######## rx_block_lock ########
Fig. 1: rx_block_lock, gate families picked out
Scale: 4 px per um.
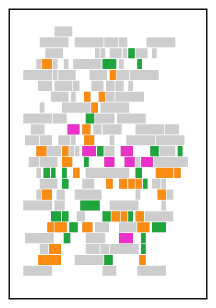
Fig. 2: rx_block_lock, metal 3
Scale: 6 px per um.
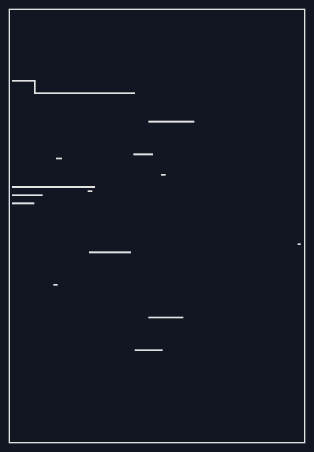
File: config.mk
export PLATFORM = sky130hd
export DESIGN_NAME = rx_block_lock
export DESIGN_NICKNAME = d
export VERILOG_FILES = /design/src/rtl/code_defs_pkg.sv /design/src/rtl/rx_block_lock.sv
export SDC_FILE = /design/constraint.sdc
export NUM_CORES = 1
export LEC_CHECK = 0
export CORE_AREA = 3 3 46 69
export DETAILED_ROUTE_END_ITERATION = 8
export DIE_AREA = 0 0 49 72
export PLACE_DENSITY = 0.67
export SYNTH_ARGS = -nofsm -noshare
export SYNTH_HDL_FRONTEND = slang
export SYNTH_SLANG_ARGS = --single-unit
export TNS_END_PERCENT = 30
File: constraint.sdc
create_clock -name i_rxc -period 6.78 [get_ports i_rxc]
set_clock_uncertainty 0.15 [all_clocks]
set_input_delay 1.017 -clock i_rxc [delete_from_list [all_inputs] [get_ports i_rxc]]
set_output_delay 1.017 -clock i_rxc [all_outputs]
set_load 0.02 [all_outputs]
File: src/rtl/code_defs_pkg.sv
// Shared 64b/66b line-code definitions: sync header values and the
// block-lock state encoding used by the RX PCS.
package code_defs_pkg;

  localparam logic [1:0] SYNC_DATA = 2'b10;
  localparam logic [1:0] SYNC_CTL  = 2'b01;

  typedef enum logic [1:0] {
    LOCK_INIT,
    TEST_SH,
    SLIP,
    SLIP_WAIT_ST
  } lock_state_t;

endpackage

File: src/rtl/rx_block_lock.sv
// 64b/66b block-boundary lock: tests sync headers in fixed windows and
// requests one-bit gearbox slips until a clean window is seen.
module rx_block_lock
  import code_defs_pkg::*;
#(
  parameter int SH_CNT_MAX   = 64,
  parameter int SH_INVLD_MAX = 16,
  parameter int SLIP_WAIT    = 32
) (
  input  logic       i_rxc,
  input  logic       i_reset,
  input  logic       i_init_done,
  input  logic [1:0] i_rx_header,
  input  logic       i_rx_valid,
  output logic       o_slip,
  output logic       o_block_lock
);

  localparam int CW = $clog2(SH_CNT_MAX + 1);
  localparam int IW = $clog2(SH_INVLD_MAX + 1);
  localparam int WW = $clog2(SLIP_WAIT + 1);

  localparam logic [CW-1:0] CNT_MAX   = CW'(SH_CNT_MAX);
  localparam logic [IW-1:0] INVLD_MAX = IW'(SH_INVLD_MAX);
  localparam logic [WW-1:0] WAIT_MAX  = WW'(SLIP_WAIT);

  lock_state_t   state_q, state_d;
  logic [CW-1:0] sh_cnt_q, sh_cnt_d;
  logic [IW-1:0] sh_invld_cnt_q, sh_invld_cnt_d;
  logic [WW-1:0] wait_cnt_q, wait_cnt_d;
  logic          lock_q, lock_d;
  logic          slip_q, slip_d;

  logic          hdr_bad;
  logic [CW-1:0] cnt_inc;
  logic [IW-1:0] invld_inc;
  logic [WW-1:0] wait_inc;

  assign hdr_bad   = (i_rx_header != SYNC_DATA) && (i_rx_header != SYNC_CTL);
  assign cnt_inc   = sh_cnt_q + 1'b1;
  assign invld_inc = sh_invld_cnt_q + IW'(hdr_bad);
  assign wait_inc  = wait_cnt_q + 1'b1;

  always_ff @(posedge i_rxc) begin
    if (i_reset) begin
      state_q        <= LOCK_INIT;
      sh_cnt_q       <= '0;
      sh_invld_cnt_q <= '0;
      wait_cnt_q     <= '0;
      lock_q         <= 1'b0;
      slip_q         <= 1'b0;
    end else begin
      state_q        <= state_d;
      sh_cnt_q       <= sh_cnt_d;
      sh_invld_cnt_q <= sh_invld_cnt_d;
      wait_cnt_q     <= wait_cnt_d;
      lock_q         <= lock_d;
      slip_q         <= slip_d;
    end
  end

  // Slip is registered together with entry to SLIP, so the pulse lasts
  // exactly the one cycle spent in that state.
  always_comb begin
    state_d        = state_q;
    sh_cnt_d       = sh_cnt_q;
    sh_invld_cnt_d = sh_invld_cnt_q;
    wait_cnt_d     = wait_cnt_q;
    lock_d         = lock_q;
    slip_d         = 1'b0;

    unique case (state_q)
      LOCK_INIT: begin
        sh_cnt_d       = '0;
        sh_invld_cnt_d = '0;
        wait_cnt_d     = '0;
        lock_d         = 1'b0;
        state_d        = TEST_SH;
      end

      TEST_SH: begin
        if (i_rx_valid) begin
          if (!lock_q) begin
            if (hdr_bad) begin
              state_d        = SLIP;
              slip_d         = 1'b1;
              sh_cnt_d       = '0;
              sh_invld_cnt_d = '0;
            end else if (cnt_inc == CNT_MAX) begin
              lock_d         = 1'b1;
              sh_cnt_d       = '0;
              sh_invld_cnt_d = '0;
            end else begin
              sh_cnt_d = cnt_inc;
            end
          end else begin
            // Losing lock outranks a window completing on the same header.
            if (invld_inc == INVLD_MAX) begin
              state_d        = SLIP;
              slip_d         = 1'b1;
              lock_d         = 1'b0;
              sh_cnt_d       = '0;
              sh_invld_cnt_d = '0;
            end else if (cnt_inc == CNT_MAX) begin
              sh_cnt_d       = '0;
              sh_invld_cnt_d = '0;
            end else begin
              sh_cnt_d       = cnt_inc;
              sh_invld_cnt_d = invld_inc;
            end
          end
        end
      end

      SLIP: begin
        state_d        = SLIP_WAIT_ST;
        lock_d         = 1'b0;
        sh_cnt_d       = '0;
        sh_invld_cnt_d = '0;
        wait_cnt_d     = '0;
      end

      SLIP_WAIT_ST: begin
        if (wait_inc >= WAIT_MAX) begin
          state_d        = TEST_SH;
          wait_cnt_d     = '0;
          sh_cnt_d       = '0;
          sh_invld_cnt_d = '0;
        end else begin
          wait_cnt_d = wait_inc;
        end
      end

      default: state_d = LOCK_INIT;
    endcase

    if (!i_init_done) begin
      state_d        = LOCK_INIT;
      sh_cnt_d       = '0;
      sh_invld_cnt_d = '0;
      wait_cnt_d     = '0;
      lock_d         = 1'b0;
      slip_d         = 1'b0;
    end
  end

  assign o_slip       = slip_q;
  assign o_block_lock = lock_q;

endmodule

==> results_slide.txt <==
Run Summary

Logic synthesis
  – Syn Inst Count: 148
  – Synth warn: 0
  – Most used DFF post-synth: dfxtp_1

STA
  – Fin. max-slew vios: 0
  – Period minus WS final: about 4.0 ns
  – Slew headroom: about 28%

CTS
  – Maximum clock path buffer count: 2

Final layout
  – Top cells excl fill/tap: 22 x dfxtp_1, 18 x nor2_1, 9 x nand2_1, 9 x ha_1, 8 x o21ai_0
  – Nets: 169
  – Top cell excl fill/tap: dfxtp_1
  – Diodes inserted: 0

Power
  – Peak supply drop: ~140 uV
  – Top power group: registers
  – Clock net power: about 0.12 mW
  – Leakage: around 0.53 nW
  – Sequential power: 0.131 mW

Floorplanning
  – Core area: roughly 2700 um2

Critical path
  – Worst R2R Setup Slack: slightly below 4 ns
  – Worst path depth: 10
  – CP Buf/Inv Count: 1

Status
  – Outcome: completed

Hold path
  – Worst Hold Class: reg -> reg
  – Hold Path Depth: 1

Drt
  – Final ANT Viol Nets: 0
Notes on Fig. 1 above:
| colour | family | cells |
|---|---|---|
| green | NAND gates | 25 |
| orange | inverting AOI/OAI gates | 29 |
| magenta | AND-OR and OR-AND gates | 7 |

Notes on Fig. 2 above:
nets with wire on the layer: 10
wire length on this layer: 72.7 um
total routed wirelength: 2.53 mm
met3 Resource Use GR: 3.08%
routed via count: 1095

==> cell type report <==
class	count	area, um2	area share [%]
Multi-Input combinational cell	116	820	56.0
Tap cell	37	46.3	3.17
Timing Repair Buffer	7	70.1	4.79
Clock buffer	3	41.3	2.82
Sequential cell	22	440	30.1
Clock inverter	1	30.0	2.05
Inverter	4	15.0	1.03
==> kinds of logic after synthesis <==
| group | Yosys count | synth area share [%] |
|---|---|---|
| xor+xnor | 5 | 3.35 |
| compound gates | 36 | 19.7 |
| mux | 2 | 1.53 |
| flops | 22 | 33.7 |
| fa+ha+maj | 9 | 8.61 |
| simple gates | 64 | 29.5 |
| buf+inv | 10 | 3.64 |
==> state kept, by name (all words and copies together) (netlist names) <==
register / count
sh_invld_cnt_q: 5
o_slip: 1
wait_cnt_q: 6
sh_cnt_q: 7
o_block_lock: 1
state_q: 2
==> per-layer routing <==
metal  wire, um  GRT usage (%)  up-vias
met5          0              0        -
met4         70           8.23        0
met3         72           3.08        8
met2       1290           29.0       15
met1       1100           17.6      514
li1           -              -      558
==> stage by stage <==
step                cells  total power, mW
floorplan             148            0.150
global placement      186            0.156
detailed placement    186            0.157
CTS                   190            0.281
global route          190            0.290
finish                190            0.278

######## snes_controller_reader_flat ########
Fig. 3: snes_controller_reader_flat, clock routing
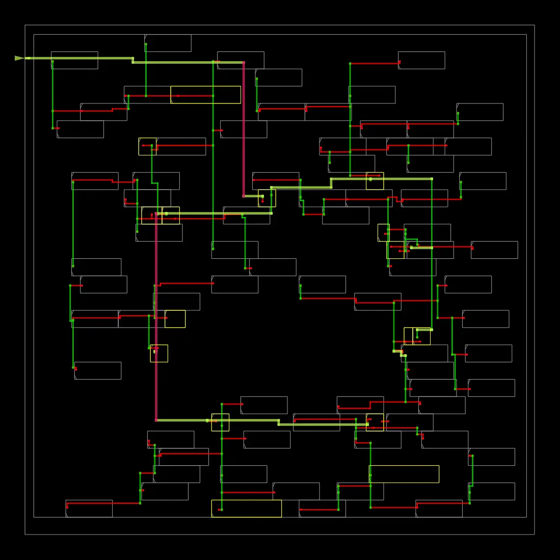
Fig. 4: snes_controller_reader_flat, clock distribution
Scale: 6 px per um.
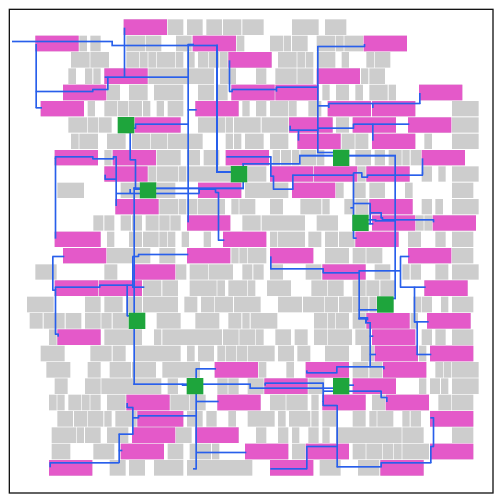
Fig. 5: snes_controller_reader_flat, signal wires by layer
Scale: 3 px per um.
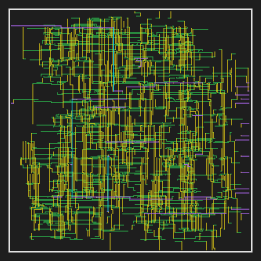
`src/rtl/snes_controller_reader_pkg.sv`:
```
// Shared constants and types for the SNES controller reader.
// Button indices follow the order in which the pad shifts its bits out.
package snes_pkg;

    localparam int NUM_BITS = 16;

    localparam int BTN_B      = 0;
    localparam int BTN_Y      = 1;
    localparam int BTN_SELECT = 2;
    localparam int BTN_START  = 3;
    localparam int BTN_UP     = 4;
    localparam int BTN_DOWN   = 5;
    localparam int BTN_LEFT   = 6;
    localparam int BTN_RIGHT  = 7;
    localparam int BTN_A      = 8;
    localparam int BTN_X      = 9;
    localparam int BTN_L      = 10;
    localparam int BTN_R      = 11;

    typedef enum logic [2:0] {
        IDLE,
        LATCH,
        CLK_LO,
        CLK_HI,
        DONE
    } state_t;

endpackage

```
`src/rtl/snes_controller_reader_if.sv`:
```
// Pad connector pins: the reader drives latch and clock, and the pad drives data back.
interface snes_controller_reader_if;

    logic snes_data;
    logic snes_latch;
    logic snes_clk;

    modport master (
        input  snes_data,
        output snes_latch,
        output snes_clk
    );

    modport slave (
        output snes_data,
        input  snes_latch,
        input  snes_clk
    );

endinterface

```
`src/rtl/snes_controller_reader_sync_2ff.sv`:
```
// Generic two-flop synchroniser for bringing an asynchronous input into the clk domain.
module sync_2ff #(
    parameter int                WIDTH     = 1,
    parameter logic [WIDTH-1:0]  RESET_VAL = '1
) (
    input  logic             clk,
    input  logic             reset,
    input  logic [WIDTH-1:0] d,
    output logic [WIDTH-1:0] q
);

    logic [WIDTH-1:0] meta_q;
    logic [WIDTH-1:0] sync_q;

    always_ff @(posedge clk) begin
        if (reset) begin
            meta_q <= RESET_VAL;
            sync_q <= RESET_VAL;
        end else begin
            meta_q <= d;
            sync_q <= meta_q;
        end
    end

    assign q = sync_q;

endmodule

```
`src/rtl/snes_controller_reader.sv`:
```
// Periodically latches and clocks out the 16-bit SNES pad word, then publishes it
// as registered active-low button outputs with a one-cycle valid strobe.
module snes_controller_reader
    import snes_pkg::*;
#(
    parameter int LATCH_CYCLES = 600,
    parameter int HALF_CYCLES  = 300,
    parameter int POLL_CYCLES  = 833333
) (
    input  logic                        clk,
    input  logic                        reset,
    snes_controller_reader_if.master    pad,
    output logic [NUM_BITS-1:0]         buttons_n,
    output logic                        Up,
    output logic                        Down,
    output logic                        Left,
    output logic                        Right,
    output logic                        valid
);

    localparam int MAX_PHASE = (LATCH_CYCLES > HALF_CYCLES) ? LATCH_CYCLES : HALF_CYCLES;
    localparam int CNT_W     = $clog2(MAX_PHASE);
    localparam int POLL_W    = $clog2(POLL_CYCLES);

    localparam logic [CNT_W-1:0]  LATCH_LAST = CNT_W'(LATCH_CYCLES - 1);
    localparam logic [CNT_W-1:0]  HALF_LAST  = CNT_W'(HALF_CYCLES - 1);
    localparam logic [POLL_W-1:0] POLL_LAST  = POLL_W'(POLL_CYCLES - 1);
    localparam logic [3:0]        IDX_LAST   = 4'(NUM_BITS - 1);

    logic                data_sync;

    state_t              state_q,   state_d;
    logic [CNT_W-1:0]    cnt_q,     cnt_d;
    logic [3:0]          idx_q,     idx_d;
    logic [POLL_W-1:0]   poll_q,    poll_d;
    logic [NUM_BITS-1:0] shift_q,   shift_d;
    logic [NUM_BITS-1:0] buttons_q, buttons_d;
    logic                latch_q,   latch_d;
    logic                sclk_q,    sclk_d;
    logic                valid_q,   valid_d;

    sync_2ff #(
        .WIDTH     (1),
        .RESET_VAL (1'b1)
    ) u_data_sync (
        .clk   (clk),
        .reset (reset),
        .d     (pad.snes_data),
        .q     (data_sync)
    );

    // Pin levels are computed one cycle ahead so latch/clock leave the block straight from flops.
    always_comb begin
        state_d   = state_q;
        cnt_d     = cnt_q;
        idx_d     = idx_q;
        shift_d   = shift_q;
        buttons_d = buttons_q;
        latch_d   = latch_q;
        sclk_d    = sclk_q;
        valid_d   = 1'b0;
        poll_d    = (poll_q == POLL_LAST) ? '0 : poll_q + POLL_W'(1);

        case (state_q)
            IDLE: begin
                if (poll_q == POLL_LAST) begin
                    state_d = LATCH;
                    cnt_d   = '0;
                    latch_d = 1'b1;
                end
            end
            LATCH: begin
                if (cnt_q == LATCH_LAST) begin
                    state_d = CLK_LO;
                    cnt_d   = '0;
                    idx_d   = '0;
                    latch_d = 1'b0;
                    sclk_d  = 1'b0;
                end else begin
                    cnt_d = cnt_q + CNT_W'(1);
                end
            end
            CLK_LO: begin
                if (cnt_q == HALF_LAST) begin
                    shift_d[idx_q] = data_sync;
                    state_d        = CLK_HI;
                    cnt_d          = '0;
                    sclk_d         = 1'b1;
                end else begin
                    cnt_d = cnt_q + CNT_W'(1);
                end
            end
            CLK_HI: begin
                if (cnt_q == HALF_LAST) begin
                    cnt_d = '0;
                    if (idx_q == IDX_LAST) begin
                        state_d   = DONE;
                        buttons_d = shift_q;
                        valid_d   = 1'b1;
                    end else begin
                        state_d = CLK_LO;
                        idx_d   = idx_q + 4'd1;
                        sclk_d  = 1'b0;
                    end
                end else begin
                    cnt_d = cnt_q + CNT_W'(1);
                end
            end
            DONE: begin
                state_d = IDLE;
            end
            default: begin
                state_d = IDLE;
                latch_d = 1'b0;
                sclk_d  = 1'b1;
            end
        endcase
    end

    always_ff @(posedge clk) begin
        if (reset) begin
            state_q   <= IDLE;
            cnt_q     <= '0;
            idx_q     <= '0;
            poll_q    <= '0;
            shift_q   <= '1;
            buttons_q <= '1;
            latch_q   <= 1'b0;
            sclk_q    <= 1'b1;
            valid_q   <= 1'b0;
        end else begin
            state_q   <= state_d;
            cnt_q     <= cnt_d;
            idx_q     <= idx_d;
            poll_q    <= poll_d;
            shift_q   <= shift_d;
            buttons_q <= buttons_d;
            latch_q   <= latch_d;
            sclk_q    <= sclk_d;
            valid_q   <= valid_d;
        end
    end

    assign pad.snes_latch = latch_q;
    assign pad.snes_clk   = sclk_q;
    assign buttons_n      = buttons_q;
    assign Up             = buttons_q[BTN_UP];
    assign Down           = buttons_q[BTN_DOWN];
    assign Left           = buttons_q[BTN_LEFT];
    assign Right          = buttons_q[BTN_RIGHT];
    assign valid          = valid_q;

endmodule
```
`src/flat_wrapper.sv`:
```
// flat-port wrapper written by rule: the top's interface ports become plain ports
module snes_controller_reader_flat import snes_pkg::*;
#(
    parameter int LATCH_CYCLES = 600,
    parameter int HALF_CYCLES  = 300,
    parameter int POLL_CYCLES  = 833333
)
  (clk, reset, buttons_n, Up, Down, Left, Right, valid, pad_snes_data, pad_snes_latch, pad_snes_clk);
  snes_controller_reader_if pad_i ();
  input  logic clk;
  input  logic reset;
  output logic [NUM_BITS-1:0] buttons_n;
  output logic Up;
  output logic Down;
  output logic Left;
  output logic Right;
  output logic valid;
  input wire logic [$bits(pad_i.snes_data)-1:0] pad_snes_data;
  output wire logic [$bits(pad_i.snes_latch)-1:0] pad_snes_latch;
  output wire logic [$bits(pad_i.snes_clk)-1:0] pad_snes_clk;
  assign pad_i.snes_data = pad_snes_data;
  assign pad_snes_latch = pad_i.snes_latch;
  assign pad_snes_clk = pad_i.snes_clk;
  snes_controller_reader #(.LATCH_CYCLES(LATCH_CYCLES), .HALF_CYCLES(HALF_CYCLES), .POLL_CYCLES(POLL_CYCLES)) u_core (.clk(clk), .reset(reset), .pad(pad_i), .buttons_n(buttons_n), .Up(Up), .Down(Down), .Left(Left), .Right(Right), .valid(valid));
endmodule
```
`config.mk`:
```
export PLATFORM = sky130hd
export DESIGN_NAME = snes_controller_reader_flat
export DESIGN_NICKNAME = d
export VERILOG_FILES = /design/src/rtl/snes_controller_reader_pkg.sv /design/src/rtl/snes_controller_reader_if.sv /design/src/rtl/snes_controller_reader_sync_2ff.sv /design/src/rtl/snes_controller_reader.sv /design/src/flat_wrapper.sv
export SDC_FILE = /design/constraint.sdc
export NUM_CORES = 1
export LEC_CHECK = 0
export CORE_UTILIZATION = 54
export CTS_BUF_LIST = sky130_fd_sc_hd__clkbuf_4
export DETAILED_ROUTE_END_ITERATION = 16
export PLACE_DENSITY = 0.76
export REMOVE_ABC_BUFFERS = 1
export SLEW_MARGIN = 15
export SYNTH_ARGS = -nofsm -noshare
export SYNTH_HDL_FRONTEND = slang
export SYNTH_SLANG_ARGS = --single-unit
```
`constraint.sdc`:
```
create_clock -name clk -period 2 [get_ports clk]
set_clock_uncertainty 0.15 [all_clocks]
set_input_delay 0.4 -clock clk [delete_from_list [all_inputs] [get_ports clk]]
set_output_delay 0.4 -clock clk [all_outputs]
set_load 0.02 [all_outputs]
```
==> results_slide.txt <==
Run Summary

Floorplanning
  – # rows: 28
  – Chip area: ~6500 um2
  – Boundary Pins: 26

Critical path
  – Reg2Reg Depth: 6
  – FF-to-FF Start: u_core.cnt_q[9]
  – Req. time, crit path: 2.16 ns

Global routing
  – Grt ovf: 0
  – All-Layer GR Usage: 23.3%

CTS
  – Reg clk slew, reported paths: 0.13 ns

STA
  – Final setup fails: 24
  – Slew headroom: a little under two fifths
  – Fin worst setup slack: -0.121 ns
  – Final Hold Viols: 0

Drt
  – Drt first pass iters: 4
  – WL met3: 261 um

Power
  – P per Cell Area: 639 nW/um2
  – Leakage: 1.71 nW

Status
  – Outcome: finished with violations
  – Violated checks: negative setup slack

Placed design
  – RD Place Congestion: 0.783
  – Placed insts: 490

Final layout
  – Top cell excl fill/tap: dfxtp_1
  – NonClk Buf Share: 15.8%

Logic synthesis
  – Top-area cell share: 44.7%
Notes on Fig. 3 above:
Inserted Clock Buffers: 9
Latency at later pin: 0.42 ns
Clock net power: 1.17 mW

Notes on Fig. 4 above:
[green] clock drivers | count: 9
[blue] clock wires | length: 845 um
[magenta] flip-flops | count: 74
routed clock nets: 10
flops lie: widely spread

Notes on Fig. 5 above:
| colour | layer | wire length |
|---|---|---|
| green | metal 1 | 3180 um |
| purple | metal 3 | 261 um |
| yellow | metal 2 | 3580 um |
| cyan | metal 4 | 72.1 um |
routed via count: 2841
DR WL/cell: 13.9 um
total routed wirelength: 7.10 mm

-- timing repair --
item                                   4_1_cts  5_1_grt
setup endpoints to repair                   25       63
resized                                      5       44
endpoints found under the hold margin        0        0
pin swaps                                    2        9
gates cloned                                 0        1
setup buffers                                2        3
-- power by group --
group          switching (mW)  internal [mW]
sequential            0.00556           1.48
combinational          0.0415         0.0266
clock                   0.539          0.633
-- logic make-up (layout without fill, tap and decap cells) --
kind of cell             after synthesis  after routing  synth area share, %
buffers and inverters                 36             95                 5.47
XOR/XNOR                              21             21                 5.55
flip-flops                            74             74                 44.7
adder cells (fa/ha/maj)                7              7                 2.64
multiplexers                           4              4                 1.21
AND/OR/NAND/NOR                      182            182                 28.9
AND-OR/OR-AND                         52             53                 11.6
-- routing by layer --
| layer | track usage, % | vias to the layer above |
|---|---|---|
| met5 | 0 | - |
| met4 | 8.21 | 0 |
| met3 | 6.02 | 7 |
| met2 | 41.1 | 51 |
| met1 | 27.0 | 1354 |
| li1 | - | 1429 |

######## aes_key_loader ########
Fig. 6: aes_key_loader, gate families picked out
Scale: 2 px per um.
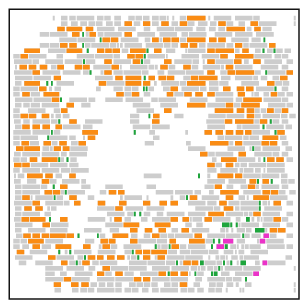
Fig. 7: aes_key_loader, signal wires by layer
Scale: 2 px per um.
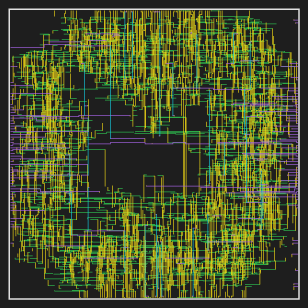
Fig. 8: aes_key_loader, metal 3
Scale: 3 px per um.
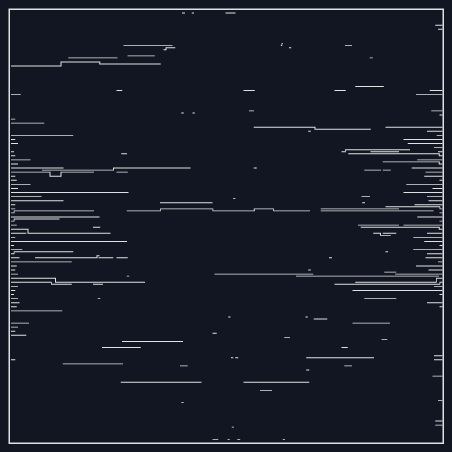
### src/rtl/aes_cfg_pkg.sv
// Shared register map, step constants and FSM state type for the AES configuration path.
// AES_KEY_LOADER_READBACK_EN adds the readback states to the state enum.
package aes_cfg_pkg;

  localparam logic [7:0] AES_REG_KEY0 = 8'h00;
  localparam logic [7:0] AES_REG_KEY1 = 8'h04;
  localparam logic [7:0] AES_REG_KEY2 = 8'h08;
  localparam logic [7:0] AES_REG_KEY3 = 8'h0C;
  localparam logic [7:0] AES_REG_MODE = 8'h10;
  localparam logic [7:0] AES_REG_LOAD = 8'h14;

  localparam int          AES_CFG_STEPS    = 6;
  localparam logic [2:0]  AES_ERR_READBACK = 3'd6;
  localparam logic [1:0]  AXI_RESP_OKAY    = 2'b00;

  typedef enum logic [2:0] {
    ST_IDLE,
    ST_WR_REQ,
    ST_WR_RESP,
    ST_FINISH
`ifdef AES_KEY_LOADER_READBACK_EN
    ,
    ST_RD_REQ,
    ST_RD_RESP
`endif
  } aes_cfg_state_t;

  function automatic logic [7:0] aesRegOffset(input logic [2:0] step);
    case (step)
      3'd0:    aesRegOffset = AES_REG_KEY0;
      3'd1:    aesRegOffset = AES_REG_KEY1;
      3'd2:    aesRegOffset = AES_REG_KEY2;
      3'd3:    aesRegOffset = AES_REG_KEY3;
      3'd4:    aesRegOffset = AES_REG_MODE;
      default: aesRegOffset = AES_REG_LOAD;
    endcase
  endfunction

  // The word written (and read back) at each step; the final step is the load pulse.
  function automatic logic [31:0] aesStepWord(input logic [127:0] key, input logic [31:0] mode,
                                              input logic [2:0] step);
    case (step)
      3'd0:    aesStepWord = key[31:0];
      3'd1:    aesStepWord = key[63:32];
      3'd2:    aesStepWord = key[95:64];
      3'd3:    aesStepWord = key[127:96];
      3'd4:    aesStepWord = mode;
      default: aesStepWord = 32'h1;
    endcase
  endfunction

endpackage

### src/rtl/aes_key_loader.sv
// AXI-Lite master that writes key, mode and load pulse into the AES core on one start request.
// Define AES_KEY_LOADER_READBACK_EN to verify key/mode by readback before the load pulse.
module aes_key_loader
  import aes_cfg_pkg::*;
#(
  parameter int C_M_AXI_ADDR_WIDTH = 7,
  parameter int C_M_AXI_DATA_WIDTH = 32,
  parameter logic [C_M_AXI_ADDR_WIDTH-1:0] BASE_ADDR = '0
) (
  input  logic                            aclk,
  input  logic                            areset,
  input  logic [127:0]                    cfg_key,
  input  logic [31:0]                     cfg_mode,
  input  logic                            cfg_start,
  output logic                            cfg_busy,
  output logic                            cfg_done,
  output logic                            cfg_err,
  output logic [2:0]                      cfg_err_idx,
  output logic [C_M_AXI_ADDR_WIDTH-1:0]   m_axi_awaddr,
  output logic                            m_axi_awvalid,
  input  logic                            m_axi_awready,
  output logic [C_M_AXI_DATA_WIDTH-1:0]   m_axi_wdata,
  output logic [C_M_AXI_DATA_WIDTH/8-1:0] m_axi_wstrb,
  output logic                            m_axi_wvalid,
  input  logic                            m_axi_wready,
  input  logic [1:0]                      m_axi_bresp,
  input  logic                            m_axi_bvalid,
  output logic                            m_axi_bready,
  output logic [C_M_AXI_ADDR_WIDTH-1:0]   m_axi_araddr,
  output logic                            m_axi_arvalid,
  input  logic                            m_axi_arready,
  input  logic [C_M_AXI_DATA_WIDTH-1:0]   m_axi_rdata,
  input  logic [1:0]                      m_axi_rresp,
  input  logic                            m_axi_rvalid,
  output logic                            m_axi_rready
);

  localparam logic [2:0] LAST_STEP = 3'(AES_CFG_STEPS - 1);
  localparam logic [2:0] MODE_STEP = LAST_STEP - 3'd1;

  aes_cfg_state_t r_state, w_nextState;
  logic [2:0]     r_step, w_stepNext;
  logic [127:0]   r_key, w_keySrc;
  logic [31:0]    r_mode, w_modeSrc;
  logic           r_awPend, r_wPend;
  logic           r_err, w_errNext;
  logic [2:0]     r_errIdx, w_errIdxNext;
  logic [C_M_AXI_ADDR_WIDTH-1:0] r_addr;
  logic [31:0]    r_wdata;
  logic           w_loadReq, w_awDone, w_wDone;

  assign w_awDone  = !r_awPend || m_axi_awready;
  assign w_wDone   = !r_wPend || m_axi_wready;
  // The first write data is chosen in the same cycle the key is latched.
  assign w_keySrc  = (r_state == ST_IDLE) ? cfg_key : r_key;
  assign w_modeSrc = (r_state == ST_IDLE) ? cfg_mode : r_mode;

  always_ff @(posedge aclk or posedge areset) begin
    if (areset) r_state <= ST_IDLE;
    else        r_state <= w_nextState;
  end

  always_comb begin
    w_nextState  = r_state;
    w_stepNext   = r_step;
    w_loadReq    = 1'b0;
    w_errNext    = 1'b0;
    w_errIdxNext = 3'd0;
    case (r_state)
      ST_IDLE: if (cfg_start) begin
        w_nextState = ST_WR_REQ;
        w_stepNext  = 3'd0;
        w_loadReq   = 1'b1;
      end
      ST_WR_REQ: if (w_awDone && w_wDone) w_nextState = ST_WR_RESP;
      ST_WR_RESP: if (m_axi_bvalid) begin
        if (m_axi_bresp != AXI_RESP_OKAY) begin
          w_nextState  = ST_FINISH;
          w_errNext    = 1'b1;
          w_errIdxNext = r_step;
        end else if (r_step == LAST_STEP) begin
          w_nextState = ST_FINISH;
`ifdef AES_KEY_LOADER_READBACK_EN
        end else if (r_step == MODE_STEP) begin
          w_nextState = ST_RD_REQ;
          w_stepNext  = 3'd0;
          w_loadReq   = 1'b1;
`endif
        end else begin
          w_nextState = ST_WR_REQ;
          w_stepNext  = r_step + 3'd1;
          w_loadReq   = 1'b1;
        end
      end
`ifdef AES_KEY_LOADER_READBACK_EN
      ST_RD_REQ: if (m_axi_arready) w_nextState = ST_RD_RESP;
      ST_RD_RESP: if (m_axi_rvalid) begin
        if (m_axi_rresp != AXI_RESP_OKAY || m_axi_rdata != aesStepWord(r_key, r_mode, r_step)) begin
          w_nextState  = ST_FINISH;
          w_errNext    = 1'b1;
          w_errIdxNext = AES_ERR_READBACK;
        end else if (r_step == MODE_STEP) begin
          w_nextState = ST_WR_REQ;
          w_stepNext  = LAST_STEP;
          w_loadReq   = 1'b1;
        end else begin
          w_nextState = ST_RD_REQ;
          w_stepNext  = r_step + 3'd1;
          w_loadReq   = 1'b1;
        end
      end
`endif
      ST_FINISH: w_nextState = ST_IDLE;
      default:   w_nextState = ST_IDLE;
    endcase
  end

  // Step, address/data and per-channel valid flags; each flag drops after its own handshake.
  always_ff @(posedge aclk or posedge areset) begin
    if (areset) begin
      r_step   <= 3'd0;
      r_key    <= '0;
      r_mode   <= '0;
      r_awPend <= 1'b0;
      r_wPend  <= 1'b0;
      r_err    <= 1'b0;
      r_errIdx <= 3'd0;
      r_addr   <= '0;
      r_wdata  <= '0;
    end else begin
      r_step <= w_stepNext;
      if (r_state == ST_IDLE && cfg_start) begin
        r_key  <= cfg_key;
        r_mode <= cfg_mode;
      end
      if (w_loadReq) r_addr <= BASE_ADDR + C_M_AXI_ADDR_WIDTH'(aesRegOffset(w_stepNext));
      if (w_loadReq && w_nextState == ST_WR_REQ) begin
        r_awPend <= 1'b1;
        r_wPend  <= 1'b1;
        r_wdata  <= aesStepWord(w_keySrc, w_modeSrc, w_stepNext);
      end else begin
        if (m_axi_awready) r_awPend <= 1'b0;
        if (m_axi_wready)  r_wPend  <= 1'b0;
      end
      if (w_nextState == ST_FINISH && r_state != ST_FINISH) begin
        r_err    <= w_errNext;
        r_errIdx <= w_errIdxNext;
      end
    end
  end

  assign cfg_busy      = (r_state != ST_IDLE) && (r_state != ST_FINISH);
  assign cfg_done      = (r_state == ST_FINISH);
  assign cfg_err       = r_err;
  assign cfg_err_idx   = r_errIdx;
  assign m_axi_awaddr  = r_addr;
  assign m_axi_awvalid = r_awPend;
  assign m_axi_wdata   = r_wdata;
  assign m_axi_wstrb   = '1;
  assign m_axi_wvalid  = r_wPend;
  assign m_axi_bready  = (r_state == ST_WR_RESP);

`ifdef AES_KEY_LOADER_READBACK_EN
  assign m_axi_araddr  = r_addr;
  assign m_axi_arvalid = (r_state == ST_RD_REQ);
  assign m_axi_rready  = (r_state == ST_RD_RESP);
`else
  logic w_unusedRd;
  assign w_unusedRd    = ^{m_axi_arready, m_axi_rdata, m_axi_rresp, m_axi_rvalid};
  assign m_axi_araddr  = '0;
  assign m_axi_arvalid = 1'b0;
  assign m_axi_rready  = 1'b0;
`endif

endmodule

### config.mk
export PLATFORM = sky130hd
export DESIGN_NAME = aes_key_loader
export DESIGN_NICKNAME = d
export VERILOG_FILES = /design/src/rtl/aes_cfg_pkg.sv /design/src/rtl/aes_key_loader.sv
export SDC_FILE = /design/constraint.sdc
export NUM_CORES = 1
export LEC_CHECK = 0
export CAP_MARGIN = 10
export CORE_UTILIZATION = 50
export CTS_BUF_LIST = sky130_fd_sc_hd__clkbuf_8
export DETAILED_ROUTE_END_ITERATION = 10
export PLACE_DENSITY = 0.93
export SYNTH_ARGS = -nofsm -noshare
export SYNTH_HDL_FRONTEND = slang
export SYNTH_SLANG_ARGS = --single-unit
### constraint.sdc
create_clock -name aclk -period 10.46 [get_ports aclk]
set_input_delay 3.138 -clock aclk [delete_from_list [all_inputs] [get_ports aclk]]
set_output_delay 3.138 -clock aclk [all_outputs]
set_load 0.01 [all_outputs]
==> results_slide.txt <==
Run Summary

STA
  – RSZ-0062 raised after global routing: no
  – Fin worst setup slack: 4.79 ns
  – Sum Neg Setup Slack: 0 ns
  – Clock skew: around 0.018 ns

Drt
  – Vias/cell: 5.64
  – Final ANT Viol Nets: 0

Placed design
  – RD Place Congestion: 0.812

Final layout
  – Seq/total area: 39.8%
  – Nets: approximately 1100
  – Clock-cell share of area: around 5.4%
  – Logic area: ~4600 um2
  – Register area: 5180 um2
  – NonClk Buf Share: ~17%
  – Inverters: 3
  – Final Cell Area: 13000 um2
  – # fillers: 1424
  – Top cells excl fill/tap: 211 x clkdlybuf4s50_1, 207 x dfrtp_1, 109 x mux2_2

CTS
  – Inserted Clock Buffers: 37
  – Maximum clock path buffer count: 3
  – Post-CTS setup buffer count: 0
  – CTS tree: yes
  – Post-CTS Resized: 0
  – Reg clk slew, reported paths: 0.06 ns
  – Latency at later pin: approximately 0.51 ns

Floorplanning
  – TAP cells: about 270
  – Core area: 19700 um2

Logic synthesis
  – Synth warn: 0
  – Syn Std Cell Area: 10100 um2
  – Synth flops: 207
  – Unique cell type count in the Yosys netlist: 53
  – Most used DFF post-synth: dfrtp_1
  – Ys async rst share: 100%

Critical path
  – Critical path class: in -> reg
  – Req. time, crit path: 10.87 ns
  – CP Buf/Inv Count: 2
  – Worst Setup Start Kind: input port
  – Crit path max-delay family: simple AND/OR/NAND/NOR gates
  – Worst setup EP type: flop
  – Launch point of the critical path: m_axi_bvalid

Power
  – Peak supply drop: approximately 130 uV
  – Top power group: registers
  – Power, Total: 2.58 mW
  – Combinational share of power: ~28%
  – Logic power comb: 0.711 mW
  – Switching share of power: about 28%

Hold path
  – Hold Startpoint: m_axi_wdata[30]
  – Hold Path Depth: 2

Run
  – Total tool warning count: 65

Global routing
  – First-pass GRT wire length: 39.0 mm
  – Largest net degree at the start of global routing: 144
  – Antenna violations before repair: 0

Status
  – Outcome: completed
About Fig. 6:
| colour | family | cells | where |
|---|---|---|---|
| magenta | AND-OR and OR-AND gates | 6 | bottom right |
| green | NAND gates | 75 | widely spread |
| orange | multiplexers | 257 | widely spread |
final cell count without fillers: 1218
multi-input combinational area share: 35.5%
Top cell excl fill/tap: clkdlybuf4s50_1

About Fig. 7:
| colour | layer | wire length |
|---|---|---|
| green | metal 1 | 9500 um |
| cyan | metal 4 | 760 um |
| purple | metal 3 | 1670 um |
| yellow | metal 2 | 12300 um |
routed via count: 6864
total routed wirelength: 24.3 mm
All-Layer GR Usage: 24.4%
DR WL/cell: 19.9 um

About Fig. 8:
main direction: horizontal
longest straight run: 47.4 um
share of all routed wire: 6.9%
met3 Resource Use GR: 5.96%

synth_stat cells, types with 10 or more instances:
cell type	n	area, um2
buf_4	18	135
dfrtp_1	207	5180
buf_1	15	56.3
buf_2	13	65.1
clkbuf_1	15	56.3
o21ai_1	24	120
nand2_1	68	255
mux2_2	109	1230
mux2i_1	31	310
mux4_1	15	394
mux2_1	75	845
o2111ai_1	21	184
mux4_2	26	586
nor2_1	10	37.5
cells by family (layout without fill, tap and decap cells):
kind of cell               Yosys count  in the layout  synth area share [%]
muxes                              257            257                  33.4
adders and majority gates            2              2                 0.248
other                                2             18                0.0743
and+or+nand+nor                    101            101                  4.89
AOI/OAI and AO/OA                   83             83                  6.33
DFF                                207            207                  51.3
buffers and inverters               69            285                  3.77
registers in the layout (all words and copies together) (netlist names):
signal,cells
m_axi_wdata,32
r_key,128
cfg_err_idx,3
m_axi_awvalid,1
m_axi_awaddr,3
m_axi_wvalid,1
cfg_err,1
r_mode,32
r_step,3
r_state,3
routing by layer:
layer | part of all wire (%) | global-route usage, %
met5 | 0 | 0
met3 | 6.9 | 5.96
met4 | 3.1 | 10.4
met2 | 51 | 42.1
met1 | 39 | 29.1

######## volume_sample_scheduler ########
Fig. 9: volume_sample_scheduler, metal 3
Scale: 8 px per um.
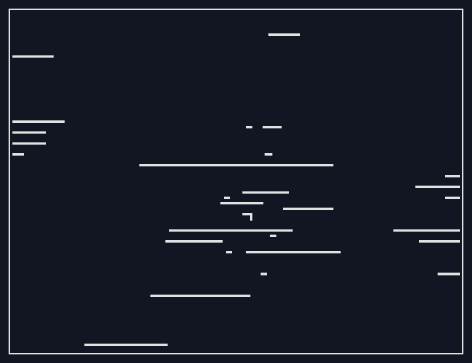
Fig. 10: volume_sample_scheduler, gate families picked out
Scale: 4 px per um.
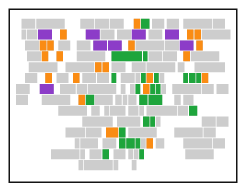
==> src/rtl/volume_sched_pkg.sv <==
// Shared types and default constants for the volume sample scheduler.
package volume_sched_pkg;

  typedef enum logic [2:0] {
    ST_IDLE      = 3'd0,
    ST_GRANT     = 3'd1,
    ST_START     = 3'd2,
    ST_WAIT_ACK  = 3'd3,
    ST_WAIT_DONE = 3'd4,
    ST_RELEASE   = 3'd5
  } sched_state_t;

  typedef logic ch_id_t;

  localparam int DEFAULT_START_HOLD     = 2;
  localparam int DEFAULT_TIMEOUT_CYCLES = 64;

endpackage

==> src/rtl/rr_arbiter2.sv <==
// Two-requester round-robin grant: on contention the channel not granted last wins.
module rr_arbiter2
  import volume_sched_pkg::*;
(
  input  logic [1:0] i_req,
  input  ch_id_t     i_last_grant,
  output ch_id_t     o_grant,
  output logic       o_valid
);

  always_comb begin
    o_valid = |i_req;
    o_grant = 1'b0;
    case (i_req)
      2'b01:   o_grant = 1'b0;
      2'b10:   o_grant = 1'b1;
      2'b11:   o_grant = ~i_last_grant;
      default: o_grant = 1'b0;
    endcase
  end

endmodule

==> src/rtl/volume_sample_scheduler.sv <==
// Dispatches channel samples to a volume engine through a start/finish handshake.
// Optional engine watchdog enabled by defining VOL_SCHED_TIMEOUT_EN.
module volume_sample_scheduler
  import volume_sched_pkg::*;
#(
  parameter int START_HOLD     = DEFAULT_START_HOLD,
  parameter int TIMEOUT_CYCLES = DEFAULT_TIMEOUT_CYCLES
) (
  input  logic       clk,
  input  logic       reset,
  input  logic       req0,
  input  logic       req1,
  input  logic [7:0] sample0,
  input  logic [7:0] sample1,
  output logic       ack0,
  output logic       ack1,
  output logic [7:0] vol_sample,
  output logic       vol_start,
  input  logic       vol_finish,
  output logic       active_ch,
  output logic       busy,
  output logic       timeout_err
);

  localparam logic [3:0] HOLD_LAST = 4'(START_HOLD - 1);

  sched_state_t r_state;
  sched_state_t w_state_next;
  logic [3:0]   r_hold_cnt;
  ch_id_t       r_win;
  ch_id_t       r_last_grant;
  ch_id_t       r_active_ch;
  ch_id_t       w_arb_id;
  logic         w_arb_valid;
  logic         w_timeout;
  logic [7:0]   r_vol_sample;
  logic         r_vol_start;
  logic         r_ack0;
  logic         r_ack1;
  logic         r_busy;

  rr_arbiter2 u_arb (
    .i_req        ({req1, req0}),
    .i_last_grant (r_last_grant),
    .o_grant      (w_arb_id),
    .o_valid      (w_arb_valid)
  );

  always_comb begin
    w_state_next = r_state;
    case (r_state)
      ST_IDLE:      if (w_arb_valid && vol_finish) w_state_next = ST_GRANT;
      ST_GRANT:     w_state_next = ST_START;
      ST_START:     if (r_hold_cnt == HOLD_LAST) w_state_next = ST_WAIT_ACK;
      ST_WAIT_ACK:  if (!vol_finish) w_state_next = ST_WAIT_DONE;
      ST_WAIT_DONE: if (vol_finish) w_state_next = ST_RELEASE;
      ST_RELEASE:   w_state_next = ST_IDLE;
      default:      w_state_next = ST_IDLE;
    endcase
    // A watchdog expiry abandons the handshake and still acknowledges the requester.
    if (w_timeout) w_state_next = ST_IDLE;
  end

  // Outputs are registered from the next state so they line up with the state they describe.
  always_ff @(posedge clk) begin
    if (reset) begin
      r_state      <= ST_IDLE;
      r_hold_cnt   <= 4'd0;
      r_win        <= 1'b0;
      r_last_grant <= 1'b1;
      r_active_ch  <= 1'b0;
      r_vol_sample <= 8'd0;
      r_vol_start  <= 1'b0;
      r_ack0       <= 1'b0;
      r_ack1       <= 1'b0;
      r_busy       <= 1'b0;
    end else begin
      r_state     <= w_state_next;
      r_busy      <= (w_state_next != ST_IDLE);
      r_vol_start <= (w_state_next == ST_START);
      r_hold_cnt  <= (r_state == ST_START && w_state_next == ST_START) ? r_hold_cnt + 4'd1 : 4'd0;
      r_ack0      <= (w_state_next == ST_RELEASE || w_timeout) && (r_active_ch == 1'b0);
      r_ack1      <= (w_state_next == ST_RELEASE || w_timeout) && (r_active_ch == 1'b1);
      if (r_state == ST_IDLE && w_state_next == ST_GRANT) r_win <= w_arb_id;
      if (r_state == ST_GRANT) begin
        r_vol_sample <= r_win ? sample1 : sample0;
        r_active_ch  <= r_win;
        r_last_grant <= r_win;
      end
    end
  end

`ifdef VOL_SCHED_TIMEOUT_EN
  localparam int WD_W = (TIMEOUT_CYCLES > 1) ? $clog2(TIMEOUT_CYCLES) : 1;
  localparam logic [WD_W-1:0] WD_LAST = WD_W'(TIMEOUT_CYCLES - 1);

  logic [WD_W-1:0] r_wd_cnt;
  logic            r_timeout_err;
  logic            w_in_wait;

  assign w_in_wait = (r_state == ST_WAIT_ACK) || (r_state == ST_WAIT_DONE);
  assign w_timeout = w_in_wait && (r_wd_cnt == WD_LAST);

  always_ff @(posedge clk) begin
    if (reset) begin
      r_wd_cnt      <= '0;
      r_timeout_err <= 1'b0;
    end else begin
      r_wd_cnt <= (w_in_wait && !w_timeout) ? r_wd_cnt + 1'b1 : '0;
      if (w_timeout) r_timeout_err <= 1'b1;
    end
  end

  assign timeout_err = r_timeout_err;
`else
  assign w_timeout   = 1'b0;
  assign timeout_err = 1'b0;
`endif

  assign ack0       = r_ack0;
  assign ack1       = r_ack1;
  assign vol_sample = r_vol_sample;
  assign vol_start  = r_vol_start;
  assign active_ch  = r_active_ch;
  assign busy       = r_busy;

endmodule
==> config.mk <==
export PLATFORM = sky130hd
export DESIGN_NAME = volume_sample_scheduler
export DESIGN_NICKNAME = d
export VERILOG_FILES = /design/src/rtl/volume_sched_pkg.sv /design/src/rtl/rr_arbiter2.sv /design/src/rtl/volume_sample_scheduler.sv
export SDC_FILE = /design/constraint.sdc
export NUM_CORES = 1
export LEC_CHECK = 0
export ABC_AREA = 1
export CAP_MARGIN = 30
export CORE_ASPECT_RATIO = 0.75
export CORE_MARGIN = 1
export CORE_UTILIZATION = 43
export DETAILED_ROUTE_END_ITERATION = 8
export GPL_TIMING_DRIVEN = 0
export PLACE_DENSITY = 0.82
export SYNTH_ARGS = -nofsm -noshare
export SYNTH_HDL_FRONTEND = slang
export SYNTH_SLANG_ARGS = --single-unit
==> constraint.sdc <==
create_clock -name clk -period 1.3 [get_ports clk]
set_clock_uncertainty 0.05 [all_clocks]
set_input_delay 0.13 -clock clk [delete_from_list [all_inputs] [get_ports clk]]
set_output_delay 0.13 -clock clk [all_outputs]
set_load 0.01 [all_outputs]
==> results_slide.txt <==
Run Summary

STA
  – Fin. max-slew vios: 0
  – Final Hold Viols: 0

Final layout
  – Finished Core Util: roughly 66%
  – Diodes inserted: 0
  – MI comb cells: about 73
  – Multi-input combinational area share: roughly a third
  – NonClk Buf Share: 24.9%
  – Clock-cell share of area: about 2.7%

Power
  – Power, Total: 1.36 mW
  – Register share of total power: 53.6%
  – Peak supply drop: approximately 820 uV

Global routing
  – All-Layer GR Usage: 21.7%
  – Antenna violations before repair: 0

Status
  – Outcome: completed

CTS
  – Maximum clock path buffer count: 2
  – Root Driver: clkbuf_4

Logic synthesis
  – And-or/or-and share of the synthesized area: between 10% and 20%
  – Synth warn: 0

Critical path
  – Most used cell along the critical path: inv_2
  – Reg2reg end: active_ch
  – Req. time, crit path: around 1.5 ns

Placed design
  – Hpwl dp: 1.81 mm
  – Placed insts: 166
  – Placed instance area: 1320 um2

Drt
  – Drt initial violations: 54
  – Routed via count: 894
About Fig. 9:
share of all routed wire: 6.3%
longest straight run: 23.9 um
nets with wire on the layer: 22
main direction: horizontal

About Fig. 10:
| colour | family | cells |
|---|---|---|
| purple | multiplexers | 8 |
| green | NAND gates | 24 |
| orange | inverting AOI/OAI gates | 21 |
Top cell excl fill/tap: clkdlybuf4s50_1
final cell count without fillers: 170

## cells in the mapped netlist
library cell | count | area, um2
a21oi_1 | 11 | 55.1
and2_1 | 1 | 6.26
and3_1 | 1 | 6.26
buf_2 | 1 | 5.00
buf_4 | 1 | 7.51
buf_6 | 1 | 11.3
clkinv_2 | 1 | 5.00
conb_1 | 1 | 3.75
dfxtp_1 | 22 | 440
ha_1 | 2 | 25.0
inv_1 | 8 | 30.0
inv_2 | 2 | 7.51
mux2i_1 | 8 | 80.1
nand2_1 | 12 | 45.0
nand2_2 | 2 | 12.5
nand3_1 | 5 | 25.0
nand3_2 | 1 | 10.0
nand4_1 | 3 | 18.8
nand4_4 | 1 | 21.3
nor2_1 | 8 | 30.0
nor2_2 | 1 | 6.26
nor2_4 | 1 | 11.3
nor3_1 | 1 | 5.00
nor3_2 | 1 | 10.0
nor3b_1 | 1 | 7.51
o21ai_0 | 8 | 40.0
o21ai_1 | 1 | 5.00
o21ai_2 | 1 | 8.76
xnor2_1 | 1 | 8.76
xor2_1 | 1 | 8.76
## layer usage
layer	track usage, %	share of wire (%)
met2	38.8	52
met3	7.01	6.3
met4	8.78	2.4
met5	0	0
met1	23.7	39

######## uart_program_dump ########
==> src/rtl/uart_program_dump.sv <==
// uart_program_dump: reads NUM_WORDS instruction words from the RAM read port
// and sends each as four 8N1 UART bytes (MSB byte first, LSB bit first).
module uart_program_dump #(
    parameter int BAUD_DIV  = 10416,
    parameter int NUM_WORDS = 16
) (
    input  logic        clk,
    input  logic        rst,
    input  logic        start,
    input  logic [31:0] RdData,
    output logic [3:0]  RdAddrs,
    output logic        TxD,
    output logic        busy,
    output logic        done
);

    localparam int             BW        = $clog2(BAUD_DIV);
    localparam logic [BW-1:0]  BAUD_LAST = BW'(BAUD_DIV - 1);
    localparam logic [BW-1:0]  BAUD_ZERO = {BW{1'b0}};
    localparam logic [BW-1:0]  BAUD_ONE  = BW'(1);
    localparam logic [3:0]     LAST_ADDR = 4'(NUM_WORDS - 1);

    typedef enum logic [2:0] {
        S_IDLE  = 3'd0,
        S_FETCH = 3'd1,
        S_LOAD  = 3'd2,
        S_START = 3'd3,
        S_DATA  = 3'd4,
        S_STOP  = 3'd5
    } state_t;

    state_t         r_state, w_state_nxt;
    logic [BW-1:0]  r_baud, w_baud_nxt;
    logic [2:0]     r_bit, w_bit_nxt;
    logic [1:0]     r_byte, w_byte_nxt;
    logic [31:0]    r_word, w_word_nxt;
    logic [3:0]     r_addr, w_addr_nxt;
    logic           r_txd, w_txd_nxt;
    logic           r_busy, w_busy_nxt;
    logic           r_done, w_done_nxt;

    logic           w_tick;
    logic [2:0]     w_bit_inc;
    logic [7:0]     w_cur_byte;

    assign w_tick    = (r_baud == BAUD_LAST);
    assign w_bit_inc = r_bit + 3'd1;

    // Select the byte currently on the line, most significant byte first
    always_comb begin
        case (r_byte)
            2'd0:    w_cur_byte = r_word[31:24];
            2'd1:    w_cur_byte = r_word[23:16];
            2'd2:    w_cur_byte = r_word[15:8];
            2'd3:    w_cur_byte = r_word[7:0];
            default: w_cur_byte = 8'h00;
        endcase
    end

    // Next-state and next-output logic; TxD is computed one cycle ahead so the pin is a flop
    always_comb begin
        w_state_nxt = r_state;
        w_baud_nxt  = r_baud;
        w_bit_nxt   = r_bit;
        w_byte_nxt  = r_byte;
        w_word_nxt  = r_word;
        w_addr_nxt  = r_addr;
        w_txd_nxt   = r_txd;
        w_busy_nxt  = r_busy;
        w_done_nxt  = 1'b0;
        case (r_state)
            S_IDLE: begin
                w_txd_nxt = 1'b1;
                if (start) begin
                    w_state_nxt = S_FETCH;
                    w_busy_nxt  = 1'b1;
                    w_addr_nxt  = 4'd0;
                    w_byte_nxt  = 2'd0;
                end else begin
                    w_state_nxt = S_IDLE;
                end
            end
            // one cycle of address hold covers registered-output RAMs
            S_FETCH: begin
                w_state_nxt = S_LOAD;
            end
            S_LOAD: begin
                w_word_nxt  = RdData;
                w_baud_nxt  = BAUD_ZERO;
                w_txd_nxt   = 1'b0;
                w_state_nxt = S_START;
            end
            S_START: begin
                if (w_tick) begin
                    w_baud_nxt  = BAUD_ZERO;
                    w_bit_nxt   = 3'd0;
                    w_txd_nxt   = w_cur_byte[0];
                    w_state_nxt = S_DATA;
                end else begin
                    w_baud_nxt = r_baud + BAUD_ONE;
                end
            end
            S_DATA: begin
                if (w_tick) begin
                    w_baud_nxt = BAUD_ZERO;
                    if (r_bit == 3'd7) begin
                        w_txd_nxt   = 1'b1;
                        w_state_nxt = S_STOP;
                    end else begin
                        w_bit_nxt = w_bit_inc;
                        w_txd_nxt = w_cur_byte[w_bit_inc];
                    end
                end else begin
                    w_baud_nxt = r_baud + BAUD_ONE;
                end
            end
            S_STOP: begin
                if (w_tick) begin
                    w_baud_nxt = BAUD_ZERO;
                    if (r_byte != 2'd3) begin
                        // next byte of the same word follows back-to-back
                        w_byte_nxt  = r_byte + 2'd1;
                        w_txd_nxt   = 1'b0;
                        w_state_nxt = S_START;
                    end else if (r_addr != LAST_ADDR) begin
                        w_addr_nxt  = r_addr + 4'd1;
                        w_byte_nxt  = 2'd0;
                        w_txd_nxt   = 1'b1;
                        w_state_nxt = S_FETCH;
                    end else begin
                        w_addr_nxt  = 4'd0;
                        w_byte_nxt  = 2'd0;
                        w_busy_nxt  = 1'b0;
                        w_done_nxt  = 1'b1;
                        w_txd_nxt   = 1'b1;
                        w_state_nxt = S_IDLE;
                    end
                end else begin
                    w_baud_nxt = r_baud + BAUD_ONE;
                end
            end
            default: begin
                w_state_nxt = S_IDLE;
                w_txd_nxt   = 1'b1;
                w_busy_nxt  = 1'b0;
                w_addr_nxt  = 4'd0;
            end
        endcase
    end

    // State, counter and output registers; reset abandons any frame and idles the line high
    always_ff @(posedge clk or posedge rst) begin
        if (rst) begin
            r_state <= S_IDLE;
            r_baud  <= BAUD_ZERO;
            r_bit   <= 3'd0;
            r_byte  <= 2'd0;
            r_word  <= 32'h0000_0000;
            r_addr  <= 4'd0;
            r_txd   <= 1'b1;
            r_busy  <= 1'b0;
            r_done  <= 1'b0;
        end else begin
            r_state <= w_state_nxt;
            r_baud  <= w_baud_nxt;
            r_bit   <= w_bit_nxt;
            r_byte  <= w_byte_nxt;
            r_word  <= w_word_nxt;
            r_addr  <= w_addr_nxt;
            r_txd   <= w_txd_nxt;
            r_busy  <= w_busy_nxt;
            r_done  <= w_done_nxt;
        end
    end

    assign RdAddrs = r_addr;
    assign TxD     = r_txd;
    assign busy    = r_busy;
    assign done    = r_done;

endmodule

==> config.mk <==
export PLATFORM = sky130hd
export DESIGN_NAME = uart_program_dump
export DESIGN_NICKNAME = d
export VERILOG_FILES = /design/src/rtl/uart_program_dump.sv
export SDC_FILE = /design/constraint.sdc
export NUM_CORES = 1
export LEC_CHECK = 0
export ABC_AREA = 1
export CORE_MARGIN = 5
export CORE_UTILIZATION = 59
export DETAILED_ROUTE_END_ITERATION = 10
export PLACE_DENSITY_LB_ADDON = 0.25
export SLEW_MARGIN = 0
export SYNTH_ARGS = -nofsm -noshare
export SYNTH_HDL_FRONTEND = slang
export SYNTH_SLANG_ARGS = --single-unit
==> constraint.sdc <==
create_clock -name clk -period 3.75 [get_ports clk]
set_clock_uncertainty 0.1 [all_clocks]
set_input_delay 1.125 -clock clk [delete_from_list [all_inputs] [get_ports clk]]
set_output_delay 1.125 -clock clk [all_outputs]
set_load 0.01 [all_outputs]
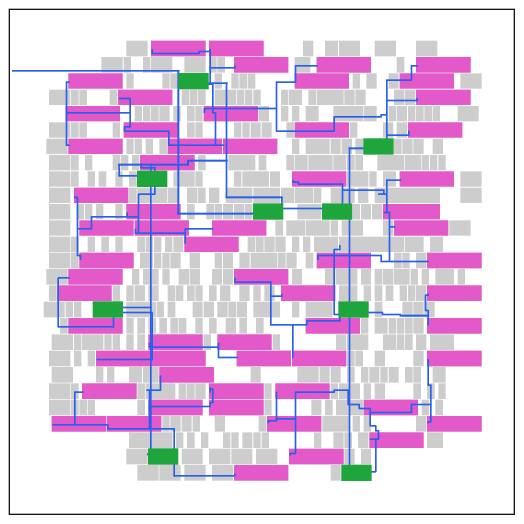
Fig. 11. Clock distribution (uart_program_dump).
Scale: 6 px per um.
[blue] clock wires | length: 827 um
[green] clock drivers | count: 9
[magenta] flip-flops | count: 61
flops lie: widely spread
routed clock nets: 10
Latency at later pin: 0.35 ns
Clock net power: 0.705 mW

==> results_slide.txt <==
Run Summary

Drt
  – Routed via count: 2777
  – Drt initial violations: 144
  – Max layer used: met4
  – Met1 Wirelength: 2.90 mm
  – Final ANT Viol Nets: 0
  – WL met3: around 300 um

Critical path
  – Worst path depth: 1
  – Crit-path max cell delay: 0.53 ns
  – Worst setup EP type: primary output
  – Critical Path AT: 1.40 ns
  – Crit path max-delay family: flip-flops

Final layout
  – Multi-input combinational area share: 36.5%
  – Synthesis-to-layout area growth: 21.4%
  – Inverters: 51
  – Finished Core Util: 72.4%
  – Nonclk buf count: around 42
  – Seq/total area: 39.0%
  – Clock buf count: 13
  – MI comb cells: 287

Floorplanning
  – Chip area: 7040 um2
  – Core area: ~5400 um2
  – TAP cells: 72

CTS
  – Hold buffer count at CTS: 0
  – Root Driver: clkbuf_8

Logic synthesis
  – Top-area cell share: 46.6%
  – Yosys top cell by area: dfrtp_1
  – Ys async rst share: 100%
  – Most used DFF post-synth: dfrtp_1
  – Top cells, area: dfrtp_1 47%, nand2_1 17%, inv_1 4.8%, nand3_1 4.7%, a21oi_1 3.9%
  – Area reported by Yosys stat: 3220 um2
  – Most frequent cell after synthesis: nand2_1
  – Syn Inst Count: about 410

Status
  – Outcome: completed

Placed design
  – Place WS: around 1.2 ns

Power
  – Power, Total: 1.47 mW
  – P per Cell Area: 375 nW/um2
  – Register share of total power: 46.6%

STA
  – Slew headroom: 60.8%

Run
  – Max-cap violations: 0

Global routing
  – Grt peak-use layer: met2
cells by family (layout without fill, tap and decap cells):
family,count (synthesis),after routing,share of synthesized area [%]
buffers and inverters,64,109,8.30
AOI/OAI and AO/OA,60,60,10.4
and+or+nand+nor,218,218,30.5
DFF,61,61,47.4
xor gates and xnor gates,1,1,0.272
adders and majority gates,8,8,3.10
cell usage in the layout, fill, tap and decap left out, types with 3 or more instances in the layout:
cell type / netlist / final
nand2_1: 142 / 142
nor3_1: 4 / 4
clkbuf_8: 0 / 13
o21ai_0: 16 / 16
nand4_1: 5 / 5
o21ai_1: 9 / 9
nor3_2: 3 / 3
nor2_1: 16 / 16
nand3_1: 30 / 30
inv_1: 41 / 40
nand2_2: 5 / 5
nand2_4: 4 / 4
inv_2: 9 / 10
dfrtp_1: 60 / 60
ha_1: 8 / 8
clkdlybuf4s50_1: 0 / 41
a21oi_1: 25 / 25
power by group through the flow:
stage	combinational (mW)	sequential (mW)	clock, mW
floorplan	0.0311	0.694	0
global placement	0.0771	0.695	0
detailed placement	0.0781	0.696	0
CTS	0.0790	0.683	0.713
global route	0.0872	0.685	0.746
finish	0.0775	0.684	0.705

######## wb_result_drain ########
Fig. 12: wb_result_drain, clock routing
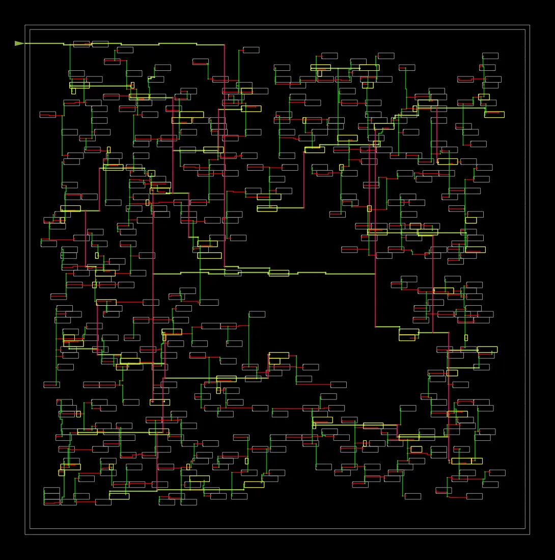
Fig. 13: wb_result_drain, clock distribution
Scale: 2 px per um.
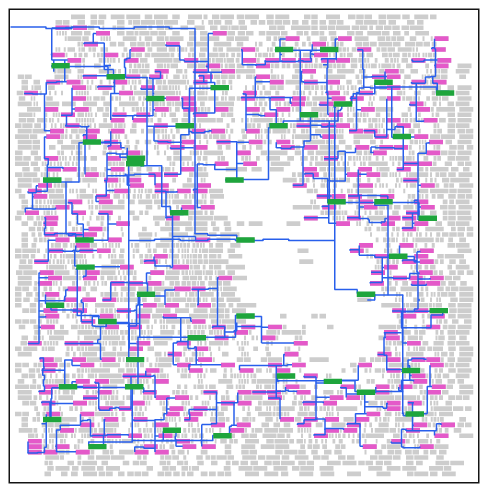
File: config.mk
export PLATFORM = sky130hd
export DESIGN_NAME = wb_result_drain
export DESIGN_NICKNAME = d
export VERILOG_FILES = /design/src/rtl/wb_result_drain.sv
export SDC_FILE = /design/constraint.sdc
export NUM_CORES = 1
export LEC_CHECK = 0
export ABC_AREA = 1
export CAP_MARGIN = 20
export CORE_AREA = 2 2 232 234
export DETAILED_ROUTE_END_ITERATION = 7
export DIE_AREA = 0 0 234 236
export SYNTH_ARGS = -nofsm -noshare
export SYNTH_HDL_FRONTEND = slang
export SYNTH_SLANG_ARGS = --single-unit
File: constraint.sdc
create_clock -name clk -period 2.41 [get_ports clk]
set_input_delay 0.241 -clock clk [delete_from_list [all_inputs] [get_ports clk]]
set_output_delay 0.241 -clock clk [all_outputs]
set_load 0.05 [all_outputs]
File: src/rtl/wb_result_drain.sv
// wb_result_drain: captures a 4-entry execute result bundle and drains it in order onto reg/seg/mem write ports (optional perf counters: WB_PERF_CNT_EN)
module wb_result_drain #(
    parameter int DATA_W = 64,
    parameter int ADDR_W = 32,
    parameter int CNT_W  = 16
) (
    input  logic              clk,
    input  logic              rst,
    input  logic              valid_in,
    input  logic [DATA_W-1:0] res1,
    input  logic [DATA_W-1:0] res2,
    input  logic [DATA_W-1:0] res3,
    input  logic [DATA_W-1:0] res4,
    input  logic              res1_wb,
    input  logic              res2_wb,
    input  logic              res3_wb,
    input  logic              res4_wb,
    input  logic              res1_is_reg,
    input  logic              res2_is_reg,
    input  logic              res3_is_reg,
    input  logic              res4_is_reg,
    input  logic              res1_is_seg,
    input  logic              res2_is_seg,
    input  logic              res3_is_seg,
    input  logic              res4_is_seg,
    input  logic              res1_is_mem,
    input  logic              res2_is_mem,
    input  logic              res3_is_mem,
    input  logic              res4_is_mem,
    input  logic [ADDR_W-1:0] res1_dest,
    input  logic [ADDR_W-1:0] res2_dest,
    input  logic [ADDR_W-1:0] res3_dest,
    input  logic [ADDR_W-1:0] res4_dest,
    input  logic [1:0]        ressize,
    input  logic              mem_wr_ready,
    output logic              stall_out,
    output logic              reg_wr_en,
    output logic [2:0]        reg_wr_idx,
    output logic [DATA_W-1:0] reg_wr_data,
    output logic [1:0]        reg_wr_size,
    output logic              seg_wr_en,
    output logic [2:0]        seg_wr_idx,
    output logic [15:0]       seg_wr_data,
    output logic              mem_wr_valid,
    output logic [ADDR_W-1:0] mem_wr_addr,
    output logic [DATA_W-1:0] mem_wr_data,
    output logic [1:0]        mem_wr_size,
    output logic              bundle_done
`ifdef WB_PERF_CNT_EN
    ,
    output logic [CNT_W-1:0]  retire_cnt,
    output logic [CNT_W-1:0]  mem_stall_cnt
`endif
);
    typedef enum logic {IDLE, DRAIN} state_t;
    localparam logic [1:0] CLS_REG = 2'd0;
    localparam logic [1:0] CLS_SEG = 2'd1;
    localparam logic [1:0] CLS_MEM = 2'd2;
    state_t                   state_q, state_d;
    logic [3:0]               pend_q, pend_d;
    logic [3:0][DATA_W-1:0]   data_q, data_d;
    logic [3:0][ADDR_W-1:0]   dest_q, dest_d;
    logic [3:0][1:0]          cls_q, cls_d;
    logic [1:0]               size_q, size_d;
    logic                     done_q, done_d;
    logic [3:0][DATA_W-1:0]   res_in;
    logic [3:0][ADDR_W-1:0]   dest_in;
    logic [3:0]               wb_in, reg_in, seg_in, mem_in, pend_in;
    logic [3:0][1:0]          cls_in;
    logic [1:0]               sel, sel_cls;
    logic [3:0]               pend_left;
    logic                     drain, complete, last, cap;

    assign res_in  = {res4, res3, res2, res1};
    assign dest_in = {res4_dest, res3_dest, res2_dest, res1_dest};
    assign wb_in   = {res4_wb, res3_wb, res2_wb, res1_wb};
    assign reg_in  = {res4_is_reg, res3_is_reg, res2_is_reg, res1_is_reg};
    assign seg_in  = {res4_is_seg, res3_is_seg, res2_is_seg, res1_is_seg};
    assign mem_in  = {res4_is_mem, res3_is_mem, res2_is_mem, res1_is_mem};

    // decode each incoming entry into a pending bit and a single class (mem > seg > reg)
    always_comb begin
        for (int i = 0; i < 4; i++) begin
            pend_in[i] = wb_in[i] & (reg_in[i] | seg_in[i] | mem_in[i]);
            cls_in[i]  = mem_in[i] ? CLS_MEM : seg_in[i] ? CLS_SEG : CLS_REG;
        end
    end

    // pick the lowest pending entry and work out whether the bundle finishes this cycle
    always_comb begin
        drain     = state_q == DRAIN;
        sel       = pend_q[0] ? 2'd0 : pend_q[1] ? 2'd1 : pend_q[2] ? 2'd2 : 2'd3;
        sel_cls   = cls_q[sel];
        complete  = drain & ((sel_cls != CLS_MEM) | mem_wr_ready);
        pend_left = pend_q & ~(4'b0001 << sel);
        last      = complete & ~|pend_left;
        stall_out = drain & ~last;
        cap       = valid_in & ~stall_out;
    end

    // write ports driven purely from registered state; payloads are zero when not strobing
    always_comb begin
        reg_wr_en    = drain & (sel_cls == CLS_REG);
        seg_wr_en    = drain & (sel_cls == CLS_SEG);
        mem_wr_valid = drain & (sel_cls == CLS_MEM);
        reg_wr_idx   = reg_wr_en ? dest_q[sel][2:0] : 3'd0;
        reg_wr_data  = reg_wr_en ? data_q[sel] : '0;
        reg_wr_size  = reg_wr_en ? size_q : 2'd0;
        seg_wr_idx   = seg_wr_en ? dest_q[sel][2:0] : 3'd0;
        seg_wr_data  = seg_wr_en ? data_q[sel][15:0] : 16'd0;
        mem_wr_addr  = mem_wr_valid ? dest_q[sel] : '0;
        mem_wr_data  = mem_wr_valid ? data_q[sel] : '0;
        mem_wr_size  = mem_wr_valid ? size_q : 2'd0;
        bundle_done  = done_q;
    end

    // retire completed entries, then capture a new bundle once the old one is on its last write
    always_comb begin
        state_d = state_q;
        pend_d  = complete ? pend_left : pend_q;
        data_d  = data_q;
        dest_d  = dest_q;
        cls_d   = cls_q;
        size_d  = size_q;
        done_d  = last | (cap & ~|pend_in);
        if (last)
            state_d = IDLE;
        if (cap & |pend_in) begin
            state_d = DRAIN;
            pend_d  = pend_in;
            data_d  = res_in;
            dest_d  = dest_in;
            cls_d   = cls_in;
            size_d  = ressize;
        end
    end

    // state registers; reset discards any partially drained bundle
    always_ff @(posedge clk) begin
        if (rst) begin
            state_q <= IDLE;
            pend_q  <= '0;
            data_q  <= '0;
            dest_q  <= '0;
            cls_q   <= '0;
            size_q  <= '0;
            done_q  <= 1'b0;
        end else begin
            state_q <= state_d;
            pend_q  <= pend_d;
            data_q  <= data_d;
            dest_q  <= dest_d;
            cls_q   <= cls_d;
            size_q  <= size_d;
            done_q  <= done_d;
        end
    end

`ifdef WB_PERF_CNT_EN
    logic [CNT_W-1:0] retire_q, retire_d, mstall_q, mstall_d;

    // free-running wrapping counters of retired bundles and memory stall cycles
    always_comb begin
        retire_d = retire_q + {{(CNT_W-1){1'b0}}, done_q};
        mstall_d = mstall_q + {{(CNT_W-1){1'b0}}, mem_wr_valid & ~mem_wr_ready};
    end

    // counter registers
    always_ff @(posedge clk) begin
        if (rst) begin
            retire_q <= '0;
            mstall_q <= '0;
        end else begin
            retire_q <= retire_d;
            mstall_q <= mstall_d;
        end
    end

    assign retire_cnt    = retire_q;
    assign mem_stall_cnt = mstall_q;
`endif
endmodule
==> results_slide.txt <==
Run Summary

Status
  – Outcome: finished with violations
  – Violated checks: negative setup slack

Final layout
  – # fillers: 4335
  – Register area: 8020 um2
  – Final Cell Area: between 30000 and 40000 um2
  – Flop count: approximately 400
  – NonClk Buf Share: 33.7%
  – Synthesis-to-layout area growth: 81.3%
  – Multi-input combinational area share: 33.2%
  – Clock-cell share of area: under 10%
  – Top cell category: non-clock buffers
  – Finished Core Util: a little over three fifths
  – Nonclk buf count: 847
  – Share of layout cells above drive strength 1: 24.1%
  – Top cells excl fill/tap: 579 x nand2_1, 404 x clkdlybuf4s50_1, 397 x dfxtp_1

CTS
  – H-tree depth: 2
  – Maximum clock path buffer count: 3
  – Clk sink count: 400
  – Reg clk slew, reported paths: 0.06 ns
  – CTS tree: yes

Critical path
  – Critical path class: reg -> out
  – Cell with the largest stage delay on the worst path: dfxtp_4
  – Worst Setup Start Kind: flop
  – Worst setup EP type: primary output
  – Most used cell along the critical path: nor2_4
  – Critical Path AT: 2.57 ns

Drt
  – DR WL/cell: around 23 um
  – Total routed wirelength: ~92 mm
  – Met2 routed WL: ~44 mm
  – WL met3: between 8 and 9 mm
  – Final ANT Viol Nets: 0

Floorplanning
  – # rows: ~85

STA
  – Final Hold Viols: 0
  – Slew headroom: between 50% and 60%
  – Clock skew: between 0.02 and 0.03 ns
  – Final setup fails: 234
  – RSZ-0062 raised after global routing: yes
  – Max Freq: between 300 and 400 MHz
  – Period minus WS final: around 2.8 ns
  – Fin worst setup slack: -0.402 ns

Logic synthesis
  – Most used DFF post-synth: dfxtp_1
  – Seq share, synth: 43.3%
  – Commonest cells post-synth: 587 x nand2_1, 400 x dfxtp_1, 387 x a21oi_1
  – Top cells, area: dfxtp_1 43%, nand2_1 12%, a21oi_1 10%, nand4_1 9.8%, nor2_1 7.8%
  – EDFF count, synth: 0
  – Syn Std Cell Area: 18500 um2
  – Synth warn: 0

Global routing
  – Antenna violations before repair: 27
  – Met3 Resource Use GR: 7.00%
  – First-pass GRT wire length: 130 mm
  – Largest net degree at the start of global routing: approximately 110
  – Vias in the first global route: 21300

Placed design
  – Placed instance area: 28100 um2
  – Placed insts: 3848
  – Place WS: -0.140 ns

Run
  – Max-cap violations: 0

Power
  – Peak supply drop: 437 uV
  – Sequential power: 7.45 mW
  – Logic power comb: 6.80 mW
## Picture notes: Fig. 12
Latency at later pin: 0.59 ns
clock buf count: 67
Clock net power: 7.07 mW

## Picture notes: Fig. 13
[blue] clock wires | length: 5490 um
[magenta] flip-flops | count: 400
[green] clock drivers | count: 45
flops lie: widely spread
routed clock nets: 46

==> what timing repair did <==
action | CTS | global route
hold buffers | 1 | 0
hold endpoints to repair | 3 | 0
buffers inserted | 42 | 27
endpoints found under the setup margin | 189 | 587
pin swaps | 85 | 45
gates cloned | 29 | 16
gates resized | 345 | 125
==> final timing paths <==
| path | start | to | slack, ns | cells after the start |
|---|---|---|---|---|
| hold reg to reg | dest_q[49] | dest_q[49] | 0.46 | 2 |
| setup reg to reg | pend_q[0] | dest_q[90] | -0.06 | 14 |
| setup / recovery | pend_q[0] | mem_wr_addr[11] | -0.40 | 14 |
| hold / removal | rst | dest_q[59] | 0.11 | 2 |
==> per-stage QoR <==
step	total power, mW	hold slack (ns)
detailed placement	12.6	0.448
global route	22.1	0.132
floorplan	10.3	0.376
CTS	20.8	0.0888
global placement	12.5	0.443
finish	21.3	0.107
==> state kept, by name (all words and copies together) (netlist names) <==
signal / count
dest_q: 128
size_q: 2
bundle_done: 1
drain: 1
data_q: 256
pend_q: 4
cls_q: 8
==> cell families after synthesis <==
kind of cell | count (synthesis) | synth area share [%]
buf+inv | 403 | 9.11
flops | 400 | 43.3
compound gates | 583 | 17.4
simple gates | 1279 | 30.1

######## config_chain_writer ########
[src/rtl/config_chain_writer.sv]
// config_chain_writer
//   Streams a CHAIN_LEN-bit configuration frame, LSB first, into a two-phase
//   latch chain. For each bit, CONF_DATA is set up, then CONF_PHA pulses, then
//   CONF_PHB pulses. A guard gap follows each pulse, so the two strobes never
//   overlap. Frame words arrive 32 bits at a time on a valid/ready stream.
//
//   Optional build macro: CONFIG_CHAIN_WRITER_READBACK_EN.
//   When defined, the chain's return bit is captured once per bit and
//   delivered as 32-bit words on rb_valid/rb_data/rb_ready.
//
// Ports
//   CLK, RESETn             system clock, async active-low reset
//   start                   one-cycle frame request (ignored unless idle)
//   busy, done              frame in progress / one-cycle completion pulse
//   s_valid, s_ready, s_data  32-bit frame word stream
//   CONF_DATA               serial data to the first CONFin of the chain
//   CONF_PHA, CONF_PHB      phase strobes (registered, non-overlapping)
//   CONF_RET                last CONFout of the chain (readback builds only)
//   rb_valid, rb_data, rb_ready  readback word stream (readback builds only)
//
// state | meaning
// IDLE  | waiting for start
// LOAD  | s_ready high, waiting for the next frame word
// SETUP | CONF_DATA settles before the strobes
// PHA   | phase-A strobe high for PULSE_W cycles
// GAP1  | both strobes low for GAP_W cycles
// PHB   | phase-B strobe high for PULSE_W cycles
// GAP2  | both strobes low for GAP_W cycles; can stall on readback backpressure
// DONE  | done pulse, back to IDLE

module config_chain_writer #(
  parameter int CHAIN_LEN = 64,
  parameter int PULSE_W   = 2,
  parameter int GAP_W     = 1
) (
  input  logic        CLK,
  input  logic        RESETn,
  input  logic        start,
  output logic        busy,
  output logic        done,
  input  logic        s_valid,
  output logic        s_ready,
  input  logic [31:0] s_data,
  output logic        CONF_DATA,
  output logic        CONF_PHA,
  output logic        CONF_PHB,
  input  logic        CONF_RET
`ifdef CONFIG_CHAIN_WRITER_READBACK_EN
  ,
  output logic        rb_valid,
  output logic [31:0] rb_data,
  input  logic        rb_ready
`endif
);

  localparam int CBW  = $clog2(CHAIN_LEN + 1);
  localparam int TMAX = (PULSE_W > GAP_W) ? PULSE_W : GAP_W;
  localparam int TW   = $clog2(TMAX + 1);
  localparam logic [CBW-1:0] LAST_BIT = CBW'(CHAIN_LEN - 1);
  localparam logic [TW-1:0]  PULSE_LD = TW'(PULSE_W - 1);
  localparam logic [TW-1:0]  GAP_LD   = TW'(GAP_W - 1);

  typedef enum logic [2:0] {
    IDLE, LOAD, SETUP, PHA, GAP1, PHB, GAP2, DONE
  } state_t;

  state_t          state, state_nx;
  logic [TW-1:0]   timer;
  logic [CBW-1:0]  bit_cnt;
  logic [4:0]      word_idx;
  logic [31:0]     shifter;
  logic            tmr_zero;
  logic            last_bit;
  logic            word_end;
  logic            rb_stall;
  logic            advance;

  assign tmr_zero = (timer == '0);
  assign last_bit = (bit_cnt == LAST_BIT);
  assign word_end = (word_idx == 5'd31);
  // GAP2 is left only once its timer expires and no readback word is pending.
  assign advance  = (state == GAP2) && tmr_zero && !rb_stall;

  // The shifter is a flop, so CONF_DATA comes straight from a register. It
  // only moves on a word load or between bits, so it is stable from SETUP
  // through GAP2 and holds while LOAD is starved.
  assign CONF_DATA = shifter[0];

  always_comb begin
    state_nx = state;
    case (state)
      IDLE:  if (start) state_nx = LOAD;
      LOAD:  if (s_valid && s_ready) state_nx = SETUP;
      SETUP: state_nx = PHA;
      PHA:   if (tmr_zero) state_nx = GAP1;
      GAP1:  if (tmr_zero) state_nx = PHB;
      PHB:   if (tmr_zero) state_nx = GAP2;
      GAP2: begin
        if (advance) begin
          if (last_bit)      state_nx = DONE;
          else if (word_end) state_nx = LOAD;
          else               state_nx = SETUP;
        end
      end
      DONE:    state_nx = IDLE;
      default: state_nx = IDLE;
    endcase
  end

  always_ff @(posedge CLK or negedge RESETn) begin
    if (!RESETn) begin
      state    <= IDLE;
      timer    <= '0;
      bit_cnt  <= '0;
      word_idx <= '0;
      shifter  <= '0;
      busy     <= 1'b0;
      done     <= 1'b0;
      s_ready  <= 1'b0;
      CONF_PHA <= 1'b0;
      CONF_PHB <= 1'b0;
    end else begin
      state <= state_nx;

      // Outputs are registered decodes of the next state, so each one comes
      // straight from a flop and lines up with the state it belongs to.
      busy     <= (state_nx != IDLE) && (state_nx != DONE);
      done     <= (state_nx == DONE);
      s_ready  <= (state_nx == LOAD);
      CONF_PHA <= (state_nx == PHA);
      CONF_PHB <= (state_nx == PHB);

      // The down-counter is loaded on entry to each timed state and then
      // counts to zero. Zero marks the last cycle of that state.
      if (state_nx != state) begin
        case (state_nx)
          PHA, PHB:   timer <= PULSE_LD;
          GAP1, GAP2: timer <= GAP_LD;
          default:    timer <= '0;
        endcase
      end else if (!tmr_zero) begin
        timer <= timer - TW'(1);
      end

      if (state == IDLE && start) begin
        bit_cnt  <= '0;
        word_idx <= '0;
      end

      if (state == LOAD && s_valid && s_ready) begin
        shifter <= s_data;
      end

      if (advance) begin
        bit_cnt  <= bit_cnt + CBW'(1);
        word_idx <= word_idx + 5'd1;
        if (state_nx == SETUP) begin
          shifter <= {1'b0, shifter[31:1]};
        end
      end
    end
  end

`ifdef CONFIG_CHAIN_WRITER_READBACK_EN
  logic [31:0] rb_acc;
  logic [31:0] rb_word;

  assign rb_stall = rb_valid && !rb_ready;

  always_comb begin
    rb_word           = rb_acc;
    rb_word[word_idx] = CONF_RET;
  end

  // CONF_RET is captured in the last PHB cycle of each bit. A word is
  // published after its 32nd bit or after the final bit of the frame. A
  // partial last word stays zero in its upper bits because the accumulator
  // is cleared at every publish.
  always_ff @(posedge CLK or negedge RESETn) begin
    if (!RESETn) begin
      rb_acc   <= '0;
      rb_data  <= '0;
      rb_valid <= 1'b0;
    end else begin
      if (rb_valid && rb_ready) begin
        rb_valid <= 1'b0;
      end
      if (state == IDLE && start) begin
        rb_acc <= '0;
      end
      if (state == PHB && tmr_zero) begin
        if (word_end || last_bit) begin
          rb_data  <= rb_word;
          rb_valid <= 1'b1;
          rb_acc   <= '0;
        end else begin
          rb_acc <= rb_word;
        end
      end
    end
  end
`else
  logic unused_conf_ret;
  assign unused_conf_ret = CONF_RET;
  assign rb_stall        = 1'b0;
`endif

endmodule
[config.mk]
export PLATFORM = sky130hd
export DESIGN_NAME = config_chain_writer
export DESIGN_NICKNAME = d
export VERILOG_FILES = /design/src/rtl/config_chain_writer.sv
export SDC_FILE = /design/constraint.sdc
export NUM_CORES = 1
export LEC_CHECK = 0
export CORE_MARGIN = 2
export CORE_UTILIZATION = 45
export CTS_CLUSTER_DIAMETER = 200
export DETAILED_ROUTE_END_ITERATION = 10
export PLACE_DENSITY_LB_ADDON = 0.25
export SLEW_MARGIN = 20
export SYNTH_ARGS = -nofsm -noshare
export SYNTH_HDL_FRONTEND = slang
export SYNTH_SLANG_ARGS = --single-unit
[constraint.sdc]
create_clock -name CLK -period 3.3 [get_ports CLK]
set_input_delay 0.66 -clock CLK [delete_from_list [all_inputs] [get_ports CLK]]
set_output_delay 0.66 -clock CLK [all_outputs]
set_load 0.005 [all_outputs]
==> results_slide.txt <==
Run Summary

Global routing
  – Vias in the first global route: 1802
  – Antenna violations before repair: 0
  – Largest net degree at the start of global routing: 40

Critical path
  – Worst R2R Setup Slack: ~0.94 ns
  – Reg2reg end: shifter[26]
  – Critical path class: reg -> reg
  – Worst Setup Start Kind: flop
  – Worst setup EP type: flop
  – Critical Path AT: 2.59 ns
  – CP Buf/Inv Count: 1
  – Launch point of the critical path: word_idx[0]
  – Most used cell along the critical path: ha_1
  – Cell with the largest stage delay on the worst path: and2_2
  – Critical path capture point: shifter[26]
  – FF-to-FF Start: word_idx[0]
  – Crit path cell chain: ha_1, and3_1, ha_1, o21ba_1, and2_2, buf_4, nand2_1, o21ai_1

CTS
  – Latency at later pin: 0.31 ns
  – Root Driver: clkbuf_8
  – Maximum clock path buffer count: 2
  – CTS tree: yes
  – Clk sink count: 54
  – Post-CTS Resized: 0
  – Hold buffer count at CTS: 0
  – Reg clk slew, reported paths: 0.11 ns

Hold path
  – Worst Hold Class: in -> async

Final layout
  – Inverters: 4
  – Diodes inserted: 0
  – Clock-cell share of area: 3.14%
  – Top cell excl fill/tap: dfrtp_1
  – NonClk Buf Share: around 14%
  – # fillers: 522
  – Nonclk buf count: 45
  – Register area: 1350 um2
  – Multi-input combinational area share: 36.6%
  – Top cell category: flip-flops and latches
  – MI comb cells: 184
  – Logic area: between 1000 and 1500 um2

Logic synthesis
  – Avg Cell Area, Syn: a little over 10 um2
  – Ys async rst share: 100%
  – Syn Inst Count: 258
  – Yosys cell count: 258
  – Top-area cell share: 50.4%
  – Yosys top cell by area: dfrtp_1
  – Most used DFF post-synth: dfrtp_1
  – Synth warn: 0
  – Area reported by Yosys stat: 2680 um2
  – Net Count, Synth: 299
  – EDFF count, synth: 0
  – Unique cell type count in the Yosys netlist: ~40

Drt
  – Routed via count: 1903
  – DR WL/cell: 13.0 um
  – Vias/cell: 5.14
  – Final ANT Viol Nets: 0
  – Drt initial violations: 88

Run
  – Max-cap violations: 0

Floorplanning
  – Core area: about 5900 um2
  – Chip area: 6590 um2
  – # rows: 28
  – Die X: 81.2 um
  – Boundary Pins: around 43

Placed design
  – Port Buffers: between 40 and 50
  – RD Place Congestion: around 0.74

STA
  – Max Freq: ~420 MHz
  – Fin worst setup slack: 0.940 ns
  – Period minus WS final: between 2 and 2.5 ns
  – Worst Max-Slew Pin Slew: around 1 ns
  – Fin. max-slew vios: 0

Status
  – Outcome: completed
-- power by group --
group	internal, mW	switching, mW	leakage [nW]	total (mW)
clock	0.173	0.223	0.0478	0.396
combinational	0.423	0.403	0.770	0.826
sequential	0.933	0.183	0.663	1.12
-- kinds of logic after synthesis --
group | count (synthesis) | synth area share, %
compound gates | 64 | 13.9
buf+inv | 20 | 6.63
xor+xnor | 3 | 0.981
flops | 54 | 50.4
simple gates | 80 | 13.9
fa+ha+maj | 4 | 1.87
mux | 33 | 12.3
-- flip-flops by register name, indices dropped and copies added (netlist names) --
name / flops
state: 3
bit_cnt: 7
shifter: 32
busy: 1
word_idx: 5
s_ready: 1
CONF_PHB: 1
timer: 2
done: 1
CONF_PHA: 1
-- stage by stage --
stage	instance area, um2	hold slack [ns]	utilization (%)	instances
after floorplan	2680	0.364	-	258
after global placement	3050	0.465	52.1	362
after detailed placement	3050	0.468	52.1	362
after CTS	3150	0.251	53.8	370
after global routing	3150	0.250	53.8	370
final	3150	0.234	53.8	370
-- metal layers --
metal	GRT usage, %	up-vias	part of all wire [%]
li1	-	973	-
met1	19.6	896	49
met2	25.5	29	45
met3	4.56	5	5.3
met4	4.07	0	1.0
met5	0	-	0
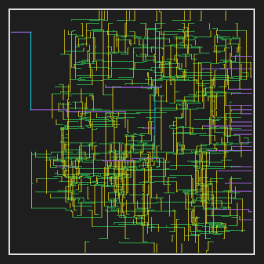
Fig. 14. Signal wires by layer (config_chain_writer).
Scale: 3 px per um.
| colour | layer | wire length |
|---|---|---|
| cyan | metal 4 | 49.6 um |
| purple | metal 3 | 254 um |
| yellow | metal 2 | 2140 um |
| green | metal 1 | 2350 um |

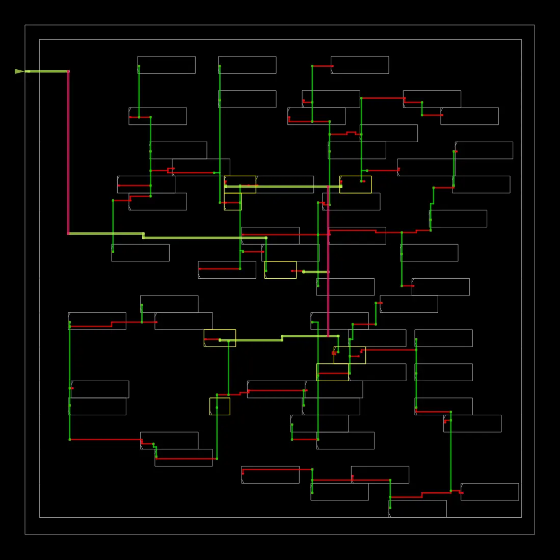
Fig. 15. Clock routing (config_chain_writer).
Inserted Clock Buffers: 5
clock skew: 0.0136 ns
flop count: 54
Clock net power: 0.396 mW
clock buf count: 6

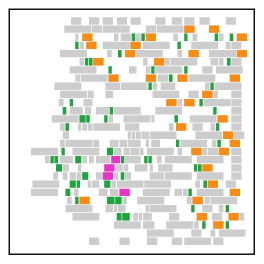
Fig. 16. Gate families picked out (config_chain_writer).
Scale: 3 px per um.
| colour | family | cells |
|---|---|---|
| green | NAND gates | 58 |
| magenta | AND-OR and OR-AND gates | 4 |
| orange | multiplexers | 33 |


######## player_input_ctrl ########
Fig. 17: player_input_ctrl, clock routing
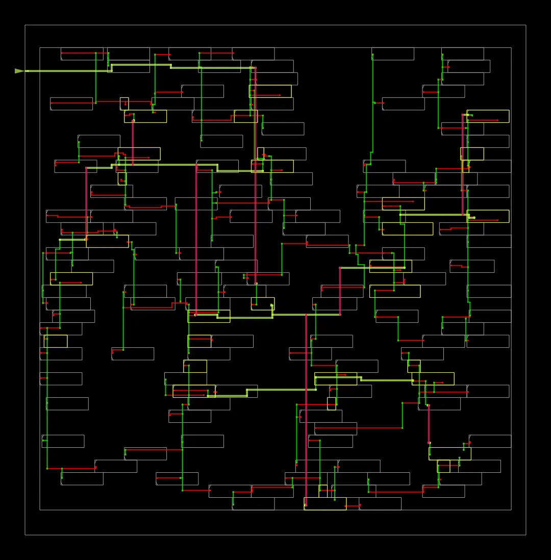
<file path="src/rtl/pacman_pkg.sv">
// Shared Pac-Man definitions: direction encoding, screen geometry and the
// W > S > A > D priority used by both the input stage and Player.
package pacman_pkg;

  typedef enum logic [1:0] {
    DIR_W = 2'd0,
    DIR_S = 2'd1,
    DIR_A = 2'd2,
    DIR_D = 2'd3
  } dir_e;

  localparam int unsigned WIDTH     = 640;
  localparam int unsigned HEIGHT    = 480;
  localparam int unsigned TILE_SIZE = 20;

  // keys is indexed by dir_e; the lowest index set wins.
  function automatic dir_e prio_dir(input logic [3:0] keys);
    dir_e sel;
    if (keys[DIR_W])      sel = DIR_W;
    else if (keys[DIR_S]) sel = DIR_S;
    else if (keys[DIR_A]) sel = DIR_A;
    else                  sel = DIR_D;
    return sel;
  endfunction

endpackage

</file>
<file path="src/rtl/key_debounce.sv">
// One button: two-flop synchroniser, stability counter, debounced level and
// a one-cycle press strobe coincident with the stable 1->0 flip.
module key_debounce #(
  parameter int unsigned DEBOUNCE_CYCLES = 500000
) (
  input  logic clk_i,
  input  logic reset_i,
  input  logic key_n_i,
  output logic level_n_o,
  output logic press_o
);

  localparam int unsigned DbW = (DEBOUNCE_CYCLES > 1) ? $clog2(DEBOUNCE_CYCLES) : 1;

  logic           sync1_q, sync2_q;
  logic           stable_q, stable_d;
  logic [DbW-1:0] cnt_q, cnt_d;
  logic           flip;

  always_ff @(posedge clk_i or posedge reset_i) begin
    if (reset_i) begin
      sync1_q  <= 1'b1;
      sync2_q  <= 1'b1;
      stable_q <= 1'b1;
      cnt_q    <= '0;
    end else begin
      sync1_q  <= key_n_i;
      sync2_q  <= sync1_q;
      stable_q <= stable_d;
      cnt_q    <= cnt_d;
    end
  end

  always_comb begin
    flip     = 1'b0;
    stable_d = stable_q;
    cnt_d    = '0;
    if (sync2_q != stable_q) begin
      if (cnt_q == DbW'(DEBOUNCE_CYCLES - 1)) begin
        flip     = 1'b1;
        stable_d = sync2_q;
      end else begin
        cnt_d = cnt_q + 1'b1;
      end
    end
  end

  // Pulses in the cycle the flip is decided, one cycle before the level moves.
  assign press_o   = flip & ~sync2_q;
  assign level_n_o = stable_q;

endmodule

</file>
<file path="src/rtl/player_input_ctrl.sv">
// WASD front end for Player: debounces four keys, latches short presses and
// issues one prioritised move command per movement tick.
module player_input_ctrl
  import pacman_pkg::*;
#(
  parameter int unsigned DEBOUNCE_CYCLES = 500000,
  parameter int unsigned TICK_CYCLES     = 833333,
  parameter int unsigned CNT_W           = $clog2(TICK_CYCLES)
) (
  input  logic       clk,
  input  logic       reset,
  input  logic       run,
  input  logic       key_w_n,
  input  logic       key_a_n,
  input  logic       key_s_n,
  input  logic       key_d_n,
  output logic       w,
  output logic       a,
  output logic       s,
  output logic       d,
  output logic [1:0] dir,
  output logic       dir_valid,
  output logic       move_tick
);

  // All per-key vectors are indexed by dir_e.
  logic [3:0] raw_n, held_n, held, press;

  assign raw_n = {key_d_n, key_a_n, key_s_n, key_w_n};

  for (genvar i = 0; i < 4; i++) begin : g_key
    key_debounce #(
      .DEBOUNCE_CYCLES(DEBOUNCE_CYCLES)
    ) u_key_debounce (
      .clk_i    (clk),
      .reset_i  (reset),
      .key_n_i  (raw_n[i]),
      .level_n_o(held_n[i]),
      .press_o  (press[i])
    );
  end

  logic [CNT_W-1:0] tick_cnt_q, tick_cnt_d;
  logic             move_tick_q, move_tick_d;
  logic             pending_valid_q, pending_valid_d;
  dir_e             pending_dir_q, pending_dir_d;
  logic [3:0]       cmd_n_q, cmd_n_d;
  dir_e             dir_q, dir_d;
  logic             dir_valid_q, dir_valid_d;
  logic             tick_now;
  logic             issue_valid;
  dir_e             issue_dir;

  always_ff @(posedge clk or posedge reset) begin
    if (reset) begin
      tick_cnt_q      <= '0;
      move_tick_q     <= 1'b0;
      pending_valid_q <= 1'b0;
      pending_dir_q   <= DIR_W;
      cmd_n_q         <= 4'hF;
      dir_q           <= DIR_W;
      dir_valid_q     <= 1'b0;
    end else begin
      tick_cnt_q      <= tick_cnt_d;
      move_tick_q     <= move_tick_d;
      pending_valid_q <= pending_valid_d;
      pending_dir_q   <= pending_dir_d;
      cmd_n_q         <= cmd_n_d;
      dir_q           <= dir_d;
      dir_valid_q     <= dir_valid_d;
    end
  end

  always_comb begin
    held     = ~held_n;
    tick_now = run && (tick_cnt_q == CNT_W'(TICK_CYCLES - 1));

    // A press arriving in the decision cycle is newer than anything pending.
    issue_valid = 1'b1;
    if (|held)       issue_dir = prio_dir(held);
    else if (|press) issue_dir = prio_dir(press);
    else begin
      issue_dir   = pending_dir_q;
      issue_valid = pending_valid_q;
    end

    tick_cnt_d      = tick_cnt_q;
    move_tick_d     = tick_now;
    pending_valid_d = pending_valid_q;
    pending_dir_d   = pending_dir_q;
    cmd_n_d         = cmd_n_q;
    dir_d           = dir_q;
    dir_valid_d     = dir_valid_q;

    if (run) tick_cnt_d = tick_now ? '0 : tick_cnt_q + 1'b1;

    if (tick_now) begin
      pending_valid_d = 1'b0;
      cmd_n_d         = 4'hF;
      dir_valid_d     = issue_valid;
      if (issue_valid) begin
        cmd_n_d = ~(4'b0001 << issue_dir);
        dir_d   = issue_dir;
      end
    end else if (|press) begin
      pending_valid_d = 1'b1;
      pending_dir_d   = prio_dir(press);
    end
  end

  assign w         = cmd_n_q[DIR_W];
  assign s         = cmd_n_q[DIR_S];
  assign a         = cmd_n_q[DIR_A];
  assign d         = cmd_n_q[DIR_D];
  assign dir       = dir_q;
  assign dir_valid = dir_valid_q;
  assign move_tick = move_tick_q;

endmodule

</file>
<file path="config.mk">
export PLATFORM = sky130hd
export DESIGN_NAME = player_input_ctrl
export DESIGN_NICKNAME = d
export VERILOG_FILES = /design/src/rtl/pacman_pkg.sv /design/src/rtl/key_debounce.sv /design/src/rtl/player_input_ctrl.sv
export SDC_FILE = /design/constraint.sdc
export NUM_CORES = 1
export LEC_CHECK = 0
export ABC_AREA = 1
export CORE_AREA = 3 3 106 108
export CTS_CLUSTER_SIZE = 10
export DETAILED_ROUTE_END_ITERATION = 10
export DIE_AREA = 0 0 109 111
export DONT_BUFFER_PORTS = 1
export GPL_ROUTABILITY_DRIVEN = 0
export HOLD_SLACK_MARGIN = 0.05
export PLACE_DENSITY_LB_ADDON = 0.08
export SLEW_MARGIN = 20
export SYNTH_ARGS = -nofsm -noshare
export SYNTH_HDL_FRONTEND = slang
export SYNTH_SLANG_ARGS = --single-unit
</file>
<file path="constraint.sdc">
create_clock -name clk -period 4.9 [get_ports clk]
set_input_delay 0.98 -clock clk [delete_from_list [all_inputs] [get_ports clk]]
set_output_delay 0.98 -clock clk [all_outputs]
set_load 0.02 [all_outputs]
</file>
==> results_slide.txt <==
Run Summary

Power
  – Switching share of power: 23.0%
  – Leakage: 3.20 nW
  – Switching power: around 0.55 mW
  – Peak supply drop: 273 uV

Final layout
  – Largest Register: g_key.u_key_debounce.cnt_q
  – Nonclk buf count: 3
  – Multi-input combinational area share: 39.8%
  – Largest regs: g_key.u_key_debounce.cnt_q: 76 flops, tick_cnt_q: 20 flops
  – Seq/total area: 43.0%
  – Finished Core Util: 67.5%

Logic synthesis
  – Syn Std Cell Area: 6230 um2
  – Area reported by Yosys stat: 6230 um2
  – Avg Cell Area, Syn: slightly above 8 um2
  – Net Count, Synth: 764
  – Post-synth mux share: 0%
  – Seq share, synth: around 48%
  – Basic Gates by Area: 32.6%
  – Syn Inst Count: approximately 750
  – Top-area cell share: approximately two fifths

CTS
  – Post-CTS Resized: 0
  – Reg clk slew, reported paths: around 0.060 ns
  – Inserted Clock Buffers: 17
  – Root Driver: clkbuf_8

Floorplanning
  – Die Y: 111 um
  – Boundary Pins: 15
  – Die X: 109 um
  – Core area: 10300 um2

Status
  – Outcome: completed

Global routing
  – First-pass GRT wire length: 21.5 mm
  – Grt ovf: 0

STA
  – Slew headroom: around half
  – Fin worst setup slack: 2.59 ns
  – Worst Hold Slack: around 0.26 ns
  – Tcrit/Tclk final: about 47%

Critical path
  – Critical path class: reg -> reg
  – Reg2reg end: cmd_n_q[2]
  – Req. time, crit path: 5.36 ns

Drt
  – DRC Markers: 0
  – DR WL/cell: 13.3 um

Placed design
  – Place WS: 2.21 ns
Notes on Fig. 17 above:
clock skew: 0.00908 ns
flop count: 119

==> cell usage in the layout, fill, tap and decap left out, drive strengths merged, types with 3 or more instances in the layout <==
master  synthesis  layout
nor3b          13      13
nor3           37      37
a211oi          3       3
o21ai          26      26
nor4           11      11
xnor2           8       8
ha              6       6
xor2           13      13
a21oi          43      43
clkbuf          3      24
buf             5       3
nand3          51      51
a31oi           6       6
or2             6       6
and3            4       4
o21a            3       3
clkinv          1       5
inv           111     111
nor2          136     136
nand2         122     122
dfrtp         103     103
dfstp          16      16
nand4          19      19
==> layer usage <==
layer  up-vias  global-route usage (%)
met1      2322                    27.4
met5         -                       0
met4         0                    9.85
li1       2472                       -
met3        21                    6.06
met2        74                    36.2
==> critical path: stages, from the launching register on <==
cell and delay (ns):
dfrtp_1 0.44, inv_1 0.15, nand4_1 0.09, nor4_1 0.17, nand3_1 0.44, inv_1 0.43
nand2_2 0.14, inv_2 0.11, nand2_1 0.08, o21a_1 0.18
==> power by group through the flow <==
stage                     registers [mW]  clock network (mW)  logic, mW
after global placement              1.08                   0      0.126
final                               1.06                1.21      0.128
after detailed placement            1.08                   0      0.130
after global routing                1.07                1.29      0.150
after floorplan                     1.06                   0      0.112
after CTS                           1.06                1.24      0.131

######## boot_loader ########
Fig. 18: boot_loader, metal 3
Scale: 2 px per um.
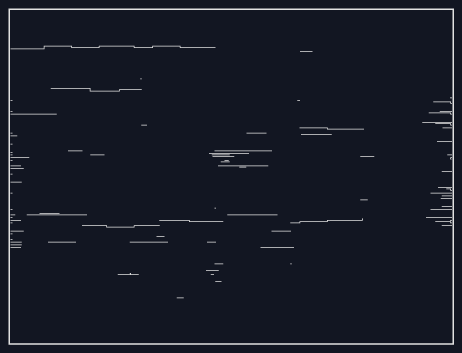
Fig. 19: boot_loader, clock routing
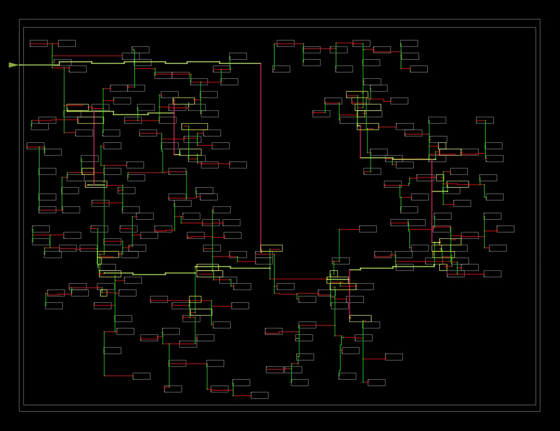
===== src/rtl/boot_pkg.sv =====
// Shared types and constants for the serial boot loader: FSM states,
// memory access length encoding and header geometry.
package boot_pkg;

  typedef enum logic [2:0] {
    ST_HDR  = 3'd0,
    ST_LOAD = 3'd1,
    ST_RUN  = 3'd2,
    ST_DUMP = 3'd3,
    ST_DONE = 3'd4,
    ST_ERR  = 3'd5
  } boot_state_t;

  localparam logic [1:0] LEN_WORD  = 2'b10;
  localparam int         HDR_BYTES = 4;
  localparam int         HDR_WIDTH = 8 * HDR_BYTES;

  // A program length is usable when it is non-zero and fits the memory window.
  function automatic logic len_ok(input logic [HDR_WIDTH-1:0] n, input int max_words);
    return (n != '0) && (n <= HDR_WIDTH'(max_words));
  endfunction

endpackage


===== src/rtl/rx_word_assembler.sv =====
// Packs a byte stream into 32-bit little-endian words; word_valid marks the
// cycle in which the 4th byte is accepted, with the complete word on 'word'.
module rx_word_assembler (
  input  logic        clk,
  input  logic        rst,
  input  logic        clr,
  input  logic        in_valid,
  input  logic [7:0]  in_data,
  output logic [31:0] word,
  output logic        word_valid
);

  logic [23:0] acc;
  logic [1:0]  byte_cnt;

  assign word       = {in_data, acc};
  assign word_valid = in_valid && (byte_cnt == 2'd3);

  // New bytes enter at the top so byte 0 ends up in the least significant lane.
  always_ff @(posedge clk) begin
    if (rst || clr) begin
      acc      <= '0;
      byte_cnt <= '0;
    end else if (in_valid) begin
      acc      <= {in_data, acc[23:8]};
      byte_cnt <= byte_cnt + 2'd1;
    end
  end

endmodule


===== src/rtl/boot_loader.sv =====
// Serial boot loader: receives a length header and program words, writes
// them to memory, releases the CPU, then requests a memory dump on halt or
// timeout. Define BOOT_LOADER_CHECKSUM_EN to require a trailing XOR byte.
module boot_loader
  import boot_pkg::*;
#(
  parameter logic [31:0] BASE_ADDR  = 32'h0000_0000,
  parameter int          MAX_WORDS  = 1024,
  parameter int          RUN_CYCLES = 100000
) (
  input  logic        clk,
  input  logic        rst,
  input  logic [7:0]  i_rx_data,
  input  logic        i_rx_valid,
  output logic        o_rx_ready,
  output logic [31:0] o_mem_addr_w,
  output logic [31:0] o_mem_data_w,
  output logic [1:0]  o_mem_len_w,
  output logic        o_mem_write_en,
  output logic        o_cpu_rstn,
  input  logic        i_cpu_halt,
  output logic        o_dump_mem,
  output logic        o_done,
  output logic        o_err,
  output logic        o_timeout,
  output logic [2:0]  o_dbg_state
);

  boot_state_t        state;
  logic [31:0]        n_words;
  logic [31:0]        word_idx;
  logic [31:0]        run_cnt;
  logic               data_done;
  logic               accept;
  logic               asm_valid;
  logic               asm_clr;
  logic [31:0]        word;
  logic               word_valid;
`ifdef BOOT_LOADER_CHECKSUM_EN
  logic [7:0]         xsum;
`endif

  // Handshake: a byte moves on a rising edge where i_rx_valid and o_rx_ready
  // are both high; the host may hold i_rx_valid low for any number of cycles.
`ifdef BOOT_LOADER_CHECKSUM_EN
  assign o_rx_ready = (state == ST_HDR) || (state == ST_LOAD);
`else
  assign o_rx_ready = (state == ST_HDR) || (state == ST_LOAD && !data_done);
`endif

  assign accept      = i_rx_valid && o_rx_ready;
  assign asm_valid   = accept && !data_done;
  assign asm_clr     = !((state == ST_HDR) || (state == ST_LOAD));
  assign o_mem_len_w = LEN_WORD;
  assign o_dbg_state = state;

  rx_word_assembler u_asm (
    .clk        (clk),
    .rst        (rst),
    .clr        (asm_clr),
    .in_valid   (asm_valid),
    .in_data    (i_rx_data),
    .word       (word),
    .word_valid (word_valid)
  );

  always_ff @(posedge clk) begin
    if (rst) begin
      state          <= ST_HDR;
      n_words        <= '0;
      word_idx       <= '0;
      run_cnt        <= '0;
      data_done      <= 1'b0;
      o_mem_write_en <= 1'b0;
      o_mem_addr_w   <= '0;
      o_mem_data_w   <= '0;
      o_cpu_rstn     <= 1'b0;
      o_dump_mem     <= 1'b0;
      o_done         <= 1'b0;
      o_err          <= 1'b0;
      o_timeout      <= 1'b0;
`ifdef BOOT_LOADER_CHECKSUM_EN
      xsum           <= '0;
`endif
    end else begin
      o_mem_write_en <= 1'b0;
      o_dump_mem     <= 1'b0;
      case (state)
        ST_HDR: begin
          if (word_valid) begin
            n_words <= word;
            if (len_ok(word, MAX_WORDS)) begin
              state <= ST_LOAD;
            end else begin
              state <= ST_ERR;
              o_err <= 1'b1;
            end
          end
        end

        ST_LOAD: begin
          if (word_valid) begin
            o_mem_write_en <= 1'b1;
            o_mem_addr_w   <= BASE_ADDR + (word_idx << 2);
            o_mem_data_w   <= word;
            word_idx       <= word_idx + 32'd1;
            if (word_idx == n_words - 32'd1) begin
              data_done <= 1'b1;
            end
          end
`ifdef BOOT_LOADER_CHECKSUM_EN
          if (asm_valid) begin
            xsum <= xsum ^ i_rx_data;
          end
          // The byte after the last data word is the checksum, not data.
          if (data_done && accept) begin
            if (i_rx_data == xsum) begin
              state      <= ST_RUN;
              o_cpu_rstn <= 1'b1;
              run_cnt    <= '0;
            end else begin
              state <= ST_ERR;
              o_err <= 1'b1;
            end
          end
`else
          // data_done is set by the last word's write; release the CPU one cycle later.
          if (data_done) begin
            state      <= ST_RUN;
            o_cpu_rstn <= 1'b1;
            run_cnt    <= '0;
          end
`endif
        end

        ST_RUN: begin
          run_cnt <= run_cnt + 32'd1;
          if (i_cpu_halt) begin
            state      <= ST_DUMP;
            o_dump_mem <= 1'b1;
          end else if (run_cnt == 32'(RUN_CYCLES - 1)) begin
            state      <= ST_DUMP;
            o_dump_mem <= 1'b1;
            o_timeout  <= 1'b1;
          end
        end

        ST_DUMP: begin
          state      <= ST_DONE;
          o_cpu_rstn <= 1'b0;
          o_done     <= 1'b1;
        end

        ST_DONE: begin
          state <= ST_DONE;
        end

        ST_ERR: begin
          state <= ST_ERR;
        end

        default: begin
          state <= ST_ERR;
          o_err <= 1'b1;
        end
      endcase
    end
  end

endmodule

===== config.mk =====
export PLATFORM = sky130hd
export DESIGN_NAME = boot_loader
export DESIGN_NICKNAME = d
export VERILOG_FILES = /design/src/rtl/boot_pkg.sv /design/src/rtl/rx_word_assembler.sv /design/src/rtl/boot_loader.sv
export SDC_FILE = /design/constraint.sdc
export NUM_CORES = 1
export LEC_CHECK = 0
export ABC_AREA = 0
export CAP_MARGIN = 20
export CORE_ASPECT_RATIO = 0.75
export CORE_MARGIN = 1.5
export CORE_UTILIZATION = 25
export DETAILED_ROUTE_END_ITERATION = 10
export PLACE_DENSITY = 0.42
export SYNTH_ARGS = -nofsm -noshare
export SYNTH_HDL_FRONTEND = slang
export SYNTH_SLANG_ARGS = --single-unit
export TNS_END_PERCENT = 1

===== constraint.sdc =====
create_clock -name clk -period 2.9 [get_ports clk]
set_clock_uncertainty 0.05 [all_clocks]
set_input_delay 0.725 -clock clk [delete_from_list [all_inputs] [get_ports clk]]
set_output_delay 0.725 -clock clk [all_outputs]
set_load 0.02 [all_outputs]

==> results_slide.txt <==
Run Summary

Final layout
  – Nonclk buf count: approximately 140
  – Inverters: 13
  – Share of layout cells above drive strength 1: 8.76%
  – # fillers: roughly 3700
  – Top cell category: multi-input combinational cells
  – Diodes inserted: 0
  – Final Cell Area: between 10000 and 15000 um2
  – Finished Core Util: around a third
  – Register area: 3880 um2
  – Synthesis-to-layout area growth: 24.5%
  – Logic area: 4700 um2
  – NonClk Buf Share: 11.2%

Logic synthesis
  – Synth flops: between 150 and 200
  – Most used DFF post-synth: dfxtp_1
  – Syn Inst Count: approximately 1200
  – Yosys top cell by area: dfxtp_1
  – Synth warn: 0
  – Area reported by Yosys stat: 8930 um2

Critical path
  – CP max FO: 10
  – Launch point of the critical path: n_words[1]
  – Worst path depth: 7
  – Worst setup EP type: flop
  – FF-to-FF Start: n_words[1]
  – Reg2reg end: data_done
  – Worst Setup Start Kind: flop
  – Critical path capture point: data_done
  – Crit-path max cell delay: between 0.5 and 0.6 ns
  – Req. time, crit path: 3.22 ns
  – Worst R2R Setup Slack: 0.23 ns

STA
  – Worst Hold Slack: 0.406 ns
  – Worst Max-Slew Pin Slew: 0.762 ns
  – Fin. max-slew vios: 0
  – Fin worst setup slack: 0.226 ns
  – Slew headroom: 49.2%
  – Final setup fails: 0
  – Max Freq: about 370 MHz
  – Period minus WS final: 2.67 ns
  – Final Hold Viols: 0

CTS
  – H-tree depth: 4
  – Post-CTS setup buffer count: 0
  – Maximum clock path buffer count: 2
  – Post-CTS Resized: 0
  – Reg clk slew, reported paths: roughly 0.070 ns

Drt
  – Max layer used: met4
  – DRC Markers: 0
  – Final ANT Viol Nets: 0
  – Met1 Wirelength: 15.4 mm
  – WL met3: roughly 850 um

Power
  – Peak supply drop: between 300 and 400 uV
  – Leakage: 3.71 nW

Hold path
  – Hold Path Depth: 2
  – Worst Hold Class: reg -> reg
  – Min-Delay Endpoint: o_mem_addr_w[16]

Run
  – Max-cap violations: 0
  – Total tool warning count: 28

Floorplanning
  – TAP cells: 457
  – Die X: approximately 220 um
  – FP Util: around 26%
  – # rows: 59
  – Die Y: 167 um

Global routing
  – All-Layer GR Usage: 14.4%

Status
  – Outcome: completed
About Fig. 18:
wire length on this layer: 851 um
share of all routed wire: 3.3%
met3 Resource Use GR: 2.91%
routed via count: 7962
total routed wirelength: 26.1 mm

About Fig. 19:
flop count: 194
Latency at later pin: 0.45 ns
Clock net power: 2.71 mW
clock buf count: 19
Inserted Clock Buffers: 17

report_power, final:
| group | switching [mW] | total [mW] | internal [mW] |
|---|---|---|---|
| combinational | 0.271 | 0.431 | 0.161 |
| sequential | 0.0596 | 2.77 | 2.71 |
| clock | 1.11 | 2.71 | 1.60 |
placed cells by master, fill, tap and decap left out, types with 7 or more instances in the layout:
cell type,Yosys,routed
nor2_1,95,95
a21oi_1,151,151
nand2_1,285,284
and3_1,12,12
buf_4,4,51
or4_1,12,12
clkdlybuf4s50_1,0,82
xnor2_1,42,42
o211ai_1,11,11
clkbuf_16,0,17
or3_1,17,17
nor4_1,24,22
inv_1,13,13
nor2b_1,8,7
dfxtp_1,194,194
nor3_1,20,19
o21ai_0,21,21
nand3_1,34,34
nand4_1,18,18
xor2_1,29,29
cells by family (layout without fill, tap and decap cells):
family | after synthesis | after routing | share of synthesized area, %
multiplexers | 10 | 10 | 1.19
flip-flops | 194 | 194 | 43.5
AND-OR/OR-AND | 220 | 220 | 14.2
adder cells (fa/ha/maj) | 4 | 4 | 0.560
other | 2 | 4 | 0.0841
buffers and inverters | 92 | 180 | 4.20
XOR/XNOR | 71 | 71 | 6.96
AND/OR/NAND/NOR | 561 | 561 | 29.3

######## multicycle_control_fsm ########
[src/rtl/multicycle_control_fsm.sv]
// Multi-cycle RV32I main controller: fetch/decode/execute/memory/writeback sequencing,
// instruction register, datapath control generation and a ready-wait watchdog.
module multicycle_control_fsm #(
  parameter int TIMEOUT_CYCLES = 255,
  parameter int CNT_W          = 8
) (
  input  logic        clk,
  input  logic        rst_n,
  input  logic [31:0] instr_rdata,
  input  logic        imem_ready,
  input  logic        dmem_ready,
  input  logic        br_taken,
  output logic        imem_req,
  output logic [31:0] ir_q,
  output logic [1:0]  imm_sel,
  output logic        alu_src_a,
  output logic        alu_src_b,
  output logic [1:0]  alu_op,
  output logic        dmem_re,
  output logic        dmem_we,
  output logic        rf_we,
  output logic [1:0]  wb_sel,
  output logic        pc_we,
  output logic        pc_sel,
  output logic        instret,
  output logic        trap,
  output logic [1:0]  trap_cause,
  output logic [2:0]  state_o
);

  typedef enum logic [2:0] {
    S_IDLE   = 3'd0,
    S_FETCH  = 3'd1,
    S_DECODE = 3'd2,
    S_EXEC   = 3'd3,
    S_MEM    = 3'd4,
    S_WB     = 3'd5,
    S_TRAP   = 3'd6
  } state_t;

  localparam logic [6:0] OP_R      = 7'b0110011;
  localparam logic [6:0] OP_IMM    = 7'b0010011;
  localparam logic [6:0] OP_LOAD   = 7'b0000011;
  localparam logic [6:0] OP_STORE  = 7'b0100011;
  localparam logic [6:0] OP_BRANCH = 7'b1100011;
  localparam logic [6:0] OP_JAL    = 7'b1101111;
  localparam logic [6:0] OP_JALR   = 7'b1100111;

  localparam logic [CNT_W-1:0] LIMIT = CNT_W'(TIMEOUT_CYCLES);

  state_t            state_q, state_d;
  logic [31:0]       ir_d;
  logic [CNT_W-1:0]  cnt_q, cnt_d, cnt_inc;
  logic              trap_q, trap_d;
  logic [1:0]        cause_q, cause_d;
  logic              timeout_hit;
  logic [6:0]        op_q, op_n;

  logic              imem_req_q, imem_req_d;
  logic              alu_src_a_q, alu_src_a_d;
  logic              alu_src_b_q, alu_src_b_d;
  logic [1:0]        alu_op_q, alu_op_d;
  logic              dmem_re_q, dmem_re_d;
  logic              dmem_we_q, dmem_we_d;
  logic              rf_we_q, rf_we_d;
  logic [1:0]        wb_sel_q, wb_sel_d;
  logic              pc_we_q, pc_we_d;
  logic              pc_sel_q, pc_sel_d;
  logic              instret_q, instret_d;

  logic              exec_branch;
  logic              store_done;

  function automatic logic is_legal(input logic [6:0] op);
    case (op)
      OP_R, OP_IMM, OP_LOAD, OP_STORE, OP_BRANCH, OP_JAL, OP_JALR: is_legal = 1'b1;
      default:                                                     is_legal = 1'b0;
    endcase
  endfunction

  assign op_q        = ir_q[6:0];
  assign op_n        = ir_d[6:0];
  assign cnt_inc     = (&cnt_q) ? cnt_q : cnt_q + CNT_W'(1);
  assign timeout_hit = (TIMEOUT_CYCLES != 0) && (cnt_inc >= LIMIT);

  always_comb begin
    state_d = state_q;
    ir_d    = ir_q;
    cnt_d   = '0;
    trap_d  = trap_q;
    cause_d = cause_q;
    case (state_q)
      S_IDLE: state_d = S_FETCH;
      S_FETCH: begin
        if (imem_ready) begin
          ir_d    = instr_rdata;
          state_d = S_DECODE;
        end else if (timeout_hit) begin
          state_d = S_TRAP;
          trap_d  = 1'b1;
          cause_d = 2'b10;
        end else begin
          cnt_d = cnt_inc;
        end
      end
      S_DECODE: begin
        if (is_legal(op_q)) begin
          state_d = S_EXEC;
        end else begin
          state_d = S_TRAP;
          trap_d  = 1'b1;
          cause_d = 2'b01;
        end
      end
      S_EXEC: begin
        case (op_q)
          OP_R, OP_IMM, OP_JAL, OP_JALR: state_d = S_WB;
          OP_LOAD, OP_STORE:             state_d = S_MEM;
          OP_BRANCH:                     state_d = S_FETCH;
          default: begin
            state_d = S_TRAP;
            trap_d  = 1'b1;
            cause_d = 2'b01;
          end
        endcase
      end
      S_MEM: begin
        if (dmem_ready) begin
          state_d = (op_q == OP_LOAD) ? S_WB : S_FETCH;
        end else if (timeout_hit) begin
          state_d = S_TRAP;
          trap_d  = 1'b1;
          cause_d = 2'b11;
        end else begin
          cnt_d = cnt_inc;
        end
      end
      S_WB:    state_d = S_FETCH;
      S_TRAP:  state_d = S_TRAP;
      default: state_d = S_IDLE;
    endcase
  end

  // Outputs are registered from the state being entered, so they line up with that state.
  always_comb begin
    imem_req_d  = 1'b0;
    alu_src_a_d = 1'b0;
    alu_src_b_d = 1'b0;
    alu_op_d    = 2'b00;
    dmem_re_d   = 1'b0;
    dmem_we_d   = 1'b0;
    rf_we_d     = 1'b0;
    wb_sel_d    = 2'b00;
    pc_we_d     = 1'b0;
    pc_sel_d    = 1'b0;
    instret_d   = 1'b0;
    case (state_d)
      S_FETCH: imem_req_d = 1'b1;
      S_EXEC: begin
        case (op_n)
          OP_R:   alu_op_d = 2'b01;
          OP_IMM: begin
            alu_src_b_d = 1'b1;
            alu_op_d    = 2'b10;
          end
          OP_LOAD, OP_STORE, OP_JALR: alu_src_b_d = 1'b1;
          OP_BRANCH: alu_op_d = 2'b11;
          OP_JAL: begin
            alu_src_a_d = 1'b1;
            alu_src_b_d = 1'b1;
          end
          default: ;
        endcase
      end
      S_MEM: begin
        alu_src_b_d = 1'b1;
        dmem_re_d   = (op_n == OP_LOAD);
        dmem_we_d   = (op_n == OP_STORE);
      end
      S_WB: begin
        rf_we_d   = 1'b1;
        pc_we_d   = 1'b1;
        instret_d = 1'b1;
        case (op_n)
          OP_LOAD: wb_sel_d = 2'b01;
          OP_JAL, OP_JALR: begin
            wb_sel_d    = 2'b10;
            pc_sel_d    = 1'b1;
            alu_src_a_d = (op_n == OP_JAL);
            alu_src_b_d = 1'b1;
          end
          default: ;
        endcase
      end
      default: ;
    endcase
  end

  always_ff @(posedge clk or negedge rst_n) begin
    if (!rst_n) begin
      state_q     <= S_IDLE;
      ir_q        <= '0;
      cnt_q       <= '0;
      trap_q      <= 1'b0;
      cause_q     <= 2'b00;
      imem_req_q  <= 1'b0;
      alu_src_a_q <= 1'b0;
      alu_src_b_q <= 1'b0;
      alu_op_q    <= 2'b00;
      dmem_re_q   <= 1'b0;
      dmem_we_q   <= 1'b0;
      rf_we_q     <= 1'b0;
      wb_sel_q    <= 2'b00;
      pc_we_q     <= 1'b0;
      pc_sel_q    <= 1'b0;
      instret_q   <= 1'b0;
    end else begin
      state_q     <= state_d;
      ir_q        <= ir_d;
      cnt_q       <= cnt_d;
      trap_q      <= trap_d;
      cause_q     <= cause_d;
      imem_req_q  <= imem_req_d;
      alu_src_a_q <= alu_src_a_d;
      alu_src_b_q <= alu_src_b_d;
      alu_op_q    <= alu_op_d;
      dmem_re_q   <= dmem_re_d;
      dmem_we_q   <= dmem_we_d;
      rf_we_q     <= rf_we_d;
      wb_sel_q    <= wb_sel_d;
      pc_we_q     <= pc_we_d;
      pc_sel_q    <= pc_sel_d;
      instret_q   <= instret_d;
    end
  end

  // Branch resolution and store completion depend on same-cycle inputs, so they bypass the registers.
  assign exec_branch = (state_q == S_EXEC) && (op_q == OP_BRANCH);
  assign store_done  = (state_q == S_MEM) && (op_q == OP_STORE) && dmem_ready;

  always_comb begin
    imm_sel = 2'b00;
    if (state_q != S_IDLE && state_q != S_TRAP) begin
      case (op_q)
        OP_STORE:  imm_sel = 2'b01;
        OP_BRANCH: imm_sel = 2'b10;
        OP_JAL:    imm_sel = 2'b11;
        default:   imm_sel = 2'b00;
      endcase
    end
  end

  assign imem_req   = imem_req_q;
  assign alu_src_a  = alu_src_a_q | (exec_branch & br_taken);
  assign alu_src_b  = alu_src_b_q | (exec_branch & br_taken);
  assign alu_op     = alu_op_q;
  assign dmem_re    = dmem_re_q;
  assign dmem_we    = dmem_we_q;
  assign rf_we      = rf_we_q;
  assign wb_sel     = wb_sel_q;
  assign pc_we      = pc_we_q | exec_branch | store_done;
  assign pc_sel     = pc_sel_q | (exec_branch & br_taken);
  assign instret    = instret_q | exec_branch | store_done;
  assign trap       = trap_q;
  assign trap_cause = cause_q;
  assign state_o    = state_q;

endmodule

[config.mk]
export PLATFORM = sky130hd
export DESIGN_NAME = multicycle_control_fsm
export DESIGN_NICKNAME = d
export VERILOG_FILES = /design/src/rtl/multicycle_control_fsm.sv
export SDC_FILE = /design/constraint.sdc
export NUM_CORES = 1
export LEC_CHECK = 0
export ABC_AREA = 1
export CORE_UTILIZATION = 35
export DETAILED_ROUTE_END_ITERATION = 8
export GPL_TIMING_DRIVEN = 0
export HOLD_SLACK_MARGIN = 0.12
export PLACE_DENSITY = 0.64
export REMOVE_ABC_BUFFERS = 1
export SYNTH_ARGS = -nofsm -noshare
export SYNTH_HDL_FRONTEND = slang
export SYNTH_SLANG_ARGS = --single-unit
[constraint.sdc]
create_clock -name clk -period 2.6 [get_ports clk]
set_input_delay 0.39 -clock clk [delete_from_list [all_inputs] [get_ports clk]]
set_output_delay 0.39 -clock clk [all_outputs]
set_load 0.01 [all_outputs]
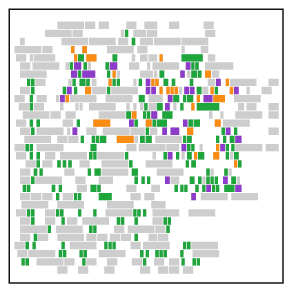
Fig. 20. Gate families picked out (multicycle_control_fsm).
Scale: 3 px per um.
| colour | family | cells |
|---|---|---|
| green | NAND gates | 177 |
| orange | NOR gates | 32 |
| purple | inverting AOI/OAI gates | 34 |
final cell count without fillers: 543
multi-input combinational area share: 30.1%
Top cell excl fill/tap: nand2_1

==> results_slide.txt <==
Run Summary

Logic synthesis
  – Most frequent cell after synthesis: nand2_1
  – Commonest cells post-synth: 142 x nand2_1, 56 x dfrtp_1, 32 x inv_1
  – Syn Inst Count: around 350
  – Syn Std Cell Area: roughly 2800 um2
  – Top-area cell share: between 50 and 60%
  – Yosys top cell by area: dfrtp_1
  – Top non-seq family: simple AND/OR/NAND/NOR gates
  – Basic Gates by Area: between 30 and 40%
  – Ys async rst share: 100%
  – Synth warn: 0
  – Top cells, area: dfrtp_1 51%, nand2_1 19%, inv_1 4.4%, nor2_1 3.1%, a21oi_1 3.1%
  – Synth flops: 56
  – Unique cell type count in the Yosys netlist: 32
  – Seq share, synth: between 50% and 60%
  – Area reported by Yosys stat: approximately 2800 um2

STA
  – Fin. max-slew vios: 0
  – Final Hold Viols: 0
  – Slew headroom: 57.1%
  – Worst Hold Slack: 0.479 ns
  – Max Freq: 406 MHz
  – Period minus WS final: 2.47 ns

Hold path
  – Worst Hold Class: reg -> reg
  – Min-Delay Endpoint: trap

Power
  – Internal power: 2.25 mW
  – Power, Total: 3.82 mW
  – Top power group: combinational logic
  – Clock net power: between 0.4 and 0.5 mW
  – Logic power comb: 1.93 mW
  – Clock Power Share: 12.9%

Final layout
  – Diodes inserted: 0
  – Nets: between 400 and 500

Drt
  – Final ANT Viol Nets: 0
  – Met1 Wirelength: about 3.2 mm
  – Routed via count: 2544
  – WL met3: about 550 um
  – DR WL/cell: 13.0 um

Critical path
  – Worst setup EP type: primary output
  – Worst Setup Start Kind: flop
  – Crit path cell chain: clkinvlp_4, nor2_1, inv_1, nor2_4, nand4_1, nand2_1, clkdlybuf4s50_1
  – CP max FO: 5
  – Worst R2R Setup Slack: 0.29 ns
  – Launch point of the critical path: state_o[1]
  – Critical path capture point: pc_sel
  – Critical path class: reg -> out
  – Reg2Reg Depth: 13

CTS
  – Inserted Clock Buffers: 5
  – Root Driver: clkbuf_8
  – Clk sink count: 56
  – Reg clk slew, reported paths: 0.10 ns
  – Latency at later pin: 0.32 ns
  – Maximum clock path buffer count: 2

Placed design
  – RD Place Congestion: 0.824
  – Hpwl dp: 4.89 mm

Global routing
  – Largest net degree at the start of global routing: 39
  – Grt ovf: 0
  – Vias in the first global route: 2536

Floorplanning
  – Core area: 7450 um2
  – Die Y: 90.7 um

Run
  – Max-cap violations: 0

Status
  – Outcome: completed
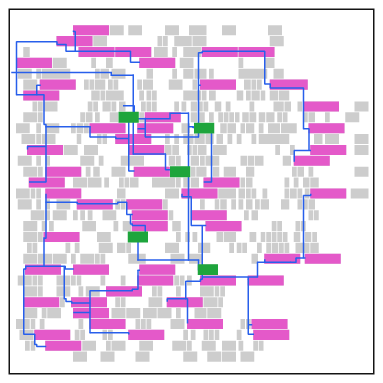
Fig. 21. Clock distribution (multicycle_control_fsm).
Scale: 4 px per um.
[green] clock drivers | count: 5
[magenta] flip-flops | count: 56
[blue] clock wires | length: 678 um
flops lie: widely spread

worst max-delay path: cells and delay by family (launching register included):
kind          cells  cell delay [ns]
buf+inv           3             0.78
simple gates      4             0.55
flops             1             0.44
repair_timing:
action	CTS	global route
resized	5	11
endpoints found under the setup margin	14	15
cloned	0	1
hold buffers	1	0
endpoints found under the hold margin	18	0
pin swaps	1	3
setup buffers	2	4
layout make-up:
| type | count | area [um2] |
|---|---|---|
| sequential | 56 | 1400 |
| inverter | 37 | 150 |
| clock buffer | 5 | 68.8 |
| fill | 719 | 3530 |
| tap | 99 | 124 |
| multi-input combinational | 246 | 1180 |
| timing repair buffer | 97 | 973 |
| clock inverter | 3 | 22.5 |
through the flow:
step           instances  cell area, um2  utilization (%)
2_1_floorplan        338            2690                -
3_3_place_gp         526            3700             49.7
3_5_place_dp         527            3720             49.9
4_1_cts              538            3850             51.7
5_1_grt              543            3920             52.7
6_report             543            3920             52.7
state kept, by name (all words and copies together), names as in the netlist:
signal,count
trap_cause,2
pc_sel_q,1
alu_op,2
instret_q,1
alu_src_b_q,1
ir_q,32
trap,1
alu_src_a_q,1
dmem_re,1
wb_sel,1
state_o,3
imem_req,1
dmem_we,1
cnt_q,8


==> gallery <==
Signal wires by layer.
picture 1
Scale: 2 px per um.
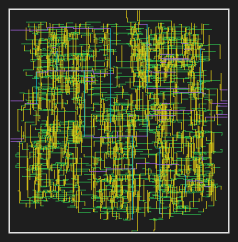
picture 2
Scale: 1 px per um.
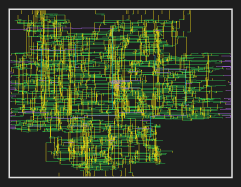
picture 3
Scale: 1 px per um.
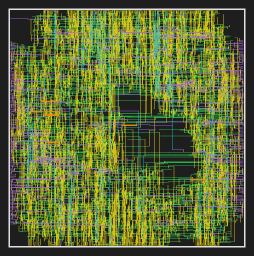
picture 4
Scale: 4 px per um.
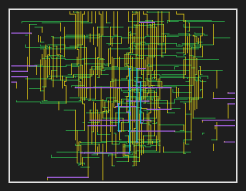
picture 5
Scale: 3 px per um.
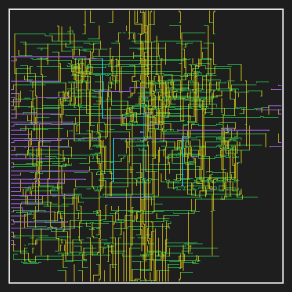
picture 6
Scale: 4 px per um.
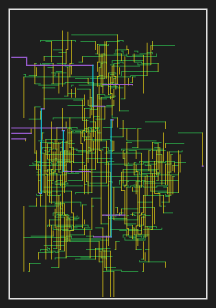
player_input_ctrl -> picture 1
volume_sample_scheduler -> picture 4
boot_loader -> picture 2
wb_result_drain -> picture 3
rx_block_lock -> picture 6
multicycle_control_fsm -> picture 5


==> layout pictures side by side <==
Clock routing.
panel A
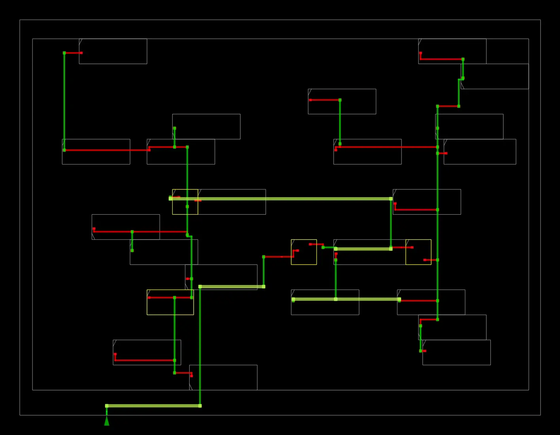
panel B
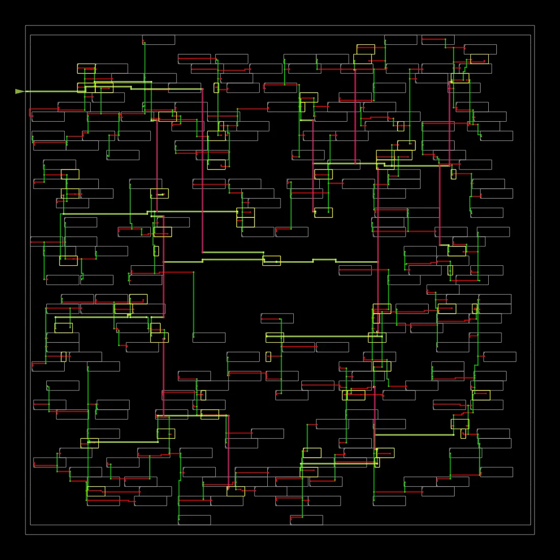
panel C
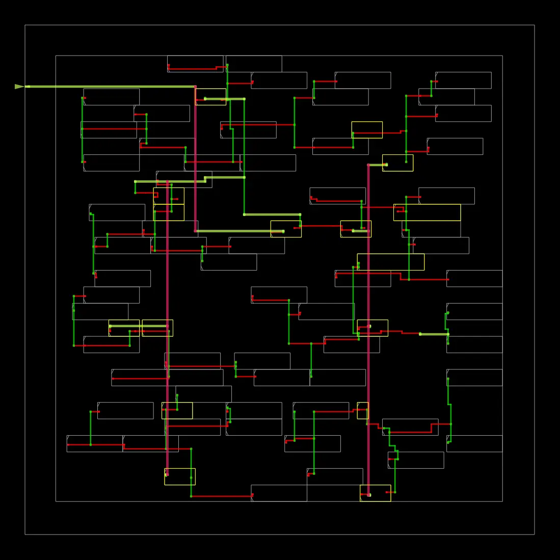
panel D
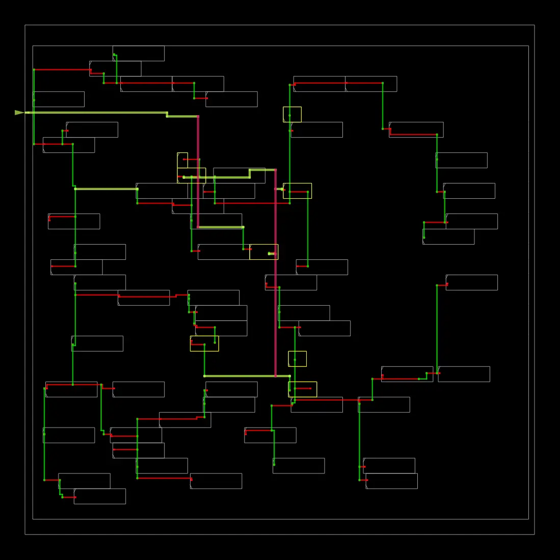
- most clock buffers: panel B
- fewest sequential cells: panel A
Panel B is aes_key_loader.
Panel C is uart_program_dump.
Panel D is multicycle_control_fsm.
Panel A is volume_sample_scheduler.

Power is estimated from default activity; no workload was simulated.
